==================== bcd_down_timer
bcd_down_timer/m2.png
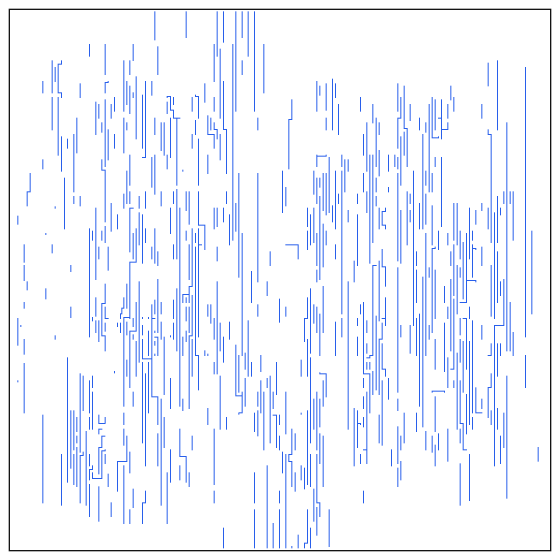

<file path="config.mk">
export PLATFORM = sky130hd
export DESIGN_NAME = bcd_down_timer
export DESIGN_NICKNAME = d
export VERILOG_FILES = /design/src/rtl/bcd_timer_pkg.sv /design/src/rtl/tick_divider.sv /design/src/rtl/bcd_down_timer.sv
export SDC_FILE = /design/constraint.sdc
export NUM_CORES = 1
export LEC_CHECK = 0
export ABC_AREA = 1
export CORE_MARGIN = 1.5
export CORE_UTILIZATION = 50
export CTS_BUF_LIST = sky130_fd_sc_hd__clkbuf_8
export CTS_CLUSTER_SIZE = 10
export DETAILED_ROUTE_END_ITERATION = 10
export PLACE_DENSITY = 0.71
export SYNTH_ARGS = -nofsm -noshare
export SYNTH_HDL_FRONTEND = slang
export SYNTH_SLANG_ARGS = --single-unit
</file>
<file path="constraint.sdc">
create_clock -name clock -period 2.7 [get_ports clock]
set_input_delay 0.405 -clock clock [delete_from_list [all_inputs] [get_ports clock]]
set_output_delay 0.405 -clock clock [all_outputs]
set_load 0.02 [all_outputs]
</file>
<file path="src/rtl/bcd_timer_pkg.sv">
// Shared types and constants for the two-digit BCD countdown timer:
// FSM state encoding, digit limits and the seven-segment lookup.
package bcd_timer_pkg;

  typedef enum logic [1:0] {
    StIdle    = 2'd0,
    StRun     = 2'd1,
    StPaused  = 2'd2,
    StExpired = 2'd3
  } timer_state_e;

  localparam logic [3:0] BcdMax   = 4'd9;
  localparam logic [3:0] BcdZero  = 4'd0;
  localparam logic [6:0] SegBlank = 7'h00;
  localparam logic [6:0] SegMask  = 7'h7F;

  // Segment patterns for digits 0..9, gfedcba order, active-high.
  localparam logic [6:0] SegTable [10] = '{
    7'h3F, 7'h06, 7'h5B, 7'h4F, 7'h66,
    7'h6D, 7'h7D, 7'h07, 7'h7F, 7'h6F
  };

  function automatic logic [6:0] seg_encode(input logic [3:0] digit, input logic invert);
    logic [6:0] seg;
    seg = SegBlank;
    case (digit)
      4'd0:    seg = SegTable[0];
      4'd1:    seg = SegTable[1];
      4'd2:    seg = SegTable[2];
      4'd3:    seg = SegTable[3];
      4'd4:    seg = SegTable[4];
      4'd5:    seg = SegTable[5];
      4'd6:    seg = SegTable[6];
      4'd7:    seg = SegTable[7];
      4'd8:    seg = SegTable[8];
      4'd9:    seg = SegTable[9];
      default: seg = SegBlank;
    endcase
    return invert ? (seg ^ SegMask) : seg;
  endfunction

  function automatic logic [3:0] clamp_digit(input logic [3:0] digit);
    return (digit > BcdMax) ? BcdMax : digit;
  endfunction

endpackage

</file>
<file path="src/rtl/tick_divider.sv">
// Free-running step divider: counts 0..TICK_DIV-1 while enabled and pulses
// tick on the terminal count. Holds its value while disabled.
module tick_divider #(
  parameter int unsigned TICK_DIV = 50_000_000
) (
  input  logic clock,
  input  logic reset,
  input  logic clear,
  input  logic enable,
  output logic tick
);

  localparam int unsigned CntW = (TICK_DIV > 2) ? $clog2(TICK_DIV) : 1;
  localparam logic [CntW-1:0] CntMax = CntW'(TICK_DIV - 1);

  logic [CntW-1:0] cnt_q, cnt_d;

  assign tick = enable && (cnt_q == CntMax);

  always_comb begin
    cnt_d = cnt_q;
    if (clear) begin
      cnt_d = '0;
    end else if (enable) begin
      cnt_d = tick ? '0 : cnt_q + 1'b1;
    end
  end

  always_ff @(posedge clock) begin
    if (reset) begin
      cnt_q <= '0;
    end else begin
      cnt_q <= cnt_d;
    end
  end

endmodule

</file>
<file path="src/rtl/bcd_down_timer.sv">
// Two-digit BCD countdown timer with load/start/pause, a one-cycle expiry
// pulse and combinational seven-segment decode of both digits.
module bcd_down_timer
  import bcd_timer_pkg::*;
#(
  parameter int unsigned TICK_DIV   = 50_000_000,
  parameter int unsigned SEG_INVERT = 0
) (
  input  logic       clock,
  input  logic       reset,
  input  logic       load,
  input  logic [3:0] load_tens,
  input  logic [3:0] load_ones,
  input  logic       start,
  input  logic       pause,
  output logic [3:0] tens,
  output logic [3:0] ones,
  output logic [6:0] display1,
  output logic [6:0] display2,
  output logic       running,
  output logic       done
);

  timer_state_e state_q, state_d;
  logic [3:0]   tens_q, tens_d;
  logic [3:0]   ones_q, ones_d;
  logic         running_q, running_d;
  logic         done_q, done_d;

  logic div_clear;
  logic div_enable;
  logic tick;
  logic value_zero;
  logic value_one;

  assign value_zero = (tens_q == BcdZero) && (ones_q == BcdZero);
  assign value_one  = (tens_q == BcdZero) && (ones_q == 4'd1);

  // Pause freezes the divider in the same cycle it is seen, so a pending
  // tick is deferred rather than lost.
  assign div_enable = (state_q == StRun) && !pause && !load;
  assign div_clear  = load || ((state_q == StIdle) && start);

  tick_divider #(
    .TICK_DIV (TICK_DIV)
  ) u_tick_divider (
    .clock  (clock),
    .reset  (reset),
    .clear  (div_clear),
    .enable (div_enable),
    .tick   (tick)
  );

  always_comb begin
    state_d = state_q;
    tens_d  = tens_q;
    ones_d  = ones_q;
    done_d  = 1'b0;

    if (load) begin
      tens_d  = clamp_digit(load_tens);
      ones_d  = clamp_digit(load_ones);
      state_d = StIdle;
    end else begin
      unique case (state_q)
        StIdle: begin
          if (start) begin
            if (value_zero) begin
              state_d = StExpired;
              done_d  = 1'b1;
            end else begin
              state_d = StRun;
            end
          end
        end
        StRun: begin
          if (pause) begin
            state_d = StPaused;
          end else if (tick) begin
            if (ones_q != BcdZero) begin
              ones_d = ones_q - 4'd1;
            end else begin
              ones_d = BcdMax;
              tens_d = tens_q - 4'd1;
            end
            if (value_one) begin
              state_d = StExpired;
              done_d  = 1'b1;
            end
          end
        end
        StPaused: begin
          if (start) begin
            state_d = StRun;
          end
        end
        StExpired: begin
          state_d = StExpired;
        end
        default: begin
          state_d = StIdle;
        end
      endcase
    end

    running_d = (state_d == StRun);
  end

  always_ff @(posedge clock) begin
    if (reset) begin
      state_q   <= StIdle;
      tens_q    <= BcdZero;
      ones_q    <= BcdZero;
      running_q <= 1'b0;
      done_q    <= 1'b0;
    end else begin
      state_q   <= state_d;
      tens_q    <= tens_d;
      ones_q    <= ones_d;
      running_q <= running_d;
      done_q    <= done_d;
    end
  end

  assign tens     = tens_q;
  assign ones     = ones_q;
  assign running  = running_q;
  assign done     = done_q;
  assign display1 = seg_encode(ones_q, SEG_INVERT != 0);
  assign display2 = seg_encode(tens_q, SEG_INVERT != 0);

endmodule

</file>
==================== sll32_iter
## config.mk

```make
export PLATFORM = sky130hd
export DESIGN_NAME = sll32_iter
export DESIGN_NICKNAME = d
export VERILOG_FILES = /design/src/rtl/sll32_iter.sv
export SDC_FILE = /design/constraint.sdc
export NUM_CORES = 1
export LEC_CHECK = 0
export CAP_MARGIN = 20
export CORE_AREA = 4 4 75 77
export CTS_BUF_LIST = sky130_fd_sc_hd__clkbuf_8 sky130_fd_sc_hd__clkbuf_16
export DETAILED_ROUTE_END_ITERATION = 6
export DIE_AREA = 0 0 79 81
export DONT_BUFFER_PORTS = 1
export HOLD_SLACK_MARGIN = 0.12
export PLACE_DENSITY = 0.72
export REMOVE_ABC_BUFFERS = 1
export SYNTH_ARGS = -nofsm -noshare
export SYNTH_HDL_FRONTEND = slang
export SYNTH_SLANG_ARGS = --single-unit
```

## constraint.sdc

```tcl
create_clock -name clock -period 3.5 [get_ports clock]
set_input_delay 1.05 -clock clock [delete_from_list [all_inputs] [get_ports clock]]
set_output_delay 1.05 -clock clock [all_outputs]
set_load 0.03 [all_outputs]
```

## src/rtl/sll32_iter.sv

```systemverilog
// Iterative 32-bit logical left shifter: one log-shifter stage per clock
// (16, 8, 4, 2, 1), fixed 5-cycle latency, sticky shifted-out-ones flag.
module sll32_iter (
  input  logic        clock,
  input  logic        reset,
  input  logic        ctrl_start,
  input  logic [31:0] data_input,
  input  logic [4:0]  ctrl_shiftamt,
  output logic [31:0] data_sll,
  output logic        data_overflow,
  output logic        data_resultRDY,
  output logic        busy
);

  typedef enum logic [1:0] {
    S_IDLE  = 2'd0,
    S_SHIFT = 2'd1,
    S_DONE  = 2'd2
  } state_t;

  state_t      state_q, state_d;
  logic [2:0]  k_q, k_d;
  logic [31:0] work_q, work_d;
  logic [4:0]  amt_q, amt_d;
  logic        ovf_q, ovf_d;

  logic        accept;
  logic        stage_bit;
  logic [31:0] stage_sh;
  logic        stage_lost;

  // DONE accepts like IDLE, which is what gives 6-cycle back-to-back issue.
  assign accept = ctrl_start && (state_q == S_IDLE || state_q == S_DONE);

  always_ff @(posedge clock) begin
    if (reset) state_q <= S_IDLE;
    else       state_q <= state_d;
  end

  always_comb begin
    state_d = state_q;
    case (state_q)
      S_IDLE:  if (accept) state_d = S_SHIFT;
      S_SHIFT: if (k_q == 3'd4) state_d = S_DONE;
      S_DONE:  state_d = accept ? S_SHIFT : S_IDLE;
      default: state_d = S_IDLE;
    endcase
  end

  // Current stage: amount bit 4-k, distance 16>>k, plus the MSBs it discards.
  always_comb begin
    stage_bit  = 1'b0;
    stage_sh   = work_q;
    stage_lost = 1'b0;
    case (k_q)
      3'd0: begin
        stage_bit  = amt_q[4];
        stage_sh   = {work_q[15:0], 16'h0000};
        stage_lost = |work_q[31:16];
      end
      3'd1: begin
        stage_bit  = amt_q[3];
        stage_sh   = {work_q[23:0], 8'h00};
        stage_lost = |work_q[31:24];
      end
      3'd2: begin
        stage_bit  = amt_q[2];
        stage_sh   = {work_q[27:0], 4'h0};
        stage_lost = |work_q[31:28];
      end
      3'd3: begin
        stage_bit  = amt_q[1];
        stage_sh   = {work_q[29:0], 2'b00};
        stage_lost = |work_q[31:30];
      end
      3'd4: begin
        stage_bit  = amt_q[0];
        stage_sh   = {work_q[30:0], 1'b0};
        stage_lost = work_q[31];
      end
      default: begin
        stage_bit  = 1'b0;
        stage_sh   = work_q;
        stage_lost = 1'b0;
      end
    endcase
  end

  always_comb begin
    k_d    = k_q;
    work_d = work_q;
    amt_d  = amt_q;
    ovf_d  = ovf_q;
    if (accept) begin
      work_d = data_input;
      amt_d  = ctrl_shiftamt;
      ovf_d  = 1'b0;
      k_d    = 3'd0;
    end else if (state_q == S_SHIFT) begin
      if (stage_bit) begin
        work_d = stage_sh;
        ovf_d  = ovf_q | stage_lost;
      end
      k_d = (k_q == 3'd4) ? 3'd0 : k_q + 3'd1;
    end
  end

  always_ff @(posedge clock) begin
    if (reset) begin
      k_q    <= 3'd0;
      work_q <= 32'h0;
      amt_q  <= 5'd0;
      ovf_q  <= 1'b0;
    end else begin
      k_q    <= k_d;
      work_q <= work_d;
      amt_q  <= amt_d;
      ovf_q  <= ovf_d;
    end
  end

  // Outputs decode only registered state, so nothing flows through from inputs.
  always_comb begin
    data_sll       = work_q;
    data_overflow  = ovf_q;
    data_resultRDY = (state_q == S_DONE);
    busy           = (state_q == S_SHIFT);
  end

endmodule

```

==================== popcount_scheduler_flat
==> config.mk <==
export PLATFORM = sky130hd
export DESIGN_NAME = popcount_scheduler_flat
export DESIGN_NICKNAME = d
export VERILOG_FILES = /design/src/rtl/popcount_scheduler_if.sv /design/src/rtl/popcount_scheduler.sv /design/src/flat_wrapper.sv
export SDC_FILE = /design/constraint.sdc
export NUM_CORES = 1
export LEC_CHECK = 0
export CORE_MARGIN = 10
export CORE_UTILIZATION = 34
export CTS_BUF_LIST = sky130_fd_sc_hd__clkbuf_4 sky130_fd_sc_hd__clkbuf_8 sky130_fd_sc_hd__clkbuf_16
export CTS_CLUSTER_SIZE = 24
export DETAILED_ROUTE_END_ITERATION = 8
export GPL_TIMING_DRIVEN = 1
export PLACE_DENSITY = 0.66
export SLEW_MARGIN = 20
export SYNTH_ARGS = -nofsm -noshare
export SYNTH_HDL_FRONTEND = slang
export SYNTH_SLANG_ARGS = --single-unit
==> constraint.sdc <==
create_clock -name CLK -period 5.25 [get_ports CLK]
set_input_delay 1.3125 -clock CLK [delete_from_list [all_inputs] [get_ports CLK]]
set_output_delay 1.3125 -clock CLK [all_outputs]
set_load 0.03 [all_outputs]
==> src/rtl/popcount_scheduler_if.sv <==
// Handshake bundle for popcount_scheduler: input word channel and result channel.
// The block uses the slave modport; the producer/consumer side uses master.
interface popcount_scheduler_if #(
  parameter int N_BYTES = 4
);
  localparam int OUT_W = $clog2(8 * N_BYTES + 1);

  logic                   I_valid;
  logic                   I_ready;
  logic [8*N_BYTES-1:0]   I_data;
  logic                   O_valid;
  logic                   O_ready;
  logic [OUT_W-1:0]       O_count;

  modport master (
    output I_valid, I_data, O_ready,
    input  I_ready, O_valid, O_count
  );

  modport slave (
    input  I_valid, I_data, O_ready,
    output I_ready, O_valid, O_count
  );
endinterface

==> src/rtl/popcount_scheduler.sv <==
// Serial popcount: one 8-bit slice per cycle through a shared counter, IDLE/COUNT/DONE.
// Define POPCOUNT_SCHEDULER_ZERO_SKIP_EN to finish early once all remaining slices are zero.
module popcount_scheduler #(
  parameter int N_BYTES = 4
) (
  input  logic                 CLK,
  input  logic                 ASYNCRESET,
  popcount_scheduler_if.slave  bus,
  output logic                 busy
);

  localparam int W     = 8 * N_BYTES;
  localparam int OUT_W = $clog2(8 * N_BYTES + 1);
  localparam int IDX_W = (N_BYTES > 1) ? $clog2(N_BYTES) : 1;

  localparam logic [1:0] IDLE  = 2'd0;
  localparam logic [1:0] COUNT = 2'd1;
  localparam logic [1:0] DONE  = 2'd2;

  logic [1:0]       state_q, state_d;
  logic [W-1:0]     shift_q;
  logic [OUT_W-1:0] acc_q;
  logic [IDX_W-1:0] idx_q;
  logic [3:0]       slice_pc;
  logic             last_slice;

  function automatic logic [3:0] popcount8(input logic [7:0] b);
    logic [3:0] n;
    n = '0;
    for (int i = 0; i < 8; i++) n = n + {3'b000, b[i]};
    return n;
  endfunction

  assign slice_pc = popcount8(shift_q[7:0]);

`ifdef POPCOUNT_SCHEDULER_ZERO_SKIP_EN
  // Stop as soon as nothing left in the shift register can add to the count.
  assign last_slice = (idx_q == IDX_W'(N_BYTES - 1)) || ((shift_q >> 8) == '0);
`else
  assign last_slice = (idx_q == IDX_W'(N_BYTES - 1));
`endif

  // NOTE: every signal assigned in always_comb gets a default first, so no latch is inferred.
  always_comb begin
    state_d = state_q;
    case (state_q)
      IDLE:    if (bus.I_valid) state_d = COUNT;
      COUNT:   if (last_slice)  state_d = DONE;
      DONE:    if (bus.O_ready) state_d = IDLE;
      default: state_d = IDLE;
    endcase
  end

  // NOTE: sequential state uses non-blocking assignments so all registers update from pre-edge values.
  // NOTE: the shift register is reset as well, so a word in flight is wiped, not just ignored.
  always_ff @(posedge CLK or posedge ASYNCRESET) begin
    if (ASYNCRESET) begin
      state_q <= IDLE;
      shift_q <= '0;
      acc_q   <= '0;
      idx_q   <= '0;
    end else begin
      state_q <= state_d;
      case (state_q)
        IDLE: begin
          if (bus.I_valid) begin
            shift_q <= bus.I_data;
            acc_q   <= '0;
            idx_q   <= '0;
          end
        end
        COUNT: begin
          acc_q   <= acc_q + OUT_W'(slice_pc);
          shift_q <= shift_q >> 8;
          idx_q   <= idx_q + 1'b1;
        end
        default: ;
      endcase
    end
  end

  assign bus.I_ready = (state_q == IDLE) && !ASYNCRESET;
  assign bus.O_valid = (state_q == DONE);
  assign bus.O_count = (state_q == DONE) ? acc_q : '0;
  assign busy        = (state_q != IDLE);

endmodule

==> src/flat_wrapper.sv <==
// flat-port wrapper written by rule: the top's interface ports become plain ports
module popcount_scheduler_flat 
#(
  parameter int N_BYTES = 4
)
  (CLK, ASYNCRESET, busy, bus_I_valid, bus_I_data, bus_O_ready, bus_I_ready, bus_O_valid, bus_O_count);
  popcount_scheduler_if #(.N_BYTES(N_BYTES)) bus_i ();
  input  logic CLK;
  input  logic ASYNCRESET;
  output logic busy;
  input wire logic [$bits(bus_i.I_valid)-1:0] bus_I_valid;
  input wire logic [$bits(bus_i.I_data)-1:0] bus_I_data;
  input wire logic [$bits(bus_i.O_ready)-1:0] bus_O_ready;
  output wire logic [$bits(bus_i.I_ready)-1:0] bus_I_ready;
  output wire logic [$bits(bus_i.O_valid)-1:0] bus_O_valid;
  output wire logic [$bits(bus_i.O_count)-1:0] bus_O_count;
  assign bus_i.I_valid = bus_I_valid;
  assign bus_i.I_data = bus_I_data;
  assign bus_i.O_ready = bus_O_ready;
  assign bus_I_ready = bus_i.I_ready;
  assign bus_O_valid = bus_i.O_valid;
  assign bus_O_count = bus_i.O_count;
  popcount_scheduler #(.N_BYTES(N_BYTES)) u_core (.CLK(CLK), .ASYNCRESET(ASYNCRESET), .bus(bus_i), .busy(busy));
endmodule

==> notes/layouts.md <==
Pictures saved along the way, in no particular order.

Clock routing.
(a)
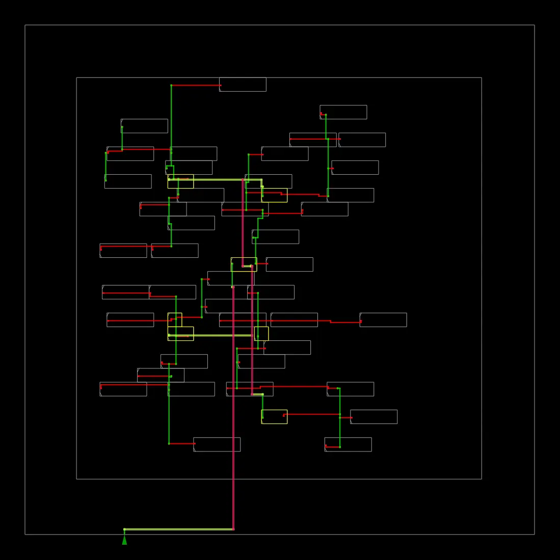
(b)
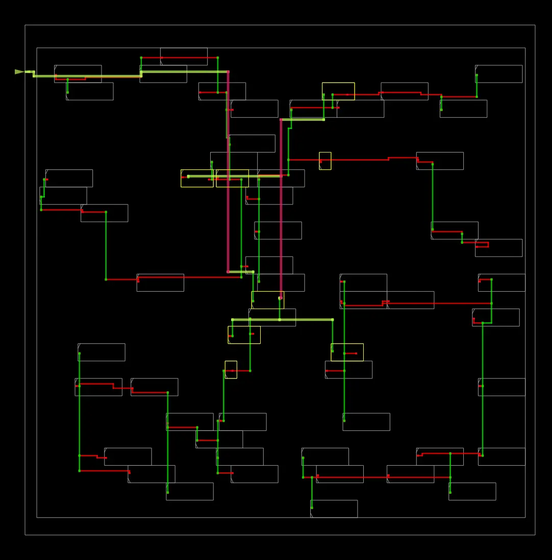
(c)
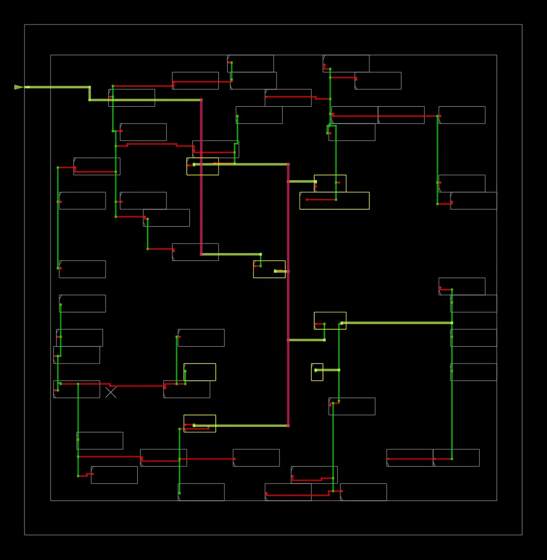
popcount_scheduler_flat: (a)
sll32_iter: (c)
bcd_down_timer: (b)

sll32_iter/m1.png
The bar under the picture is 20 um long. Cells faint in the background.
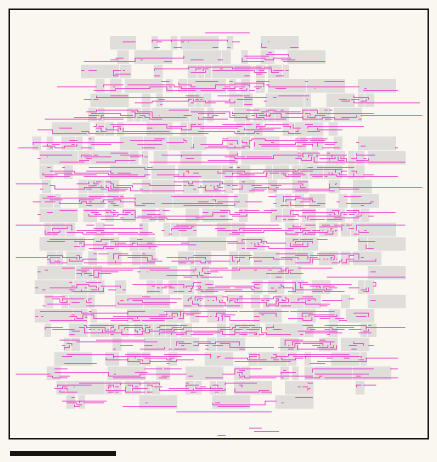
wire length on this layer: 3,490 um
longest straight run: 28.4 um
nets with wire on the layer: 327
main direction: horizontal

sll32_iter/m2.png
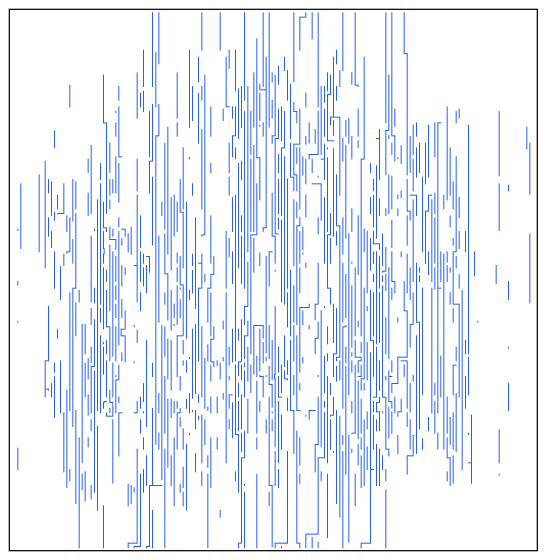
main direction: vertical
share of all routed wire: 49%
wire length on this layer: 4,270 um

==> out/results.ini, sll32_iter <==
[outcome]
status=complete, but fails checks
violations=design-rule violations

[clock_tree]
h-tree-depth=2
cts_resized=0
clock_latency_ps=300
post_cts_buffers=0

[synth]
synth_area_per_cell_um2=8.01
enable_flop_cells=0
synthMuxAreaShare_pct=0.783
fa_ha_area_share_pct=2.17
ys_area_mm2=0.00288
netlist_logic_family_top=AND-OR/OR-AND gates
ys_seq_share_pct=29.9

[grt]
grt_use_met3_pct=7.65
antenna_found_initial=0

[sta]
fmax_ghz=0.351
hold_violations=0
final_max_slew_viol_count=0
relSlewSlack_pct=41.1
period_used_pct=81.5

[routing]
vias=2970
drc=1
route.met3.wl_um=882
routed.top_layer=met4
viasPerCell=7.37
drt_wl_total_um=8770

[finish]
drive_gt1_share_pct=11.4
nNetsFinal=377
syn2layout_area_growth_pct=5.09
stdcell_count=403
flops=43
final_cell_mix=nor3_1 (46), dfxtp_1 (43), nor2_1 (39)
utilization_pct=60.3

[worst_hold_path]
worst_hold_path.endpoint=amt_q[1]
hold_depth=2
hold_path.class=register to register

[floorplan]
io_pins=75
initial_utilization_pct=57.4
die_y_um=81

[setup_path]
max_stage_delay_ps=590
required_ps=3680
cp-startpoint=k_q[0]

[power_and_ir_drop]
p_per_area_mw_per_mm2=435
p_sw_mw=0.460
cellLeakagePower_nw=0.959

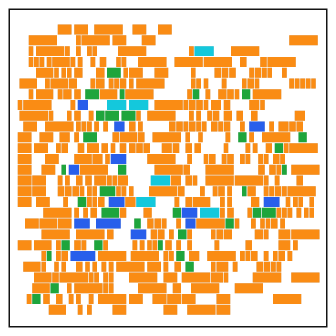
bcd_down_timer/sizing.png
legend:
  x3 and x4:
    color: blue
    cells: 13
    share: 2.9%
  x1 and smaller:
    color: orange
    cells: 400
    share: 88%
    most_used: nand2_1
  x6 and larger:
    color: cyan
    cells: 6
    share: 1.3%
    most_used: clkbuf_8
  x2:
    color: green
    cells: 33
    share: 7.3%

About bcd_down_timer/m2.png:
longest straight run: 39.8 um
nets with wire on the layer: 367

==> out/results.ini, bcd_down_timer <==
[placement]
dp_hpwl_um=4810
placed_area_mm2=0.00335

[finish]
nFillCells=569
final_cell_area_mm2=0.00345
largest_reg_flops=26
logic_gates=291

[clock_tree]
cts_buffer_depth=2
post_cts_buffers=0
cts_tree=done

[power_and_ir_drop]
seqPwrFrac_pct=49.1
p_comb_share_pct=24.3
p_int_mw=1.20
comb_power_mw=0.417

[setup_path]
cp-startpoint=u_tick_divider.cnt_q[0]
critPathCapture=display1[4]
crit_top_cell=nor2_2

[floorplan]
die_y_um=79.7

[outcome]
status=finished clean

[synth]
topCellsByArea=dfxtp_1 (35%), nand2_1 (12%), inv_1 (7.0%), ha_1 (6.4%), nor2_1 (5.1%)
enable_flop_cells=0
netlist_logic_family_top=simple AND/OR/NAND/NOR gates
top_cells_by_count=nand2_1 (93), inv_1 (55), dfxtp_1 (52)
async_flop_share_pct=0

[grt]
grt_use_met3_pct=3.89

[sta]
final_max_slew_viol_count=0
fin_ws_ps=297

[routing]
route.met2.wl_um=2820
viasPerCell=5.07

popcount_scheduler_flat/m1.png
The bar under the picture is 20 um long. Cells faint in the background.
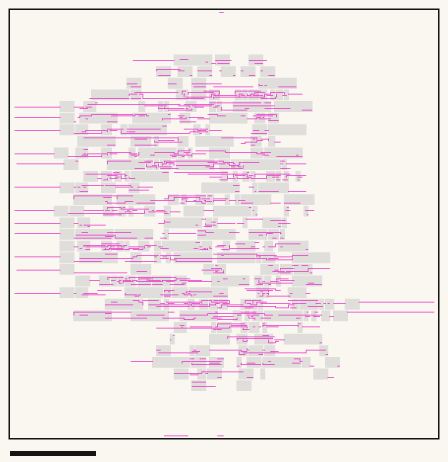
main direction: horizontal
share of all routed wire: 44%
wire length on this layer: 2,060 um
longest straight run: 22.1 um
nets with wire on the layer: 277

popcount_scheduler_flat/sizing.png
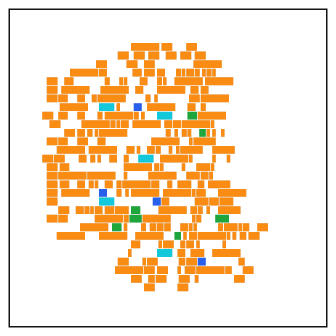
legend:
  x2:
    color: green
    cells: 7
    share: 2.8%
  x3 and x4:
    color: blue
    cells: 4
    share: 1.6%
  x1 and smaller:
    color: orange
    cells: 233
    share: 94%
    most_used: clkdlybuf4s50_1
  x6 and larger:
    color: cyan
    cells: 5
    share: 2.0%
    most_used: clkbuf_8

==> out/results.ini, popcount_scheduler_flat <==
[floorplan]
taps=77
die_area_mm2=0.0100

[synth]
ys_seq_elements=42
syn_nets=260
enable_flop_cells=0
ys_sh_simple_pct=10.8

[clock_tree]
clock_latency_ps=290
cts_resized=0
clk_pin_slew_ps=80
post_cts_buffers=0
postCtsHoldBufs=0

[sta]
hold_violations=0
relSlewSlack_pct=31.5
final-setup-viol-count=0
whs_ps=472

[power_and_ir_drop]
switching_share_pct=41.4
p_int_mw=0.932

[grt]
grt_use_met3_pct=2.13
grt_max_degree=43

[finish]
flops=42
final_cell_area_mm2=0.00270
comb_share_pct=35.2
largest_reg_flops=32
drive_gt1_share_pct=6.43

[outcome]
status=finished clean

[setup_path]
r2r-start=u_core.shift_q[0]
cp_slowest_cell=dfrtp_1
reg2reg_slack_ps=1500
cp-startpoint=u_core.state_q[1]


==================== fg_pwm_dac
$ cat src/rtl/fg_pwm_dac.sv
// PWM output stage for the function generator: double-buffers incoming samples
// and applies a new duty value only on a PWM period boundary.
module fg_pwm_dac #(
  parameter int BITWIDTH           = 8,
  parameter int BITWIDTH_PRESCALAR = 6
) (
  input  logic                          clk_i,
  input  logic                          rst_i,
  input  logic                          enable_i,
  input  logic [BITWIDTH-1:0]           sample_i,
  input  logic                          sampleValid_STRB_i,
  input  logic                          unsigned_i,
  input  logic [BITWIDTH_PRESCALAR-1:0] prescaler_i,
  input  logic                          overrunClr_i,
  output logic                          pwm_o,
  output logic                          periodStrb_o,
  output logic                          overrun_o,
  output logic [BITWIDTH-1:0]           duty_o
);

  localparam logic [BITWIDTH-1:0] CNT_MAX = '1;

  logic [BITWIDTH_PRESCALAR-1:0] psc_q, psc_d;
  logic [BITWIDTH-1:0]           cnt_q, cnt_d;
  logic [BITWIDTH-1:0]           pending_q, pending_d;
  logic                          pending_valid_q, pending_valid_d;
  logic [BITWIDTH-1:0]           duty_q, duty_d;
  logic                          pwm_q, pwm_d;
  logic                          period_strb_q, period_strb_d;
  logic                          overrun_q, overrun_d;

  logic [BITWIDTH-1:0] conv;
  logic                tick;
  logic                reload;
  logic                overrun_set;

  always_comb begin
    // NOTE: every combinational output gets a value on every path (defaults
    // first), otherwise synthesis infers a latch to hold the old value.
    conv          = unsigned_i ? sample_i
                               : {~sample_i[BITWIDTH-1], sample_i[BITWIDTH-2:0]};
    // ">=" also catches a prescaler lowered below the running count.
    tick          = enable_i && (psc_q >= prescaler_i);
    reload        = tick && (cnt_q == CNT_MAX);
    overrun_set   = sampleValid_STRB_i && pending_valid_q && !reload;

    psc_d           = psc_q;
    cnt_d           = cnt_q;
    pending_d       = pending_q;
    pending_valid_d = pending_valid_q;
    duty_d          = duty_q;
    overrun_d       = overrun_q;

    if (!enable_i) begin
      psc_d = '0;
      cnt_d = '0;
    end else if (tick) begin
      psc_d = '0;
      cnt_d = cnt_q + 1'b1;
    end else begin
      psc_d = psc_q + 1'b1;
    end

    // Reload consumes the old pending value before a same-cycle capture replaces it.
    if (reload && pending_valid_q) begin
      duty_d          = pending_q;
      pending_valid_d = 1'b0;
    end
    if (sampleValid_STRB_i) begin
      pending_d       = conv;
      pending_valid_d = 1'b1;
    end

    if (overrun_set)       overrun_d = 1'b1;
    else if (overrunClr_i) overrun_d = 1'b0;

    pwm_d         = enable_i && (cnt_q < duty_q);
    period_strb_d = reload;
  end

  always_ff @(posedge clk_i or posedge rst_i) begin
    // NOTE: state registers use non-blocking assignments so every register
    // samples the pre-edge values, independent of statement order.
    if (rst_i) begin
      psc_q           <= '0;
      cnt_q           <= '0;
      pending_q       <= '0;
      pending_valid_q <= 1'b0;
      duty_q          <= '0;
      pwm_q           <= 1'b0;
      period_strb_q   <= 1'b0;
      overrun_q       <= 1'b0;
    end else begin
      psc_q           <= psc_d;
      cnt_q           <= cnt_d;
      pending_q       <= pending_d;
      pending_valid_q <= pending_valid_d;
      duty_q          <= duty_d;
      pwm_q           <= pwm_d;
      period_strb_q   <= period_strb_d;
      overrun_q       <= overrun_d;
    end
  end

  assign pwm_o        = pwm_q;
  assign periodStrb_o = period_strb_q;
  assign overrun_o    = overrun_q;
  assign duty_o       = duty_q;

endmodule

$ cat config.mk
export PLATFORM = sky130hd
export DESIGN_NAME = fg_pwm_dac
export DESIGN_NICKNAME = d
export VERILOG_FILES = /design/src/rtl/fg_pwm_dac.sv
export SDC_FILE = /design/constraint.sdc
export NUM_CORES = 1
export LEC_CHECK = 0
export ABC_CLOCK_PERIOD_IN_PS = 4620
export CAP_MARGIN = 10
export CORE_MARGIN = 1.5
export CORE_UTILIZATION = 56
export CTS_CLUSTER_SIZE = 28
export DETAILED_ROUTE_END_ITERATION = 16
export GPL_ROUTABILITY_DRIVEN = 0
export PLACE_DENSITY = 0.88
export RECOVER_POWER = 50
export SYNTH_ARGS = -nofsm -noshare
export SYNTH_HDL_FRONTEND = slang
export SYNTH_SLANG_ARGS = --single-unit
$ cat constraint.sdc
create_clock -name clk_i -period 4.62 [get_ports clk_i]
set_input_delay 0.924 -clock clk_i [delete_from_list [all_inputs] [get_ports clk_i]]
set_output_delay 0.924 -clock clk_i [all_outputs]
set_load 0.02 [all_outputs]
==================== uart_frame_serializer
[src/rtl/uart_frame_serializer.sv]
// uart_frame_serializer: one-word UART TX framer (start, data, optional parity, stop) stepped by baud tick; parity compiled in by UART_SER_PARITY_EN
module uart_frame_serializer #(
  parameter int DATA_W    = 8,
  parameter int STOP_BITS = 1,
  parameter int MSB_FIRST = 0,
  parameter int PAR_ODD   = 0
) (
  input  logic              clk,
  input  logic              rst,
  input  logic              tick,
  input  logic              s_valid,
  input  logic [DATA_W-1:0] s_data,
  output logic              s_ready,
  output logic              tx,
  output logic              busy,
  output logic              done
);
  localparam int CW = $clog2(DATA_W);
  typedef enum logic [2:0] {
    IDLE,
    PEND,
    START,
    DATA,
`ifdef UART_SER_PARITY_EN
    PARITY,
`endif
    STOP
  } state_t;
`ifdef UART_SER_PARITY_EN
  localparam state_t AFTER_DATA = PARITY;
  logic par;
`else
  localparam state_t AFTER_DATA = STOP;
  logic unused_par_odd;
  assign unused_par_odd = PAR_ODD != 0;
`endif
  state_t state, state_n;
  logic [DATA_W-1:0] shift, shift_n;
  logic [CW-1:0] cnt;
  logic stop_cnt, last_bit, last_stop, tx_n;
  assign last_bit  = cnt == CW'(DATA_W - 1);
  assign last_stop = (STOP_BITS == 1) || stop_cnt;
  assign s_ready   = state == IDLE;
  assign busy      = state != IDLE;
  always_comb begin
    state_n = state;
    shift_n = shift;
    done    = 1'b0;
    case (state)
      IDLE:   if (s_valid) begin
        state_n = PEND;
        shift_n = s_data;
      end
      PEND:   state_n = tick ? START : PEND;
      START:  state_n = tick ? DATA : START;
      DATA:   if (tick) begin
        state_n = last_bit ? AFTER_DATA : DATA;
        shift_n = MSB_FIRST != 0 ? shift << 1 : shift >> 1;
      end
`ifdef UART_SER_PARITY_EN
      PARITY: state_n = tick ? STOP : PARITY;
`endif
      STOP:   if (tick && last_stop) begin
        state_n = IDLE;
        done    = 1'b1;
      end
      default: state_n = IDLE;
    endcase
  end
  always_comb begin
    tx_n = state_n == START ? 1'b0 :
           state_n == DATA  ? (MSB_FIRST != 0 ? shift_n[DATA_W-1] : shift_n[0]) :
`ifdef UART_SER_PARITY_EN
           state_n == PARITY ? par :
`endif
           1'b1;
  end
  always_ff @(posedge clk) begin
    if (rst) begin
      state    <= IDLE;
      shift    <= '0;
      cnt      <= '0;
      stop_cnt <= 1'b0;
      tx       <= 1'b1;
`ifdef UART_SER_PARITY_EN
      par      <= 1'b0;
`endif
    end else begin
      state    <= state_n;
      shift    <= shift_n;
      tx       <= tx_n;
      cnt      <= state != DATA ? '0 : (tick && !last_bit) ? cnt + 1'b1 : cnt;
      stop_cnt <= state == STOP && (stop_cnt ^ tick);
`ifdef UART_SER_PARITY_EN
      if (state == IDLE && s_valid) par <= (^s_data) ^ (PAR_ODD != 0);
`endif
    end
  end
endmodule
[config.mk]
export PLATFORM = sky130hd
export DESIGN_NAME = uart_frame_serializer
export DESIGN_NICKNAME = d
export VERILOG_FILES = /design/src/rtl/uart_frame_serializer.sv
export SDC_FILE = /design/constraint.sdc
export NUM_CORES = 1
export LEC_CHECK = 0
export ABC_AREA = 1
export CORE_ASPECT_RATIO = 0.9
export CORE_UTILIZATION = 45
export DETAILED_ROUTE_END_ITERATION = 6
export PLACE_DENSITY = 0.81
export SLEW_MARGIN = 20
export SYNTH_ARGS = -nofsm -noshare
export SYNTH_HDL_FRONTEND = slang
export SYNTH_SLANG_ARGS = --single-unit
[constraint.sdc]
create_clock -name clk -period 2.75 [get_ports clk]
set_input_delay 0.55 -clock clk [delete_from_list [all_inputs] [get_ports clk]]
set_output_delay 0.55 -clock clk [all_outputs]
set_load 0.02 [all_outputs]
uart_frame_serializer/clock_nets.png
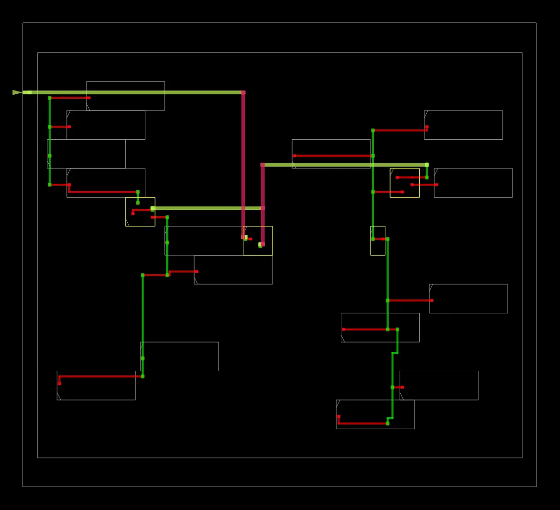
clkbuf count: 4
sequential cell count: 15
Clk power: 0.126 mW
CTS Buf Count: 3
clock sinks: 15

uart_frame_serializer/m3.png
The bar under the picture is 10 um long.
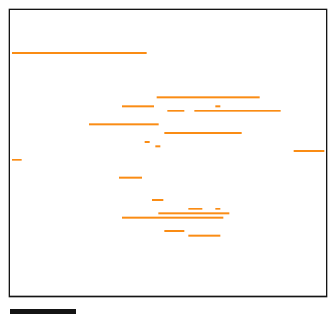
wire length on this layer: 123 um
main direction: horizontal
longest straight run: 20.2 um

==> out/results.ini, uart_frame_serializer <==
[setup_path]
critPathTopFamily=buffers and inverters
reg2reg_depth=7
path_cells=clkdlybuf4s50_1 > inv_2 > nor4_1 > clkdlybuf4s50_1
required_ps=2200

[power_and_ir_drop]
finalPower_mw=0.498
p_per_area_mw_per_mm2=477
p_sw_mw=0.155
switching_share_pct=31.1

[finish]
regArea_um2=300
bufAreaShareNonClock_pct=15.1
largest_reg_flops=8

[grt]
busiest_layer=met2
grt_pass1_vias=716

[synth]
netlist_logic_family_top=simple AND/OR/NAND/NOR gates
async_flop_share_pct=0
compound_area_share_pct=4.62
most_common_cell=nand2_1

[clock_tree]
post_cts_buffers=0
cts_buffer_depth=2
h-tree-depth=1
postCtsHoldBufs=0

[placement]
gp_congestion=0.859
numPortBuffers=15

[routing]
firstDrtPassIters=4
vias=876

[floorplan]
initial_utilization_pct=49.9
rows=14

[outcome]
status=finished clean

fg_pwm_dac/m3.png
The bar under the picture is 20 um long.
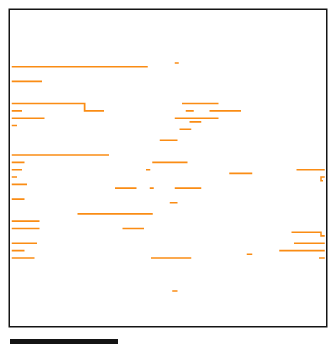
longest straight run: 24.8 um
wire length on this layer: 204 um
share of all routed wire: 6.2%
main direction: horizontal

==> out/results.ini, fg_pwm_dac <==
[finish]
buffers=31
seq_share_pct=40.4
nFillCells=193
final_cell_area_mm2=0.00211
inverters_excl_clock=20
final_cell_mix=dfrtp_1 (34), clkdlybuf4s50_1 (28), inv_1 (20)
bufAreaShareNonClock_pct=14.4

[clock_tree]
post_cts_buffers=0
cts_buffer_depth=2
cts_made_buffers=5
clock-sinks=34

[synth]
ys_seq_elements=34
synth_area_per_cell_um2=11.1
yosysTopAreaCell=dfrtp_1
ys_cells=155
most_common_cell=dfrtp_1
topCellsByArea=dfrtp_1 (49%), ha_1 (11%), mux2_2 (10%), inv_1 (4.4%), a21oi_1 (2.9%)
syn_area_mm2=0.00172

[sta]
relSlewSlack_pct=-15.6
period_used_pct=64.9
fin_ws_ps=1620
final_max_slew_viol_count=35
hold_violations=0
final-setup-viol-count=0

[grt]
met1_usage_pct=25.9
antenna_found_initial=0

[flow_run]
drv_cap=1
warnings=26

[setup_path]
cp.depth=7

[routing]
routedWlPerCell_um=14.7
drt_first_iter_violations=46
drtAntennaViolNets=0
firstDrtPassIters=4

[outcome]
status=complete, but fails checks
violations=max-capacitance violations, max-slew violations

[placement]
dp_hpwl_um=2490

[floorplan]
initial_utilization_pct=60.8
rows=19

[worst_hold_path]
hold_depth=1


==================== apb_master_arbiter_flat
--- src/rtl/apb_master_arbiter_if.sv ---
// Requester command/response and APB master bus bundle for apb_master_arbiter.
interface apb_master_arbiter_if #(
  parameter int NREQ = 4
);
  logic [NREQ-1:0]       req_valid;
  logic [NREQ-1:0]       req_write;
  logic [NREQ-1:0][31:0] req_addr;
  logic [NREQ-1:0][31:0] req_wdata;
  logic [NREQ-1:0]       req_ready;
  logic [NREQ-1:0]       rsp_valid;
  logic [31:0]           rsp_rdata;
  logic                  rsp_err;
  logic                  _PSEL1;
  logic                  _PENABLE;
  logic                  _PWRITE;
  logic [31:0]           _PADDR;
  logic [31:0]           _PWDATA;
  logic [31:0]           _PRDATA;
  logic                  _PREADY;
  logic                  _PSLVERR;

  modport master (
    input  req_valid, req_write, req_addr, req_wdata, _PRDATA, _PREADY, _PSLVERR,
    output req_ready, rsp_valid, rsp_rdata, rsp_err,
           _PSEL1, _PENABLE, _PWRITE, _PADDR, _PWDATA
  );

  modport slave (
    output req_valid, req_write, req_addr, req_wdata, _PRDATA, _PREADY, _PSLVERR,
    input  req_ready, rsp_valid, rsp_rdata, rsp_err,
           _PSEL1, _PENABLE, _PWRITE, _PADDR, _PWDATA
  );
endinterface

--- src/rtl/apb_master_arbiter.sv ---
// Round-robin arbiter feeding a single APB master sequencer (IDLE/SETUP/ACCESS).
// Optional ACCESS watchdog enabled by defining APB_TIMEOUT_EN.
module apb_master_arbiter #(
  parameter int NREQ = 4
`ifdef APB_TIMEOUT_EN
  , parameter int TIMEOUT_CYCLES = 64
`endif
) (
  input  logic                _PCLK,
  input  logic                _PRESETn,
  apb_master_arbiter_if.master bus_io
);
  localparam int PW = (NREQ > 1) ? $clog2(NREQ) : 1;
`ifdef APB_TIMEOUT_EN
  localparam int TW = ($clog2(TIMEOUT_CYCLES + 1) > 8) ? $clog2(TIMEOUT_CYCLES + 1) : 8;
`endif

  typedef enum logic [1:0] {
    S_IDLE   = 2'd0,
    S_SETUP  = 2'd1,
    S_ACCESS = 2'd2
  } state_t;

  state_t            state_q, state_d;
  logic [PW-1:0]     ptr_q, ptr_d;
  logic [PW-1:0]     gnt_q, gnt_d;
  logic              psel_q, psel_d;
  logic              pen_q, pen_d;
  logic              pwrite_q, pwrite_d;
  logic [31:0]       paddr_q, paddr_d;
  logic [31:0]       pwdata_q, pwdata_d;
  logic [NREQ-1:0]   rdy_q, rdy_d;
  logic [NREQ-1:0]   rspv_q, rspv_d;
  logic [31:0]       rdata_q, rdata_d;
  logic              err_q, err_d;
`ifdef APB_TIMEOUT_EN
  logic [TW-1:0]     cnt_q, cnt_d;
`endif

  // Search starts just past the last winner so it drops to lowest priority.
  logic          arb_found;
  logic [PW-1:0] arb_idx;
  logic [PW-1:0] cand;
  always_comb begin
    arb_found = 1'b0;
    arb_idx   = '0;
    cand      = '0;
    for (int k = 1; k <= NREQ; k++) begin
      cand = PW'((int'(ptr_q) + k) % NREQ);
      if (!arb_found && bus_io.req_valid[cand]) begin
        arb_found = 1'b1;
        arb_idx   = cand;
      end
    end
  end

  always_comb begin
    state_d  = state_q;
    ptr_d    = ptr_q;
    gnt_d    = gnt_q;
    psel_d   = psel_q;
    pen_d    = pen_q;
    pwrite_d = pwrite_q;
    paddr_d  = paddr_q;
    pwdata_d = pwdata_q;
    rdy_d    = '0;
    rspv_d   = '0;
    rdata_d  = '0;
    err_d    = 1'b0;
`ifdef APB_TIMEOUT_EN
    cnt_d    = cnt_q;
`endif
    case (state_q)
      S_IDLE: begin
        psel_d = 1'b0;
        pen_d  = 1'b0;
        if (arb_found) begin
          rdy_d[arb_idx] = 1'b1;
          ptr_d    = arb_idx;
          gnt_d    = arb_idx;
          pwrite_d = bus_io.req_write[arb_idx];
          paddr_d  = bus_io.req_addr[arb_idx];
          pwdata_d = bus_io.req_wdata[arb_idx];
          psel_d   = 1'b1;
          state_d  = S_SETUP;
        end
      end
      S_SETUP: begin
        pen_d   = 1'b1;
        state_d = S_ACCESS;
`ifdef APB_TIMEOUT_EN
        cnt_d   = '0;
`endif
      end
      S_ACCESS: begin
        if (bus_io._PREADY) begin
          rspv_d[gnt_q] = 1'b1;
          err_d   = bus_io._PSLVERR;
          rdata_d = (!pwrite_q && !bus_io._PSLVERR) ? bus_io._PRDATA : '0;
          psel_d  = 1'b0;
          pen_d   = 1'b0;
          state_d = S_IDLE;
        end
`ifdef APB_TIMEOUT_EN
        // Abort on the cycle the stall count would reach the limit.
        else if (cnt_q == TW'(TIMEOUT_CYCLES - 1)) begin
          rspv_d[gnt_q] = 1'b1;
          err_d   = 1'b1;
          psel_d  = 1'b0;
          pen_d   = 1'b0;
          state_d = S_IDLE;
        end else begin
          cnt_d = cnt_q + 1'b1;
        end
`endif
      end
      default: begin
        psel_d  = 1'b0;
        pen_d   = 1'b0;
        state_d = S_IDLE;
      end
    endcase
  end

  always_ff @(posedge _PCLK or negedge _PRESETn) begin
    if (!_PRESETn) begin
      state_q  <= S_IDLE;
      ptr_q    <= PW'(NREQ - 1);
      gnt_q    <= '0;
      psel_q   <= 1'b0;
      pen_q    <= 1'b0;
      pwrite_q <= 1'b0;
      paddr_q  <= '0;
      pwdata_q <= '0;
      rdy_q    <= '0;
      rspv_q   <= '0;
      rdata_q  <= '0;
      err_q    <= 1'b0;
`ifdef APB_TIMEOUT_EN
      cnt_q    <= '0;
`endif
    end else begin
      state_q  <= state_d;
      ptr_q    <= ptr_d;
      gnt_q    <= gnt_d;
      psel_q   <= psel_d;
      pen_q    <= pen_d;
      pwrite_q <= pwrite_d;
      paddr_q  <= paddr_d;
      pwdata_q <= pwdata_d;
      rdy_q    <= rdy_d;
      rspv_q   <= rspv_d;
      rdata_q  <= rdata_d;
      err_q    <= err_d;
`ifdef APB_TIMEOUT_EN
      cnt_q    <= cnt_d;
`endif
    end
  end

  assign bus_io.req_ready = rdy_q;
  assign bus_io.rsp_valid = rspv_q;
  assign bus_io.rsp_rdata = rdata_q;
  assign bus_io.rsp_err   = err_q;
  assign bus_io._PSEL1    = psel_q;
  assign bus_io._PENABLE  = pen_q;
  assign bus_io._PWRITE   = pwrite_q;
  assign bus_io._PADDR    = paddr_q;
  assign bus_io._PWDATA   = pwdata_q;
endmodule

--- src/flat_wrapper.sv ---
// flat-port wrapper written by rule: the top's interface ports become plain ports
module apb_master_arbiter_flat 
#(
  parameter int NREQ = 4

)
  (_PCLK, _PRESETn, bus_io_req_valid, bus_io_req_write, bus_io_req_addr, bus_io_req_wdata, bus_io__PRDATA, bus_io__PREADY, bus_io__PSLVERR, bus_io_req_ready, bus_io_rsp_valid, bus_io_rsp_rdata, bus_io_rsp_err, bus_io__PSEL1, bus_io__PENABLE, bus_io__PWRITE, bus_io__PADDR, bus_io__PWDATA);
  apb_master_arbiter_if #(.NREQ(NREQ)) bus_io_i ();
  input  logic _PCLK;
  input  logic _PRESETn;
  input wire logic [$bits(bus_io_i.req_valid)-1:0] bus_io_req_valid;
  input wire logic [$bits(bus_io_i.req_write)-1:0] bus_io_req_write;
  input wire logic [$bits(bus_io_i.req_addr)-1:0] bus_io_req_addr;
  input wire logic [$bits(bus_io_i.req_wdata)-1:0] bus_io_req_wdata;
  input wire logic [$bits(bus_io_i._PRDATA)-1:0] bus_io__PRDATA;
  input wire logic [$bits(bus_io_i._PREADY)-1:0] bus_io__PREADY;
  input wire logic [$bits(bus_io_i._PSLVERR)-1:0] bus_io__PSLVERR;
  output wire logic [$bits(bus_io_i.req_ready)-1:0] bus_io_req_ready;
  output wire logic [$bits(bus_io_i.rsp_valid)-1:0] bus_io_rsp_valid;
  output wire logic [$bits(bus_io_i.rsp_rdata)-1:0] bus_io_rsp_rdata;
  output wire logic [$bits(bus_io_i.rsp_err)-1:0] bus_io_rsp_err;
  output wire logic [$bits(bus_io_i._PSEL1)-1:0] bus_io__PSEL1;
  output wire logic [$bits(bus_io_i._PENABLE)-1:0] bus_io__PENABLE;
  output wire logic [$bits(bus_io_i._PWRITE)-1:0] bus_io__PWRITE;
  output wire logic [$bits(bus_io_i._PADDR)-1:0] bus_io__PADDR;
  output wire logic [$bits(bus_io_i._PWDATA)-1:0] bus_io__PWDATA;
  assign bus_io_i.req_valid = bus_io_req_valid;
  assign bus_io_i.req_write = bus_io_req_write;
  assign bus_io_i.req_addr = bus_io_req_addr;
  assign bus_io_i.req_wdata = bus_io_req_wdata;
  assign bus_io_i._PRDATA = bus_io__PRDATA;
  assign bus_io_i._PREADY = bus_io__PREADY;
  assign bus_io_i._PSLVERR = bus_io__PSLVERR;
  assign bus_io_req_ready = bus_io_i.req_ready;
  assign bus_io_rsp_valid = bus_io_i.rsp_valid;
  assign bus_io_rsp_rdata = bus_io_i.rsp_rdata;
  assign bus_io_rsp_err = bus_io_i.rsp_err;
  assign bus_io__PSEL1 = bus_io_i._PSEL1;
  assign bus_io__PENABLE = bus_io_i._PENABLE;
  assign bus_io__PWRITE = bus_io_i._PWRITE;
  assign bus_io__PADDR = bus_io_i._PADDR;
  assign bus_io__PWDATA = bus_io_i._PWDATA;
  apb_master_arbiter #(.NREQ(NREQ)) u_core (._PCLK(_PCLK), ._PRESETn(_PRESETn), .bus_io(bus_io_i));
endmodule
--- config.mk ---
export PLATFORM = sky130hd
export DESIGN_NAME = apb_master_arbiter_flat
export DESIGN_NICKNAME = d
export VERILOG_FILES = /design/src/rtl/apb_master_arbiter_if.sv /design/src/rtl/apb_master_arbiter.sv /design/src/flat_wrapper.sv
export SDC_FILE = /design/constraint.sdc
export NUM_CORES = 1
export LEC_CHECK = 0
export CAP_MARGIN = 25
export CORE_AREA = 2 2 160 162
export DETAILED_ROUTE_END_ITERATION = 7
export DIE_AREA = 0 0 162 164
export PLACE_DENSITY = 0.64
export SYNTH_ARGS = -nofsm -noshare
export SYNTH_HDL_FRONTEND = slang
export SYNTH_SLANG_ARGS = --single-unit
--- constraint.sdc ---
create_clock -name _PCLK -period 2.3 [get_ports _PCLK]
set_input_delay 0.46 -clock _PCLK [delete_from_list [all_inputs] [get_ports _PCLK]]
set_output_delay 0.46 -clock _PCLK [all_outputs]
set_load 0.005 [all_outputs]
==================== uart_ctrl
## src/rtl/uart_ctrl_pkg.sv

```systemverilog
// Shared definitions for the UART controller: state encodings, op/select codes
// and the memory-mapped register addresses used by the memory stage.
package uart_ctrl_pkg;

   typedef enum logic [2:0] {
      ST_IDLE     = 3'd0,
      ST_RD_LOW   = 3'd1,
      ST_WR_SETUP = 3'd2,
      ST_WR_LOW   = 3'd3,
      ST_WR_HOLD  = 3'd4,
      ST_WR_WAIT  = 3'd5,
      ST_DONE     = 3'd6
   } state_t;

   localparam logic RAM_OP_RD = 1'b0;
   localparam logic RAM_OP_WR = 1'b1;

   localparam logic SEL_DATA = 1'b0;
   localparam logic SEL_STAT = 1'b1;

   localparam logic [15:0] UART_DATA_ADDR = 16'hBF00;
   localparam logic [15:0] UART_STAT_ADDR = 16'hBF01;

   // Status word: bit 1 = RX byte waiting, bit 0 = transmitter fully idle.
   function automatic logic [15:0] status_word(input logic dr, input logic tbre,
                                               input logic tsre);
      return {14'b0, dr, tbre & tsre};
   endfunction

endpackage

```

## src/rtl/uart_ctrl_sync2.sv

```systemverilog
// Two-flop synchroniser for a single asynchronous level input.
module sync2 (
   input  logic clk_i,
   input  logic rst_i,
   input  logic d_i,
   output logic q_o
);

   logic meta_q;

   // NOTE: non-blocking assignments make the two flops a true shift chain;
   // blocking here would collapse them into one stage.
   always_ff @(posedge clk_i or posedge rst_i) begin
      if (rst_i) begin
         meta_q <= 1'b0;
         q_o    <= 1'b0;
      end else begin
         meta_q <= d_i;
         q_o    <= meta_q;
      end
   end

endmodule

```

## src/rtl/uart_ctrl.sv

```systemverilog
// Memory-stage bridge to an external UART: sequences rdn/wrn strobes and the
// shared data bus, reports status, and stalls the pipeline until done.
module uart_ctrl
   import uart_ctrl_pkg::*;
#(
   parameter int RD_LOW_CYC = 2,
   parameter int WR_LOW_CYC = 2
) (
   input  logic        clk_50MHz,
   input  logic        rst,
   input  logic        req,
   input  logic        op,
   input  logic        sel,
   input  logic [15:0] wdata,
   output logic [15:0] rdata,
   output logic        done,
   output logic        stall,
   input  logic [7:0]  bus_i,
   output logic [7:0]  bus_o,
   output logic        bus_oe,
   output logic        rdn,
   output logic        wrn,
   input  logic        data_ready,
   input  logic        tbre,
   input  logic        tsre
);

   localparam logic [7:0] RD_LAST = 8'(RD_LOW_CYC - 1);
   localparam logic [7:0] WR_LAST = 8'(WR_LOW_CYC - 1);

   logic dr_s, tbre_s, tsre_s;

   sync2 u_sync_dr   (.clk_i(clk_50MHz), .rst_i(rst), .d_i(data_ready), .q_o(dr_s));
   sync2 u_sync_tbre (.clk_i(clk_50MHz), .rst_i(rst), .d_i(tbre),       .q_o(tbre_s));
   sync2 u_sync_tsre (.clk_i(clk_50MHz), .rst_i(rst), .d_i(tsre),       .q_o(tsre_s));

   state_t      state_q;
   logic [7:0]  cnt_q;
   logic        tbre_seen_q;
   logic [15:0] rdata_q;
   logic [7:0]  bus_o_q;
   logic        bus_oe_q, rdn_q, wrn_q, done_q;

   logic unused_wdata_hi;
   assign unused_wdata_hi = ^wdata[15:8];

   // NOTE: every register, including the captured read data, is cleared by the
   // async reset so an aborted access leaves no strobe or stale result behind.
   always_ff @(posedge clk_50MHz or posedge rst) begin
      if (rst) begin
         state_q     <= ST_IDLE;
         cnt_q       <= '0;
         tbre_seen_q <= 1'b0;
         rdata_q     <= '0;
         bus_o_q     <= '0;
         bus_oe_q    <= 1'b0;
         rdn_q       <= 1'b1;
         wrn_q       <= 1'b1;
         done_q      <= 1'b0;
      end else begin
         done_q <= 1'b0;
         unique case (state_q)
            ST_IDLE: begin
               if (req) begin
                  cnt_q       <= '0;
                  tbre_seen_q <= 1'b0;
                  rdata_q     <= '0;
                  if (sel == SEL_STAT) begin
                     if (op == RAM_OP_RD) rdata_q <= status_word(dr_s, tbre_s, tsre_s);
                     state_q <= ST_DONE;
                     done_q  <= 1'b1;
                  end else if (op == RAM_OP_WR) begin
                     bus_o_q  <= wdata[7:0];
                     bus_oe_q <= 1'b1;
                     state_q  <= ST_WR_SETUP;
                  end else if (dr_s) begin
                     rdn_q   <= 1'b0;
                     state_q <= ST_RD_LOW;
                  end else begin
                     state_q <= ST_DONE;
                     done_q  <= 1'b1;
                  end
               end
            end
            ST_RD_LOW: begin
               if (cnt_q == RD_LAST) begin
                  rdn_q   <= 1'b1;
                  rdata_q <= {8'h00, bus_i};
                  state_q <= ST_DONE;
                  done_q  <= 1'b1;
               end else begin
                  cnt_q <= cnt_q + 8'd1;
               end
            end
            ST_WR_SETUP: begin
               wrn_q   <= 1'b0;
               state_q <= ST_WR_LOW;
            end
            ST_WR_LOW: begin
               if (cnt_q == WR_LAST) begin
                  wrn_q   <= 1'b1;
                  state_q <= ST_WR_HOLD;
               end else begin
                  cnt_q <= cnt_q + 8'd1;
               end
            end
            ST_WR_HOLD: begin
               bus_oe_q <= 1'b0;
               state_q  <= ST_WR_WAIT;
            end
            ST_WR_WAIT: begin
               // Buffer must drain before the shifter; both may show up together.
               if ((tbre_seen_q || tbre_s) && tsre_s) begin
                  state_q <= ST_DONE;
                  done_q  <= 1'b1;
               end else if (tbre_s) begin
                  tbre_seen_q <= 1'b1;
               end
            end
            ST_DONE:  state_q <= ST_IDLE;
            default:  state_q <= ST_IDLE;
         endcase
      end
   end

   assign rdata  = rdata_q;
   assign done   = done_q;
   assign stall  = req & ~done_q;
   assign bus_o  = bus_o_q;
   assign bus_oe = bus_oe_q;
   assign rdn    = rdn_q;
   assign wrn    = wrn_q;

endmodule

```

## config.mk

```make
export PLATFORM = sky130hd
export DESIGN_NAME = uart_ctrl
export DESIGN_NICKNAME = d
export VERILOG_FILES = /design/src/rtl/uart_ctrl_pkg.sv /design/src/rtl/uart_ctrl_sync2.sv /design/src/rtl/uart_ctrl.sv
export SDC_FILE = /design/constraint.sdc
export NUM_CORES = 1
export LEC_CHECK = 0
export ABC_AREA = 1
export CAP_MARGIN = 20
export CELL_PAD_IN_SITES_DETAIL_PLACEMENT = 1
export CELL_PAD_IN_SITES_GLOBAL_PLACEMENT = 1
export CORE_AREA = 2 2 88 90
export DETAILED_ROUTE_END_ITERATION = 16
export DIE_AREA = 0 0 90 92
export GPL_ROUTABILITY_DRIVEN = 0
export MAX_ROUTING_LAYER = met4
export PLACE_DENSITY = 0.64
export SLEW_MARGIN = 20
export SYNTH_ARGS = -nofsm -noshare
export SYNTH_HDL_FRONTEND = slang
export SYNTH_SLANG_ARGS = --single-unit
export TNS_END_PERCENT = 5
```

## constraint.sdc

```tcl
create_clock -name clk_50MHz -period 1.7 [get_ports clk_50MHz]
set_input_delay 0.425 -clock clk_50MHz [delete_from_list [all_inputs] [get_ports clk_50MHz]]
set_output_delay 0.425 -clock clk_50MHz [all_outputs]
set_load 0.05 [all_outputs]
```

apb_master_arbiter_flat/m4.png
The bar under the picture is 50 um long.
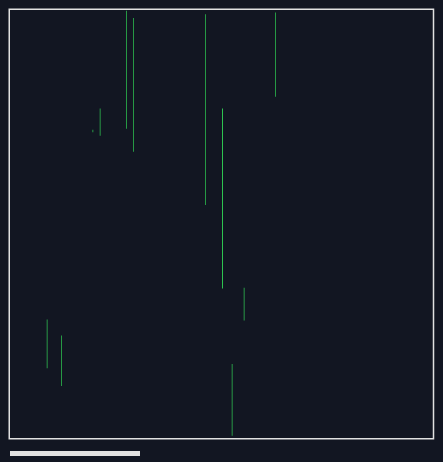
nets with wire on the layer: 9
wire length on this layer: 357 um
share of all routed wire: 1.6%
longest straight run: 72.8 um

==> out/results.ini, apb_master_arbiter_flat <==
[outcome]
status=finished clean

[placement]
placed_area_mm2=0.0103
placed_cells=1222

[sta]
fmax_ghz=0.496
period_used_pct=87.7
rsz0062_at_grt=no
tns_ps=0

[power_and_ir_drop]
peakVddDrop_uv=719
comb_power_mw=5.52
p_clk_share_pct=24.0

[grt]
grt.overflow.total=0
busiest_layer=met2

[setup_path]
cp_data_arrival_time_ps=2290
path_buffers=2
r2r-start=u_core.ptr_q[1]
required_ps=2570

[clock_tree]
post_cts_buffers=0

[floorplan]
rows=58

[routing]
route.met3.wl_um=2080
drt_wl_total_um=22500
vias=5628

[finish]
nNetsFinal=1212
final_cell_area_mm2=0.0109
stdcell_count=1255
bufAreaShareNonClock_pct=41.1
clock_buffers=17

[flow_run]
drv_cap=0

[synth]
most_common_cell=mux2i_1
yosysTopAreaCell=dfrtp_1
ys_area_mm2=0.00569

[worst_hold_path]
holdCritStartpoint=u_core.bus_io._PSEL1

uart_ctrl/clock_nets.png
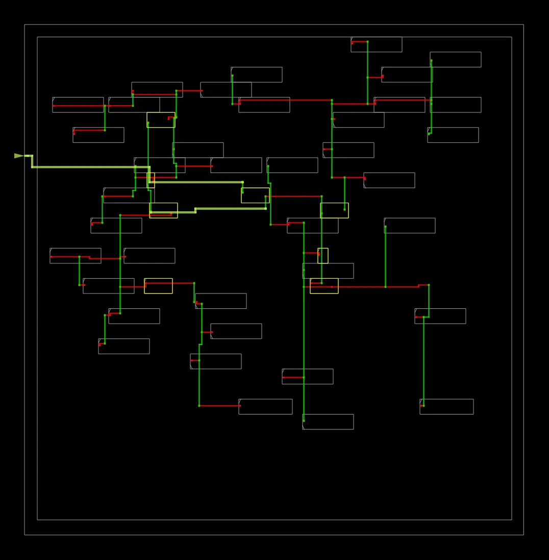
worst skew pair latency: 280 ps
sequential cell count: 38

uart_ctrl/m1.png
The bar under the picture is 20 um long. Cells faint in the background.
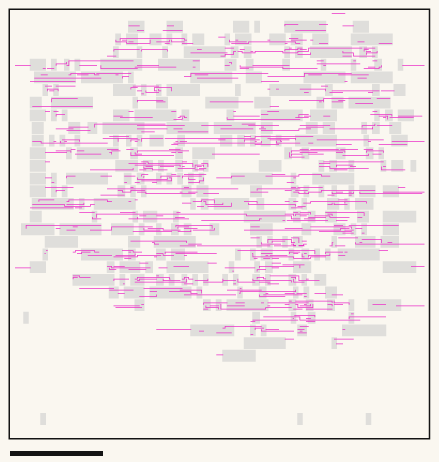
wire length on this layer: 2,310 um
longest straight run: 32.2 um
share of all routed wire: 48%
main direction: horizontal
nets with wire on the layer: 260

==> out/results.ini, uart_ctrl <==
[outcome]
status=finished clean

[clock_tree]
postCtsHoldBufs=0
cts_buffer_depth=2
cts_root_buffer=clkbuf_8
h-tree-depth=2

[synth]
ys_sh_simple_pct=31.1
netlist_logic_family_top=simple AND/OR/NAND/NOR gates
synth.distinct_cells=28

[worst_hold_path]
hold_depth=0

[power_and_ir_drop]
maxPowerGroup=combinational logic

[routing]
routed.top_layer=met3
drc=0
drtAntennaViolNets=0

[floorplan]
initial_utilization_pct=25.0
core_area_mm2=0.00745
taps=102

[finish]
comb_area_um2=793
nNetsFinal=316
bufAreaShareNonClock_pct=22.1
clockNetworkAreaShare_pct=3.48

[sta]
period_used_pct=90.5
final-setup-viol-count=0

[setup_path]
cp-end-kind=register

[grt]
track_usage_pct=12.6


==================== output_logic
output_logic/m2.png
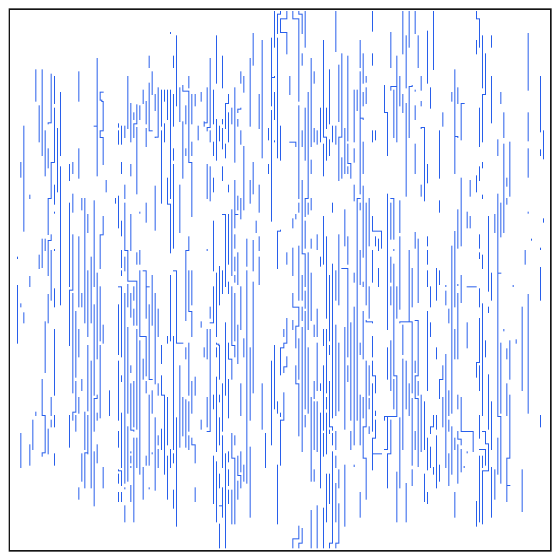

### src/rtl/output_logic.sv
// Router transmit side: drains three packet FIFOs onto independent req/ack output
// channels and uses each header's length field to find where the packet ends.
module output_logic #(
   parameter int DATA_WIDTH = 8,
   parameter int DATA_SIZE  = 6
) (
   input  logic                    clk,
   input  logic                    rst_n,
   input  logic [3*DATA_WIDTH-1:0] fifo_data_out,
   input  logic [2:0]              fifo_empty,
   output logic [2:0]              fifo_pop,
   output logic [3*DATA_WIDTH-1:0] data_out,
   output logic [2:0]              data_out_req,
   input  logic [2:0]              data_out_ack,
   input  logic                    crc_en,
   output logic [2:0]              ch_busy
);
   localparam int REM_W = DATA_SIZE + 1;

   typedef enum logic [1:0] { IDLE, BODY, LAST } state_t;

   for (genvar i = 0; i < 3; i++) begin : g_ch
      state_t                state, state_nxt;
      logic [REM_W-1:0]      rem, rem_nxt, hdr_rem;
      logic [DATA_WIDTH-1:0] head, data_q;
      logic                  req_q, busy_q, busy_nxt;
      logic                  ack, permit, load, take_hdr;

      assign head     = fifo_data_out[i*DATA_WIDTH +: DATA_WIDTH];
      assign ack      = data_out_ack[i];
      assign hdr_rem  = REM_W'(head[2 +: DATA_SIZE]) + REM_W'(crc_en);
      // The next header may enter the stage only as the final byte is accepted.
      assign permit   = (state != LAST) || ack;
      assign load     = (!req_q || ack) && !fifo_empty[i] && permit;
      assign take_hdr = load && ((state == IDLE) || (state == LAST));

      always_comb begin
         // NOTE: every output of this block gets a default first, so no path can infer a latch.
         state_nxt = state;
         rem_nxt   = rem;
         busy_nxt  = busy_q;
         if (take_hdr) begin
            rem_nxt   = hdr_rem;
            state_nxt = (hdr_rem == '0) ? LAST : BODY;
            busy_nxt  = (hdr_rem != '0);
         end else begin
            case (state)
               BODY: begin
                  if (load) begin
                     rem_nxt = rem - REM_W'(1);
                     if (rem == REM_W'(1)) state_nxt = LAST;
                  end
               end
               LAST: begin
                  if (ack) begin
                     state_nxt = IDLE;
                     busy_nxt  = 1'b0;
                  end
               end
               default: state_nxt = IDLE;
            endcase
         end
      end

      // NOTE: clocked state uses non-blocking assignments so every register samples pre-edge values.
      always_ff @(posedge clk or negedge rst_n) begin
         if (!rst_n) begin
            state  <= IDLE;
            rem    <= '0;
            data_q <= '0;
            req_q  <= 1'b0;
            busy_q <= 1'b0;
         end else begin
            state  <= state_nxt;
            rem    <= rem_nxt;
            busy_q <= busy_nxt;
            if (load) begin
               data_q <= head;
               req_q  <= 1'b1;
            end else if (ack) begin
               req_q  <= 1'b0;
            end
         end
      end

      // Pop is held low during reset so no FIFO entry is consumed while the stage is cleared.
      assign fifo_pop[i]                           = load && rst_n;
      assign data_out[i*DATA_WIDTH +: DATA_WIDTH] = data_q;
      assign data_out_req[i]                       = req_q;
      assign ch_busy[i]                            = busy_q;
   end
endmodule

### config.mk
export PLATFORM = sky130hd
export DESIGN_NAME = output_logic
export DESIGN_NICKNAME = d
export VERILOG_FILES = /design/src/rtl/output_logic.sv
export SDC_FILE = /design/constraint.sdc
export NUM_CORES = 1
export LEC_CHECK = 0
export CORE_UTILIZATION = 52
export DETAILED_ROUTE_END_ITERATION = 6
export PLACE_DENSITY_LB_ADDON = 0.1
export SLEW_MARGIN = 20
export SYNTH_ARGS = -nofsm -noshare
export SYNTH_HDL_FRONTEND = slang
export SYNTH_SLANG_ARGS = --single-unit
### constraint.sdc
create_clock -name clk -period 2.1 [get_ports clk]
set_clock_uncertainty 0.2 [all_clocks]
set_input_delay 0.21 -clock clk [delete_from_list [all_inputs] [get_ports clk]]
set_output_delay 0.21 -clock clk [all_outputs]
set_load 0.02 [all_outputs]
==================== dsound_fifo
===== src/rtl/dsound_fifo.sv =====
// Direct-sound sample FIFO: 32-bit or paired 16-bit bus writes in, show-ahead word out; pushes/pops visible next cycle.
// No backpressure: a push into a full FIFO without a same-cycle pop is dropped and flagged by a one-cycle overflow pulse.
module dsound_fifo #(
    parameter int DEPTH = 8,
    parameter int WIDTH = 32,
    parameter int SW    = $clog2(DEPTH) + 1
) (
    input  logic             clk,
    input  logic             rst_b,
    input  logic             wr_en,
    input  logic             wr_half,
    input  logic             wr_hi,
    input  logic [WIDTH-1:0] wr_data,
    input  logic             fifo_re,
    input  logic             fifo_clr,
    output logic [WIDTH-1:0] fifo_val,
    output logic [SW-1:0]    fifo_size,
    output logic             fifo_full,
    output logic             overflow
);
    localparam int PW = $clog2(DEPTH);
    localparam int HW = WIDTH / 2;

    logic [WIDTH-1:0] mem [DEPTH];
    logic [PW-1:0]    rd_ptr, wr_ptr;
    logic [SW-1:0]    count;
    logic [HW-1:0]    hold_lo;
    logic             hold_valid;

    logic             full, empty, push, pop, wr_ok;
    logic [WIDTH-1:0] push_dat;

    always_comb begin
        full  = (count == SW'(DEPTH));
        empty = (count == '0);
        push  = wr_en & (~wr_half | wr_hi);
        pop   = fifo_re & ~empty;
        // When full, a same-cycle pop frees the slot the push lands in.
        wr_ok = push & (~full | pop);
        if (wr_half)
            push_dat = {wr_data[HW-1:0], (hold_valid ? hold_lo : HW'(0))};
        else
            push_dat = wr_data;
    end

    always_ff @(posedge clk) begin
        if (~fifo_clr && wr_ok)
            mem[wr_ptr] <= push_dat;
    end

    always_ff @(posedge clk or negedge rst_b) begin
        if (!rst_b) begin
            rd_ptr     <= '0;
            wr_ptr     <= '0;
            count      <= '0;
            hold_lo    <= '0;
            hold_valid <= 1'b0;
            overflow   <= 1'b0;
        end else if (fifo_clr) begin
            rd_ptr     <= '0;
            wr_ptr     <= '0;
            count      <= '0;
            hold_valid <= 1'b0;
            overflow   <= 1'b0;
        end else begin
            overflow <= push & full & ~pop;
            if (wr_ok)
                wr_ptr <= wr_ptr + 1'b1;
            if (pop)
                rd_ptr <= rd_ptr + 1'b1;
            case ({wr_ok, pop})
                2'b10:   count <= count + 1'b1;
                2'b01:   count <= count - 1'b1;
                default: count <= count;
            endcase
            if (wr_en) begin
                if (wr_half && !wr_hi) begin
                    hold_lo    <= wr_data[HW-1:0];
                    hold_valid <= 1'b1;
                end else begin
                    hold_valid <= 1'b0;
                end
            end
        end
    end

    assign fifo_val  = empty ? '0 : mem[rd_ptr];
    assign fifo_size = count;
    assign fifo_full = full;
endmodule


===== config.mk =====
export PLATFORM = sky130hd
export DESIGN_NAME = dsound_fifo
export DESIGN_NICKNAME = d
export VERILOG_FILES = /design/src/rtl/dsound_fifo.sv
export SDC_FILE = /design/constraint.sdc
export NUM_CORES = 1
export LEC_CHECK = 0
export ABC_CLOCK_PERIOD_IN_PS = 7260
export CAP_MARGIN = 25
export CORE_MARGIN = 2
export CORE_UTILIZATION = 60
export DETAILED_ROUTE_END_ITERATION = 10
export PLACE_DENSITY = 0.84
export SYNTH_ARGS = -nofsm -noshare
export SYNTH_HDL_FRONTEND = slang
export SYNTH_SLANG_ARGS = --single-unit

===== constraint.sdc =====
create_clock -name clk -period 7.26 [get_ports clk]
set_input_delay 1.815 -clock clk [delete_from_list [all_inputs] [get_ports clk]]
set_output_delay 1.815 -clock clk [all_outputs]
set_load 0.01 [all_outputs]


==> notes/layouts.md <==
Pictures saved along the way, in no particular order.

Signal wires on met3.
shot_01.png
The bar under the picture is 20 um long.
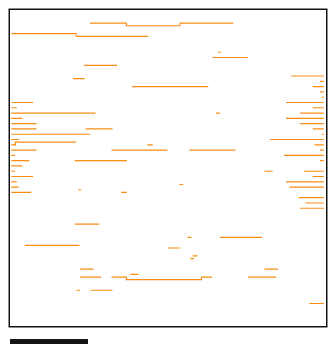
shot_02.png
The bar under the picture is 50 um long.
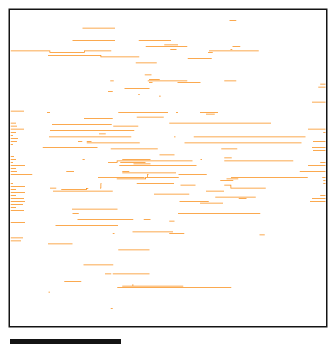
shot_02.png comes from dsound_fifo.
shot_01.png comes from output_logic.
The one with the largest die is shot_02.png.

Key to shot_02.png:
longest straight run: 52.4 um
share of all routed wire: 6.7%

dsound_fifo/m2.png
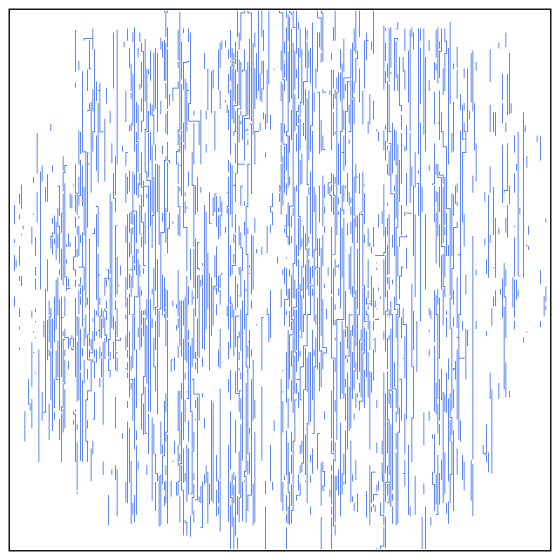
nets with wire on the layer: 651
main direction: vertical

==> out/results.ini, dsound_fifo <==
[outcome]
status=finished clean

[synth]
ys_cells=596
topCellsByArea=edfxtp_1 (67%), mux4_2 (13%), dfrtp_1 (6.1%), mux2i_1 (3.1%), nor2_1 (1.7%)

[power_and_ir_drop]
p_clk_share_pct=29.9

[finish]
largest_reg_flops=256
final_common_cell=edfxtp_1

[floorplan]
taps=234

[routing]
drt_wl_total_um=23700
wl_met1_um=9320

[sta]
fmax_ghz=0.195
hold_violations=0
skew_ps=10.7
max_slew.worst_pin.slew_ps=1050

[setup_path]
cp_data_arrival_time_ps=3310
cp-end-kind=output port

[placement]
gp_congestion=0.885

[clock_tree]
cts_tree=done

[worst_hold_path]
worst_hold_path.endpoint=hold_lo[14]

output_logic/clock_nets.png
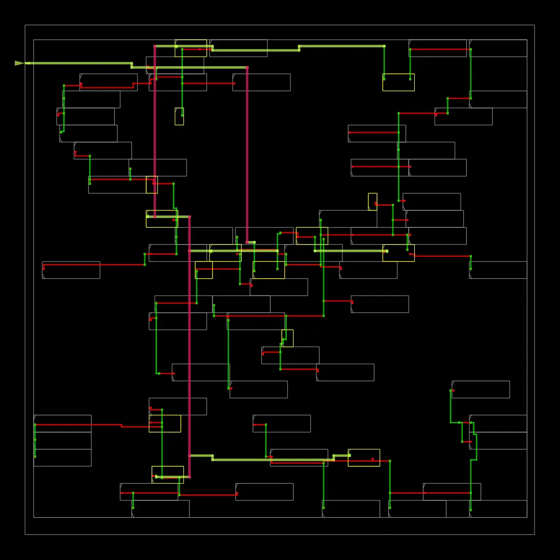
Clk power: 0.875 mW
sequential cell count: 57
clock sinks: 57

## Picture notes: output_logic/m2.png
nets with wire on the layer: 450
share of all routed wire: 48%
main direction: vertical
wire length on this layer: 3,960 um
longest straight run: 33.5 um

==> out/results.ini, output_logic <==
[finish]
nFillCells=418
top_register=g_ch.data_q
clock_buffers=12
antennaDiodeCount=0
comb_area_mm2=0.00174
final_cell_mix=dfrtp_1 (57), clkdlybuf4s50_1 (57), buf_4 (52)
comb_share_pct=38.3
buffers=120

[routing]
drtAntennaViolNets=0

[flow_run]
drv_cap=0

[power_and_ir_drop]
maxPowerGroup=registers

[setup_path]
reg2reg_slack_ps=250
required_ps=1690
path_buffers=1
crit_fanout=5
cp-end-kind=output port

[clock_tree]
cts_tree=done
post_cts_buffers=1
cts_resized=11

[synth]
netlist_logic_family_top=simple AND/OR/NAND/NOR gates
synth.top_cell.area_share_pct=43.7
synth.distinct_cells=50
fa_ha_area_share_pct=4.60
yosys_warnings=0

[sta]
max_slew.worst_pin.slew_ps=471

[outcome]
status=finished clean



==> gallery <==
Signal wires on met3.
image #1
The bar under the picture is 20 um long.
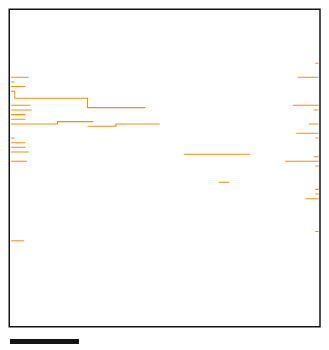
image #2
The bar under the picture is 50 um long.
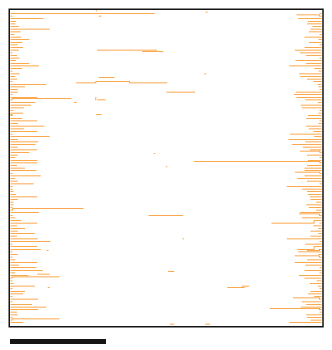
image #3
The bar under the picture is 20 um long.
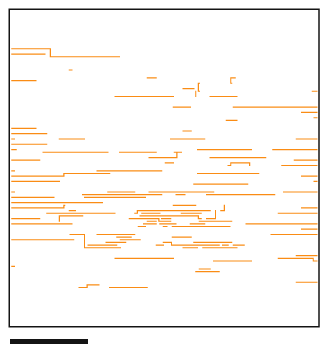
image #4
The bar under the picture is 20 um long.
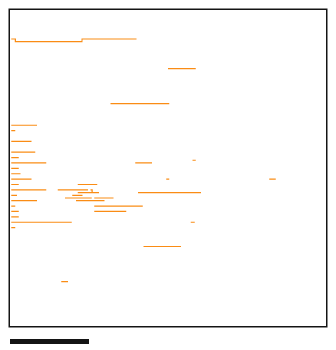
| picture | from |
|---|---|
| image #1 | uart_ctrl |
| image #2 | apb_master_arbiter_flat |
| image #4 | bcd_down_timer |
| image #3 | sll32_iter |
- largest die: image #2

Key to image #1:
main direction: horizontal
nets with wire on the layer: 32
wire length on this layer: 201 um
longest straight run: 21.2 um


==> screenshots <==
Met1 routing.
picture 1
The bar under the picture is 20 um long. Cells faint in the background.
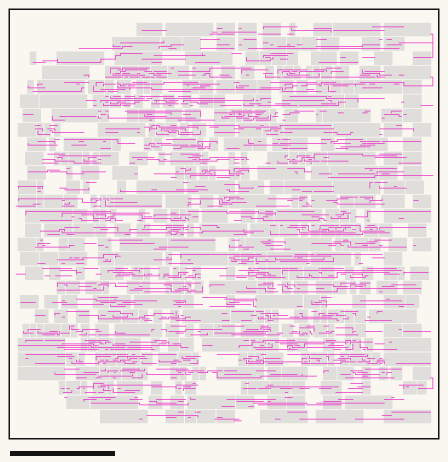
picture 2
The bar under the picture is 50 um long. Cells faint in the background.
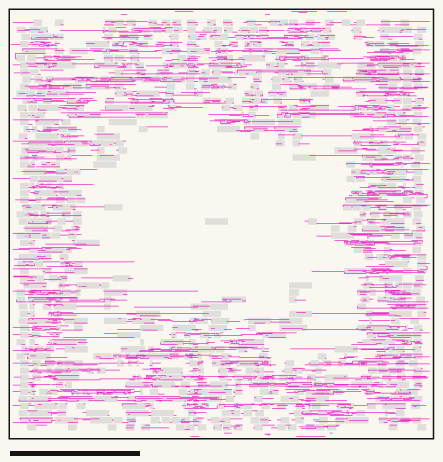
picture 3
The bar under the picture is 20 um long. Cells faint in the background.
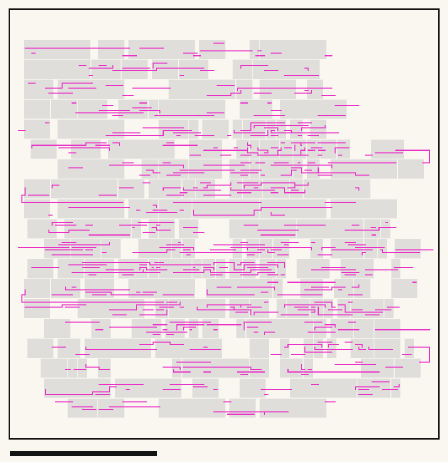
picture 4
The bar under the picture is 50 um long. Cells faint in the background.
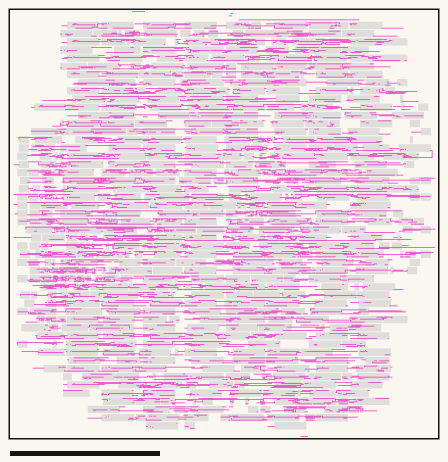
picture 5
The bar under the picture is 20 um long. Cells faint in the background.
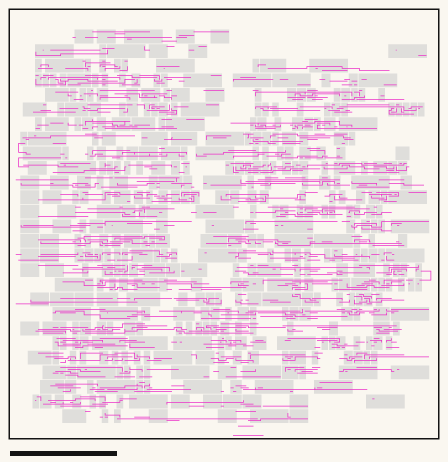
picture 6
The bar under the picture is 10 um long. Cells faint in the background.
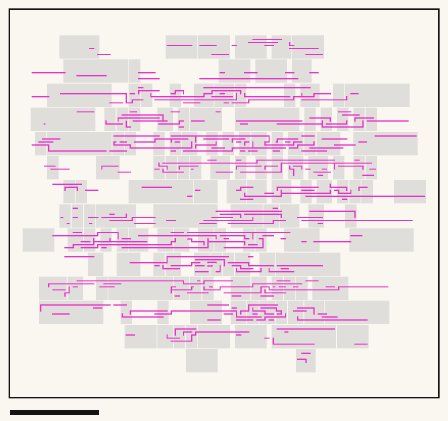
| from | picture |
|---|---|
| output_logic | picture 1 |
| bcd_down_timer | picture 5 |
| uart_frame_serializer | picture 6 |
| apb_master_arbiter_flat | picture 2 |
| fg_pwm_dac | picture 3 |
| dsound_fifo | picture 4 |

Power and IR drop assume default switching activity.
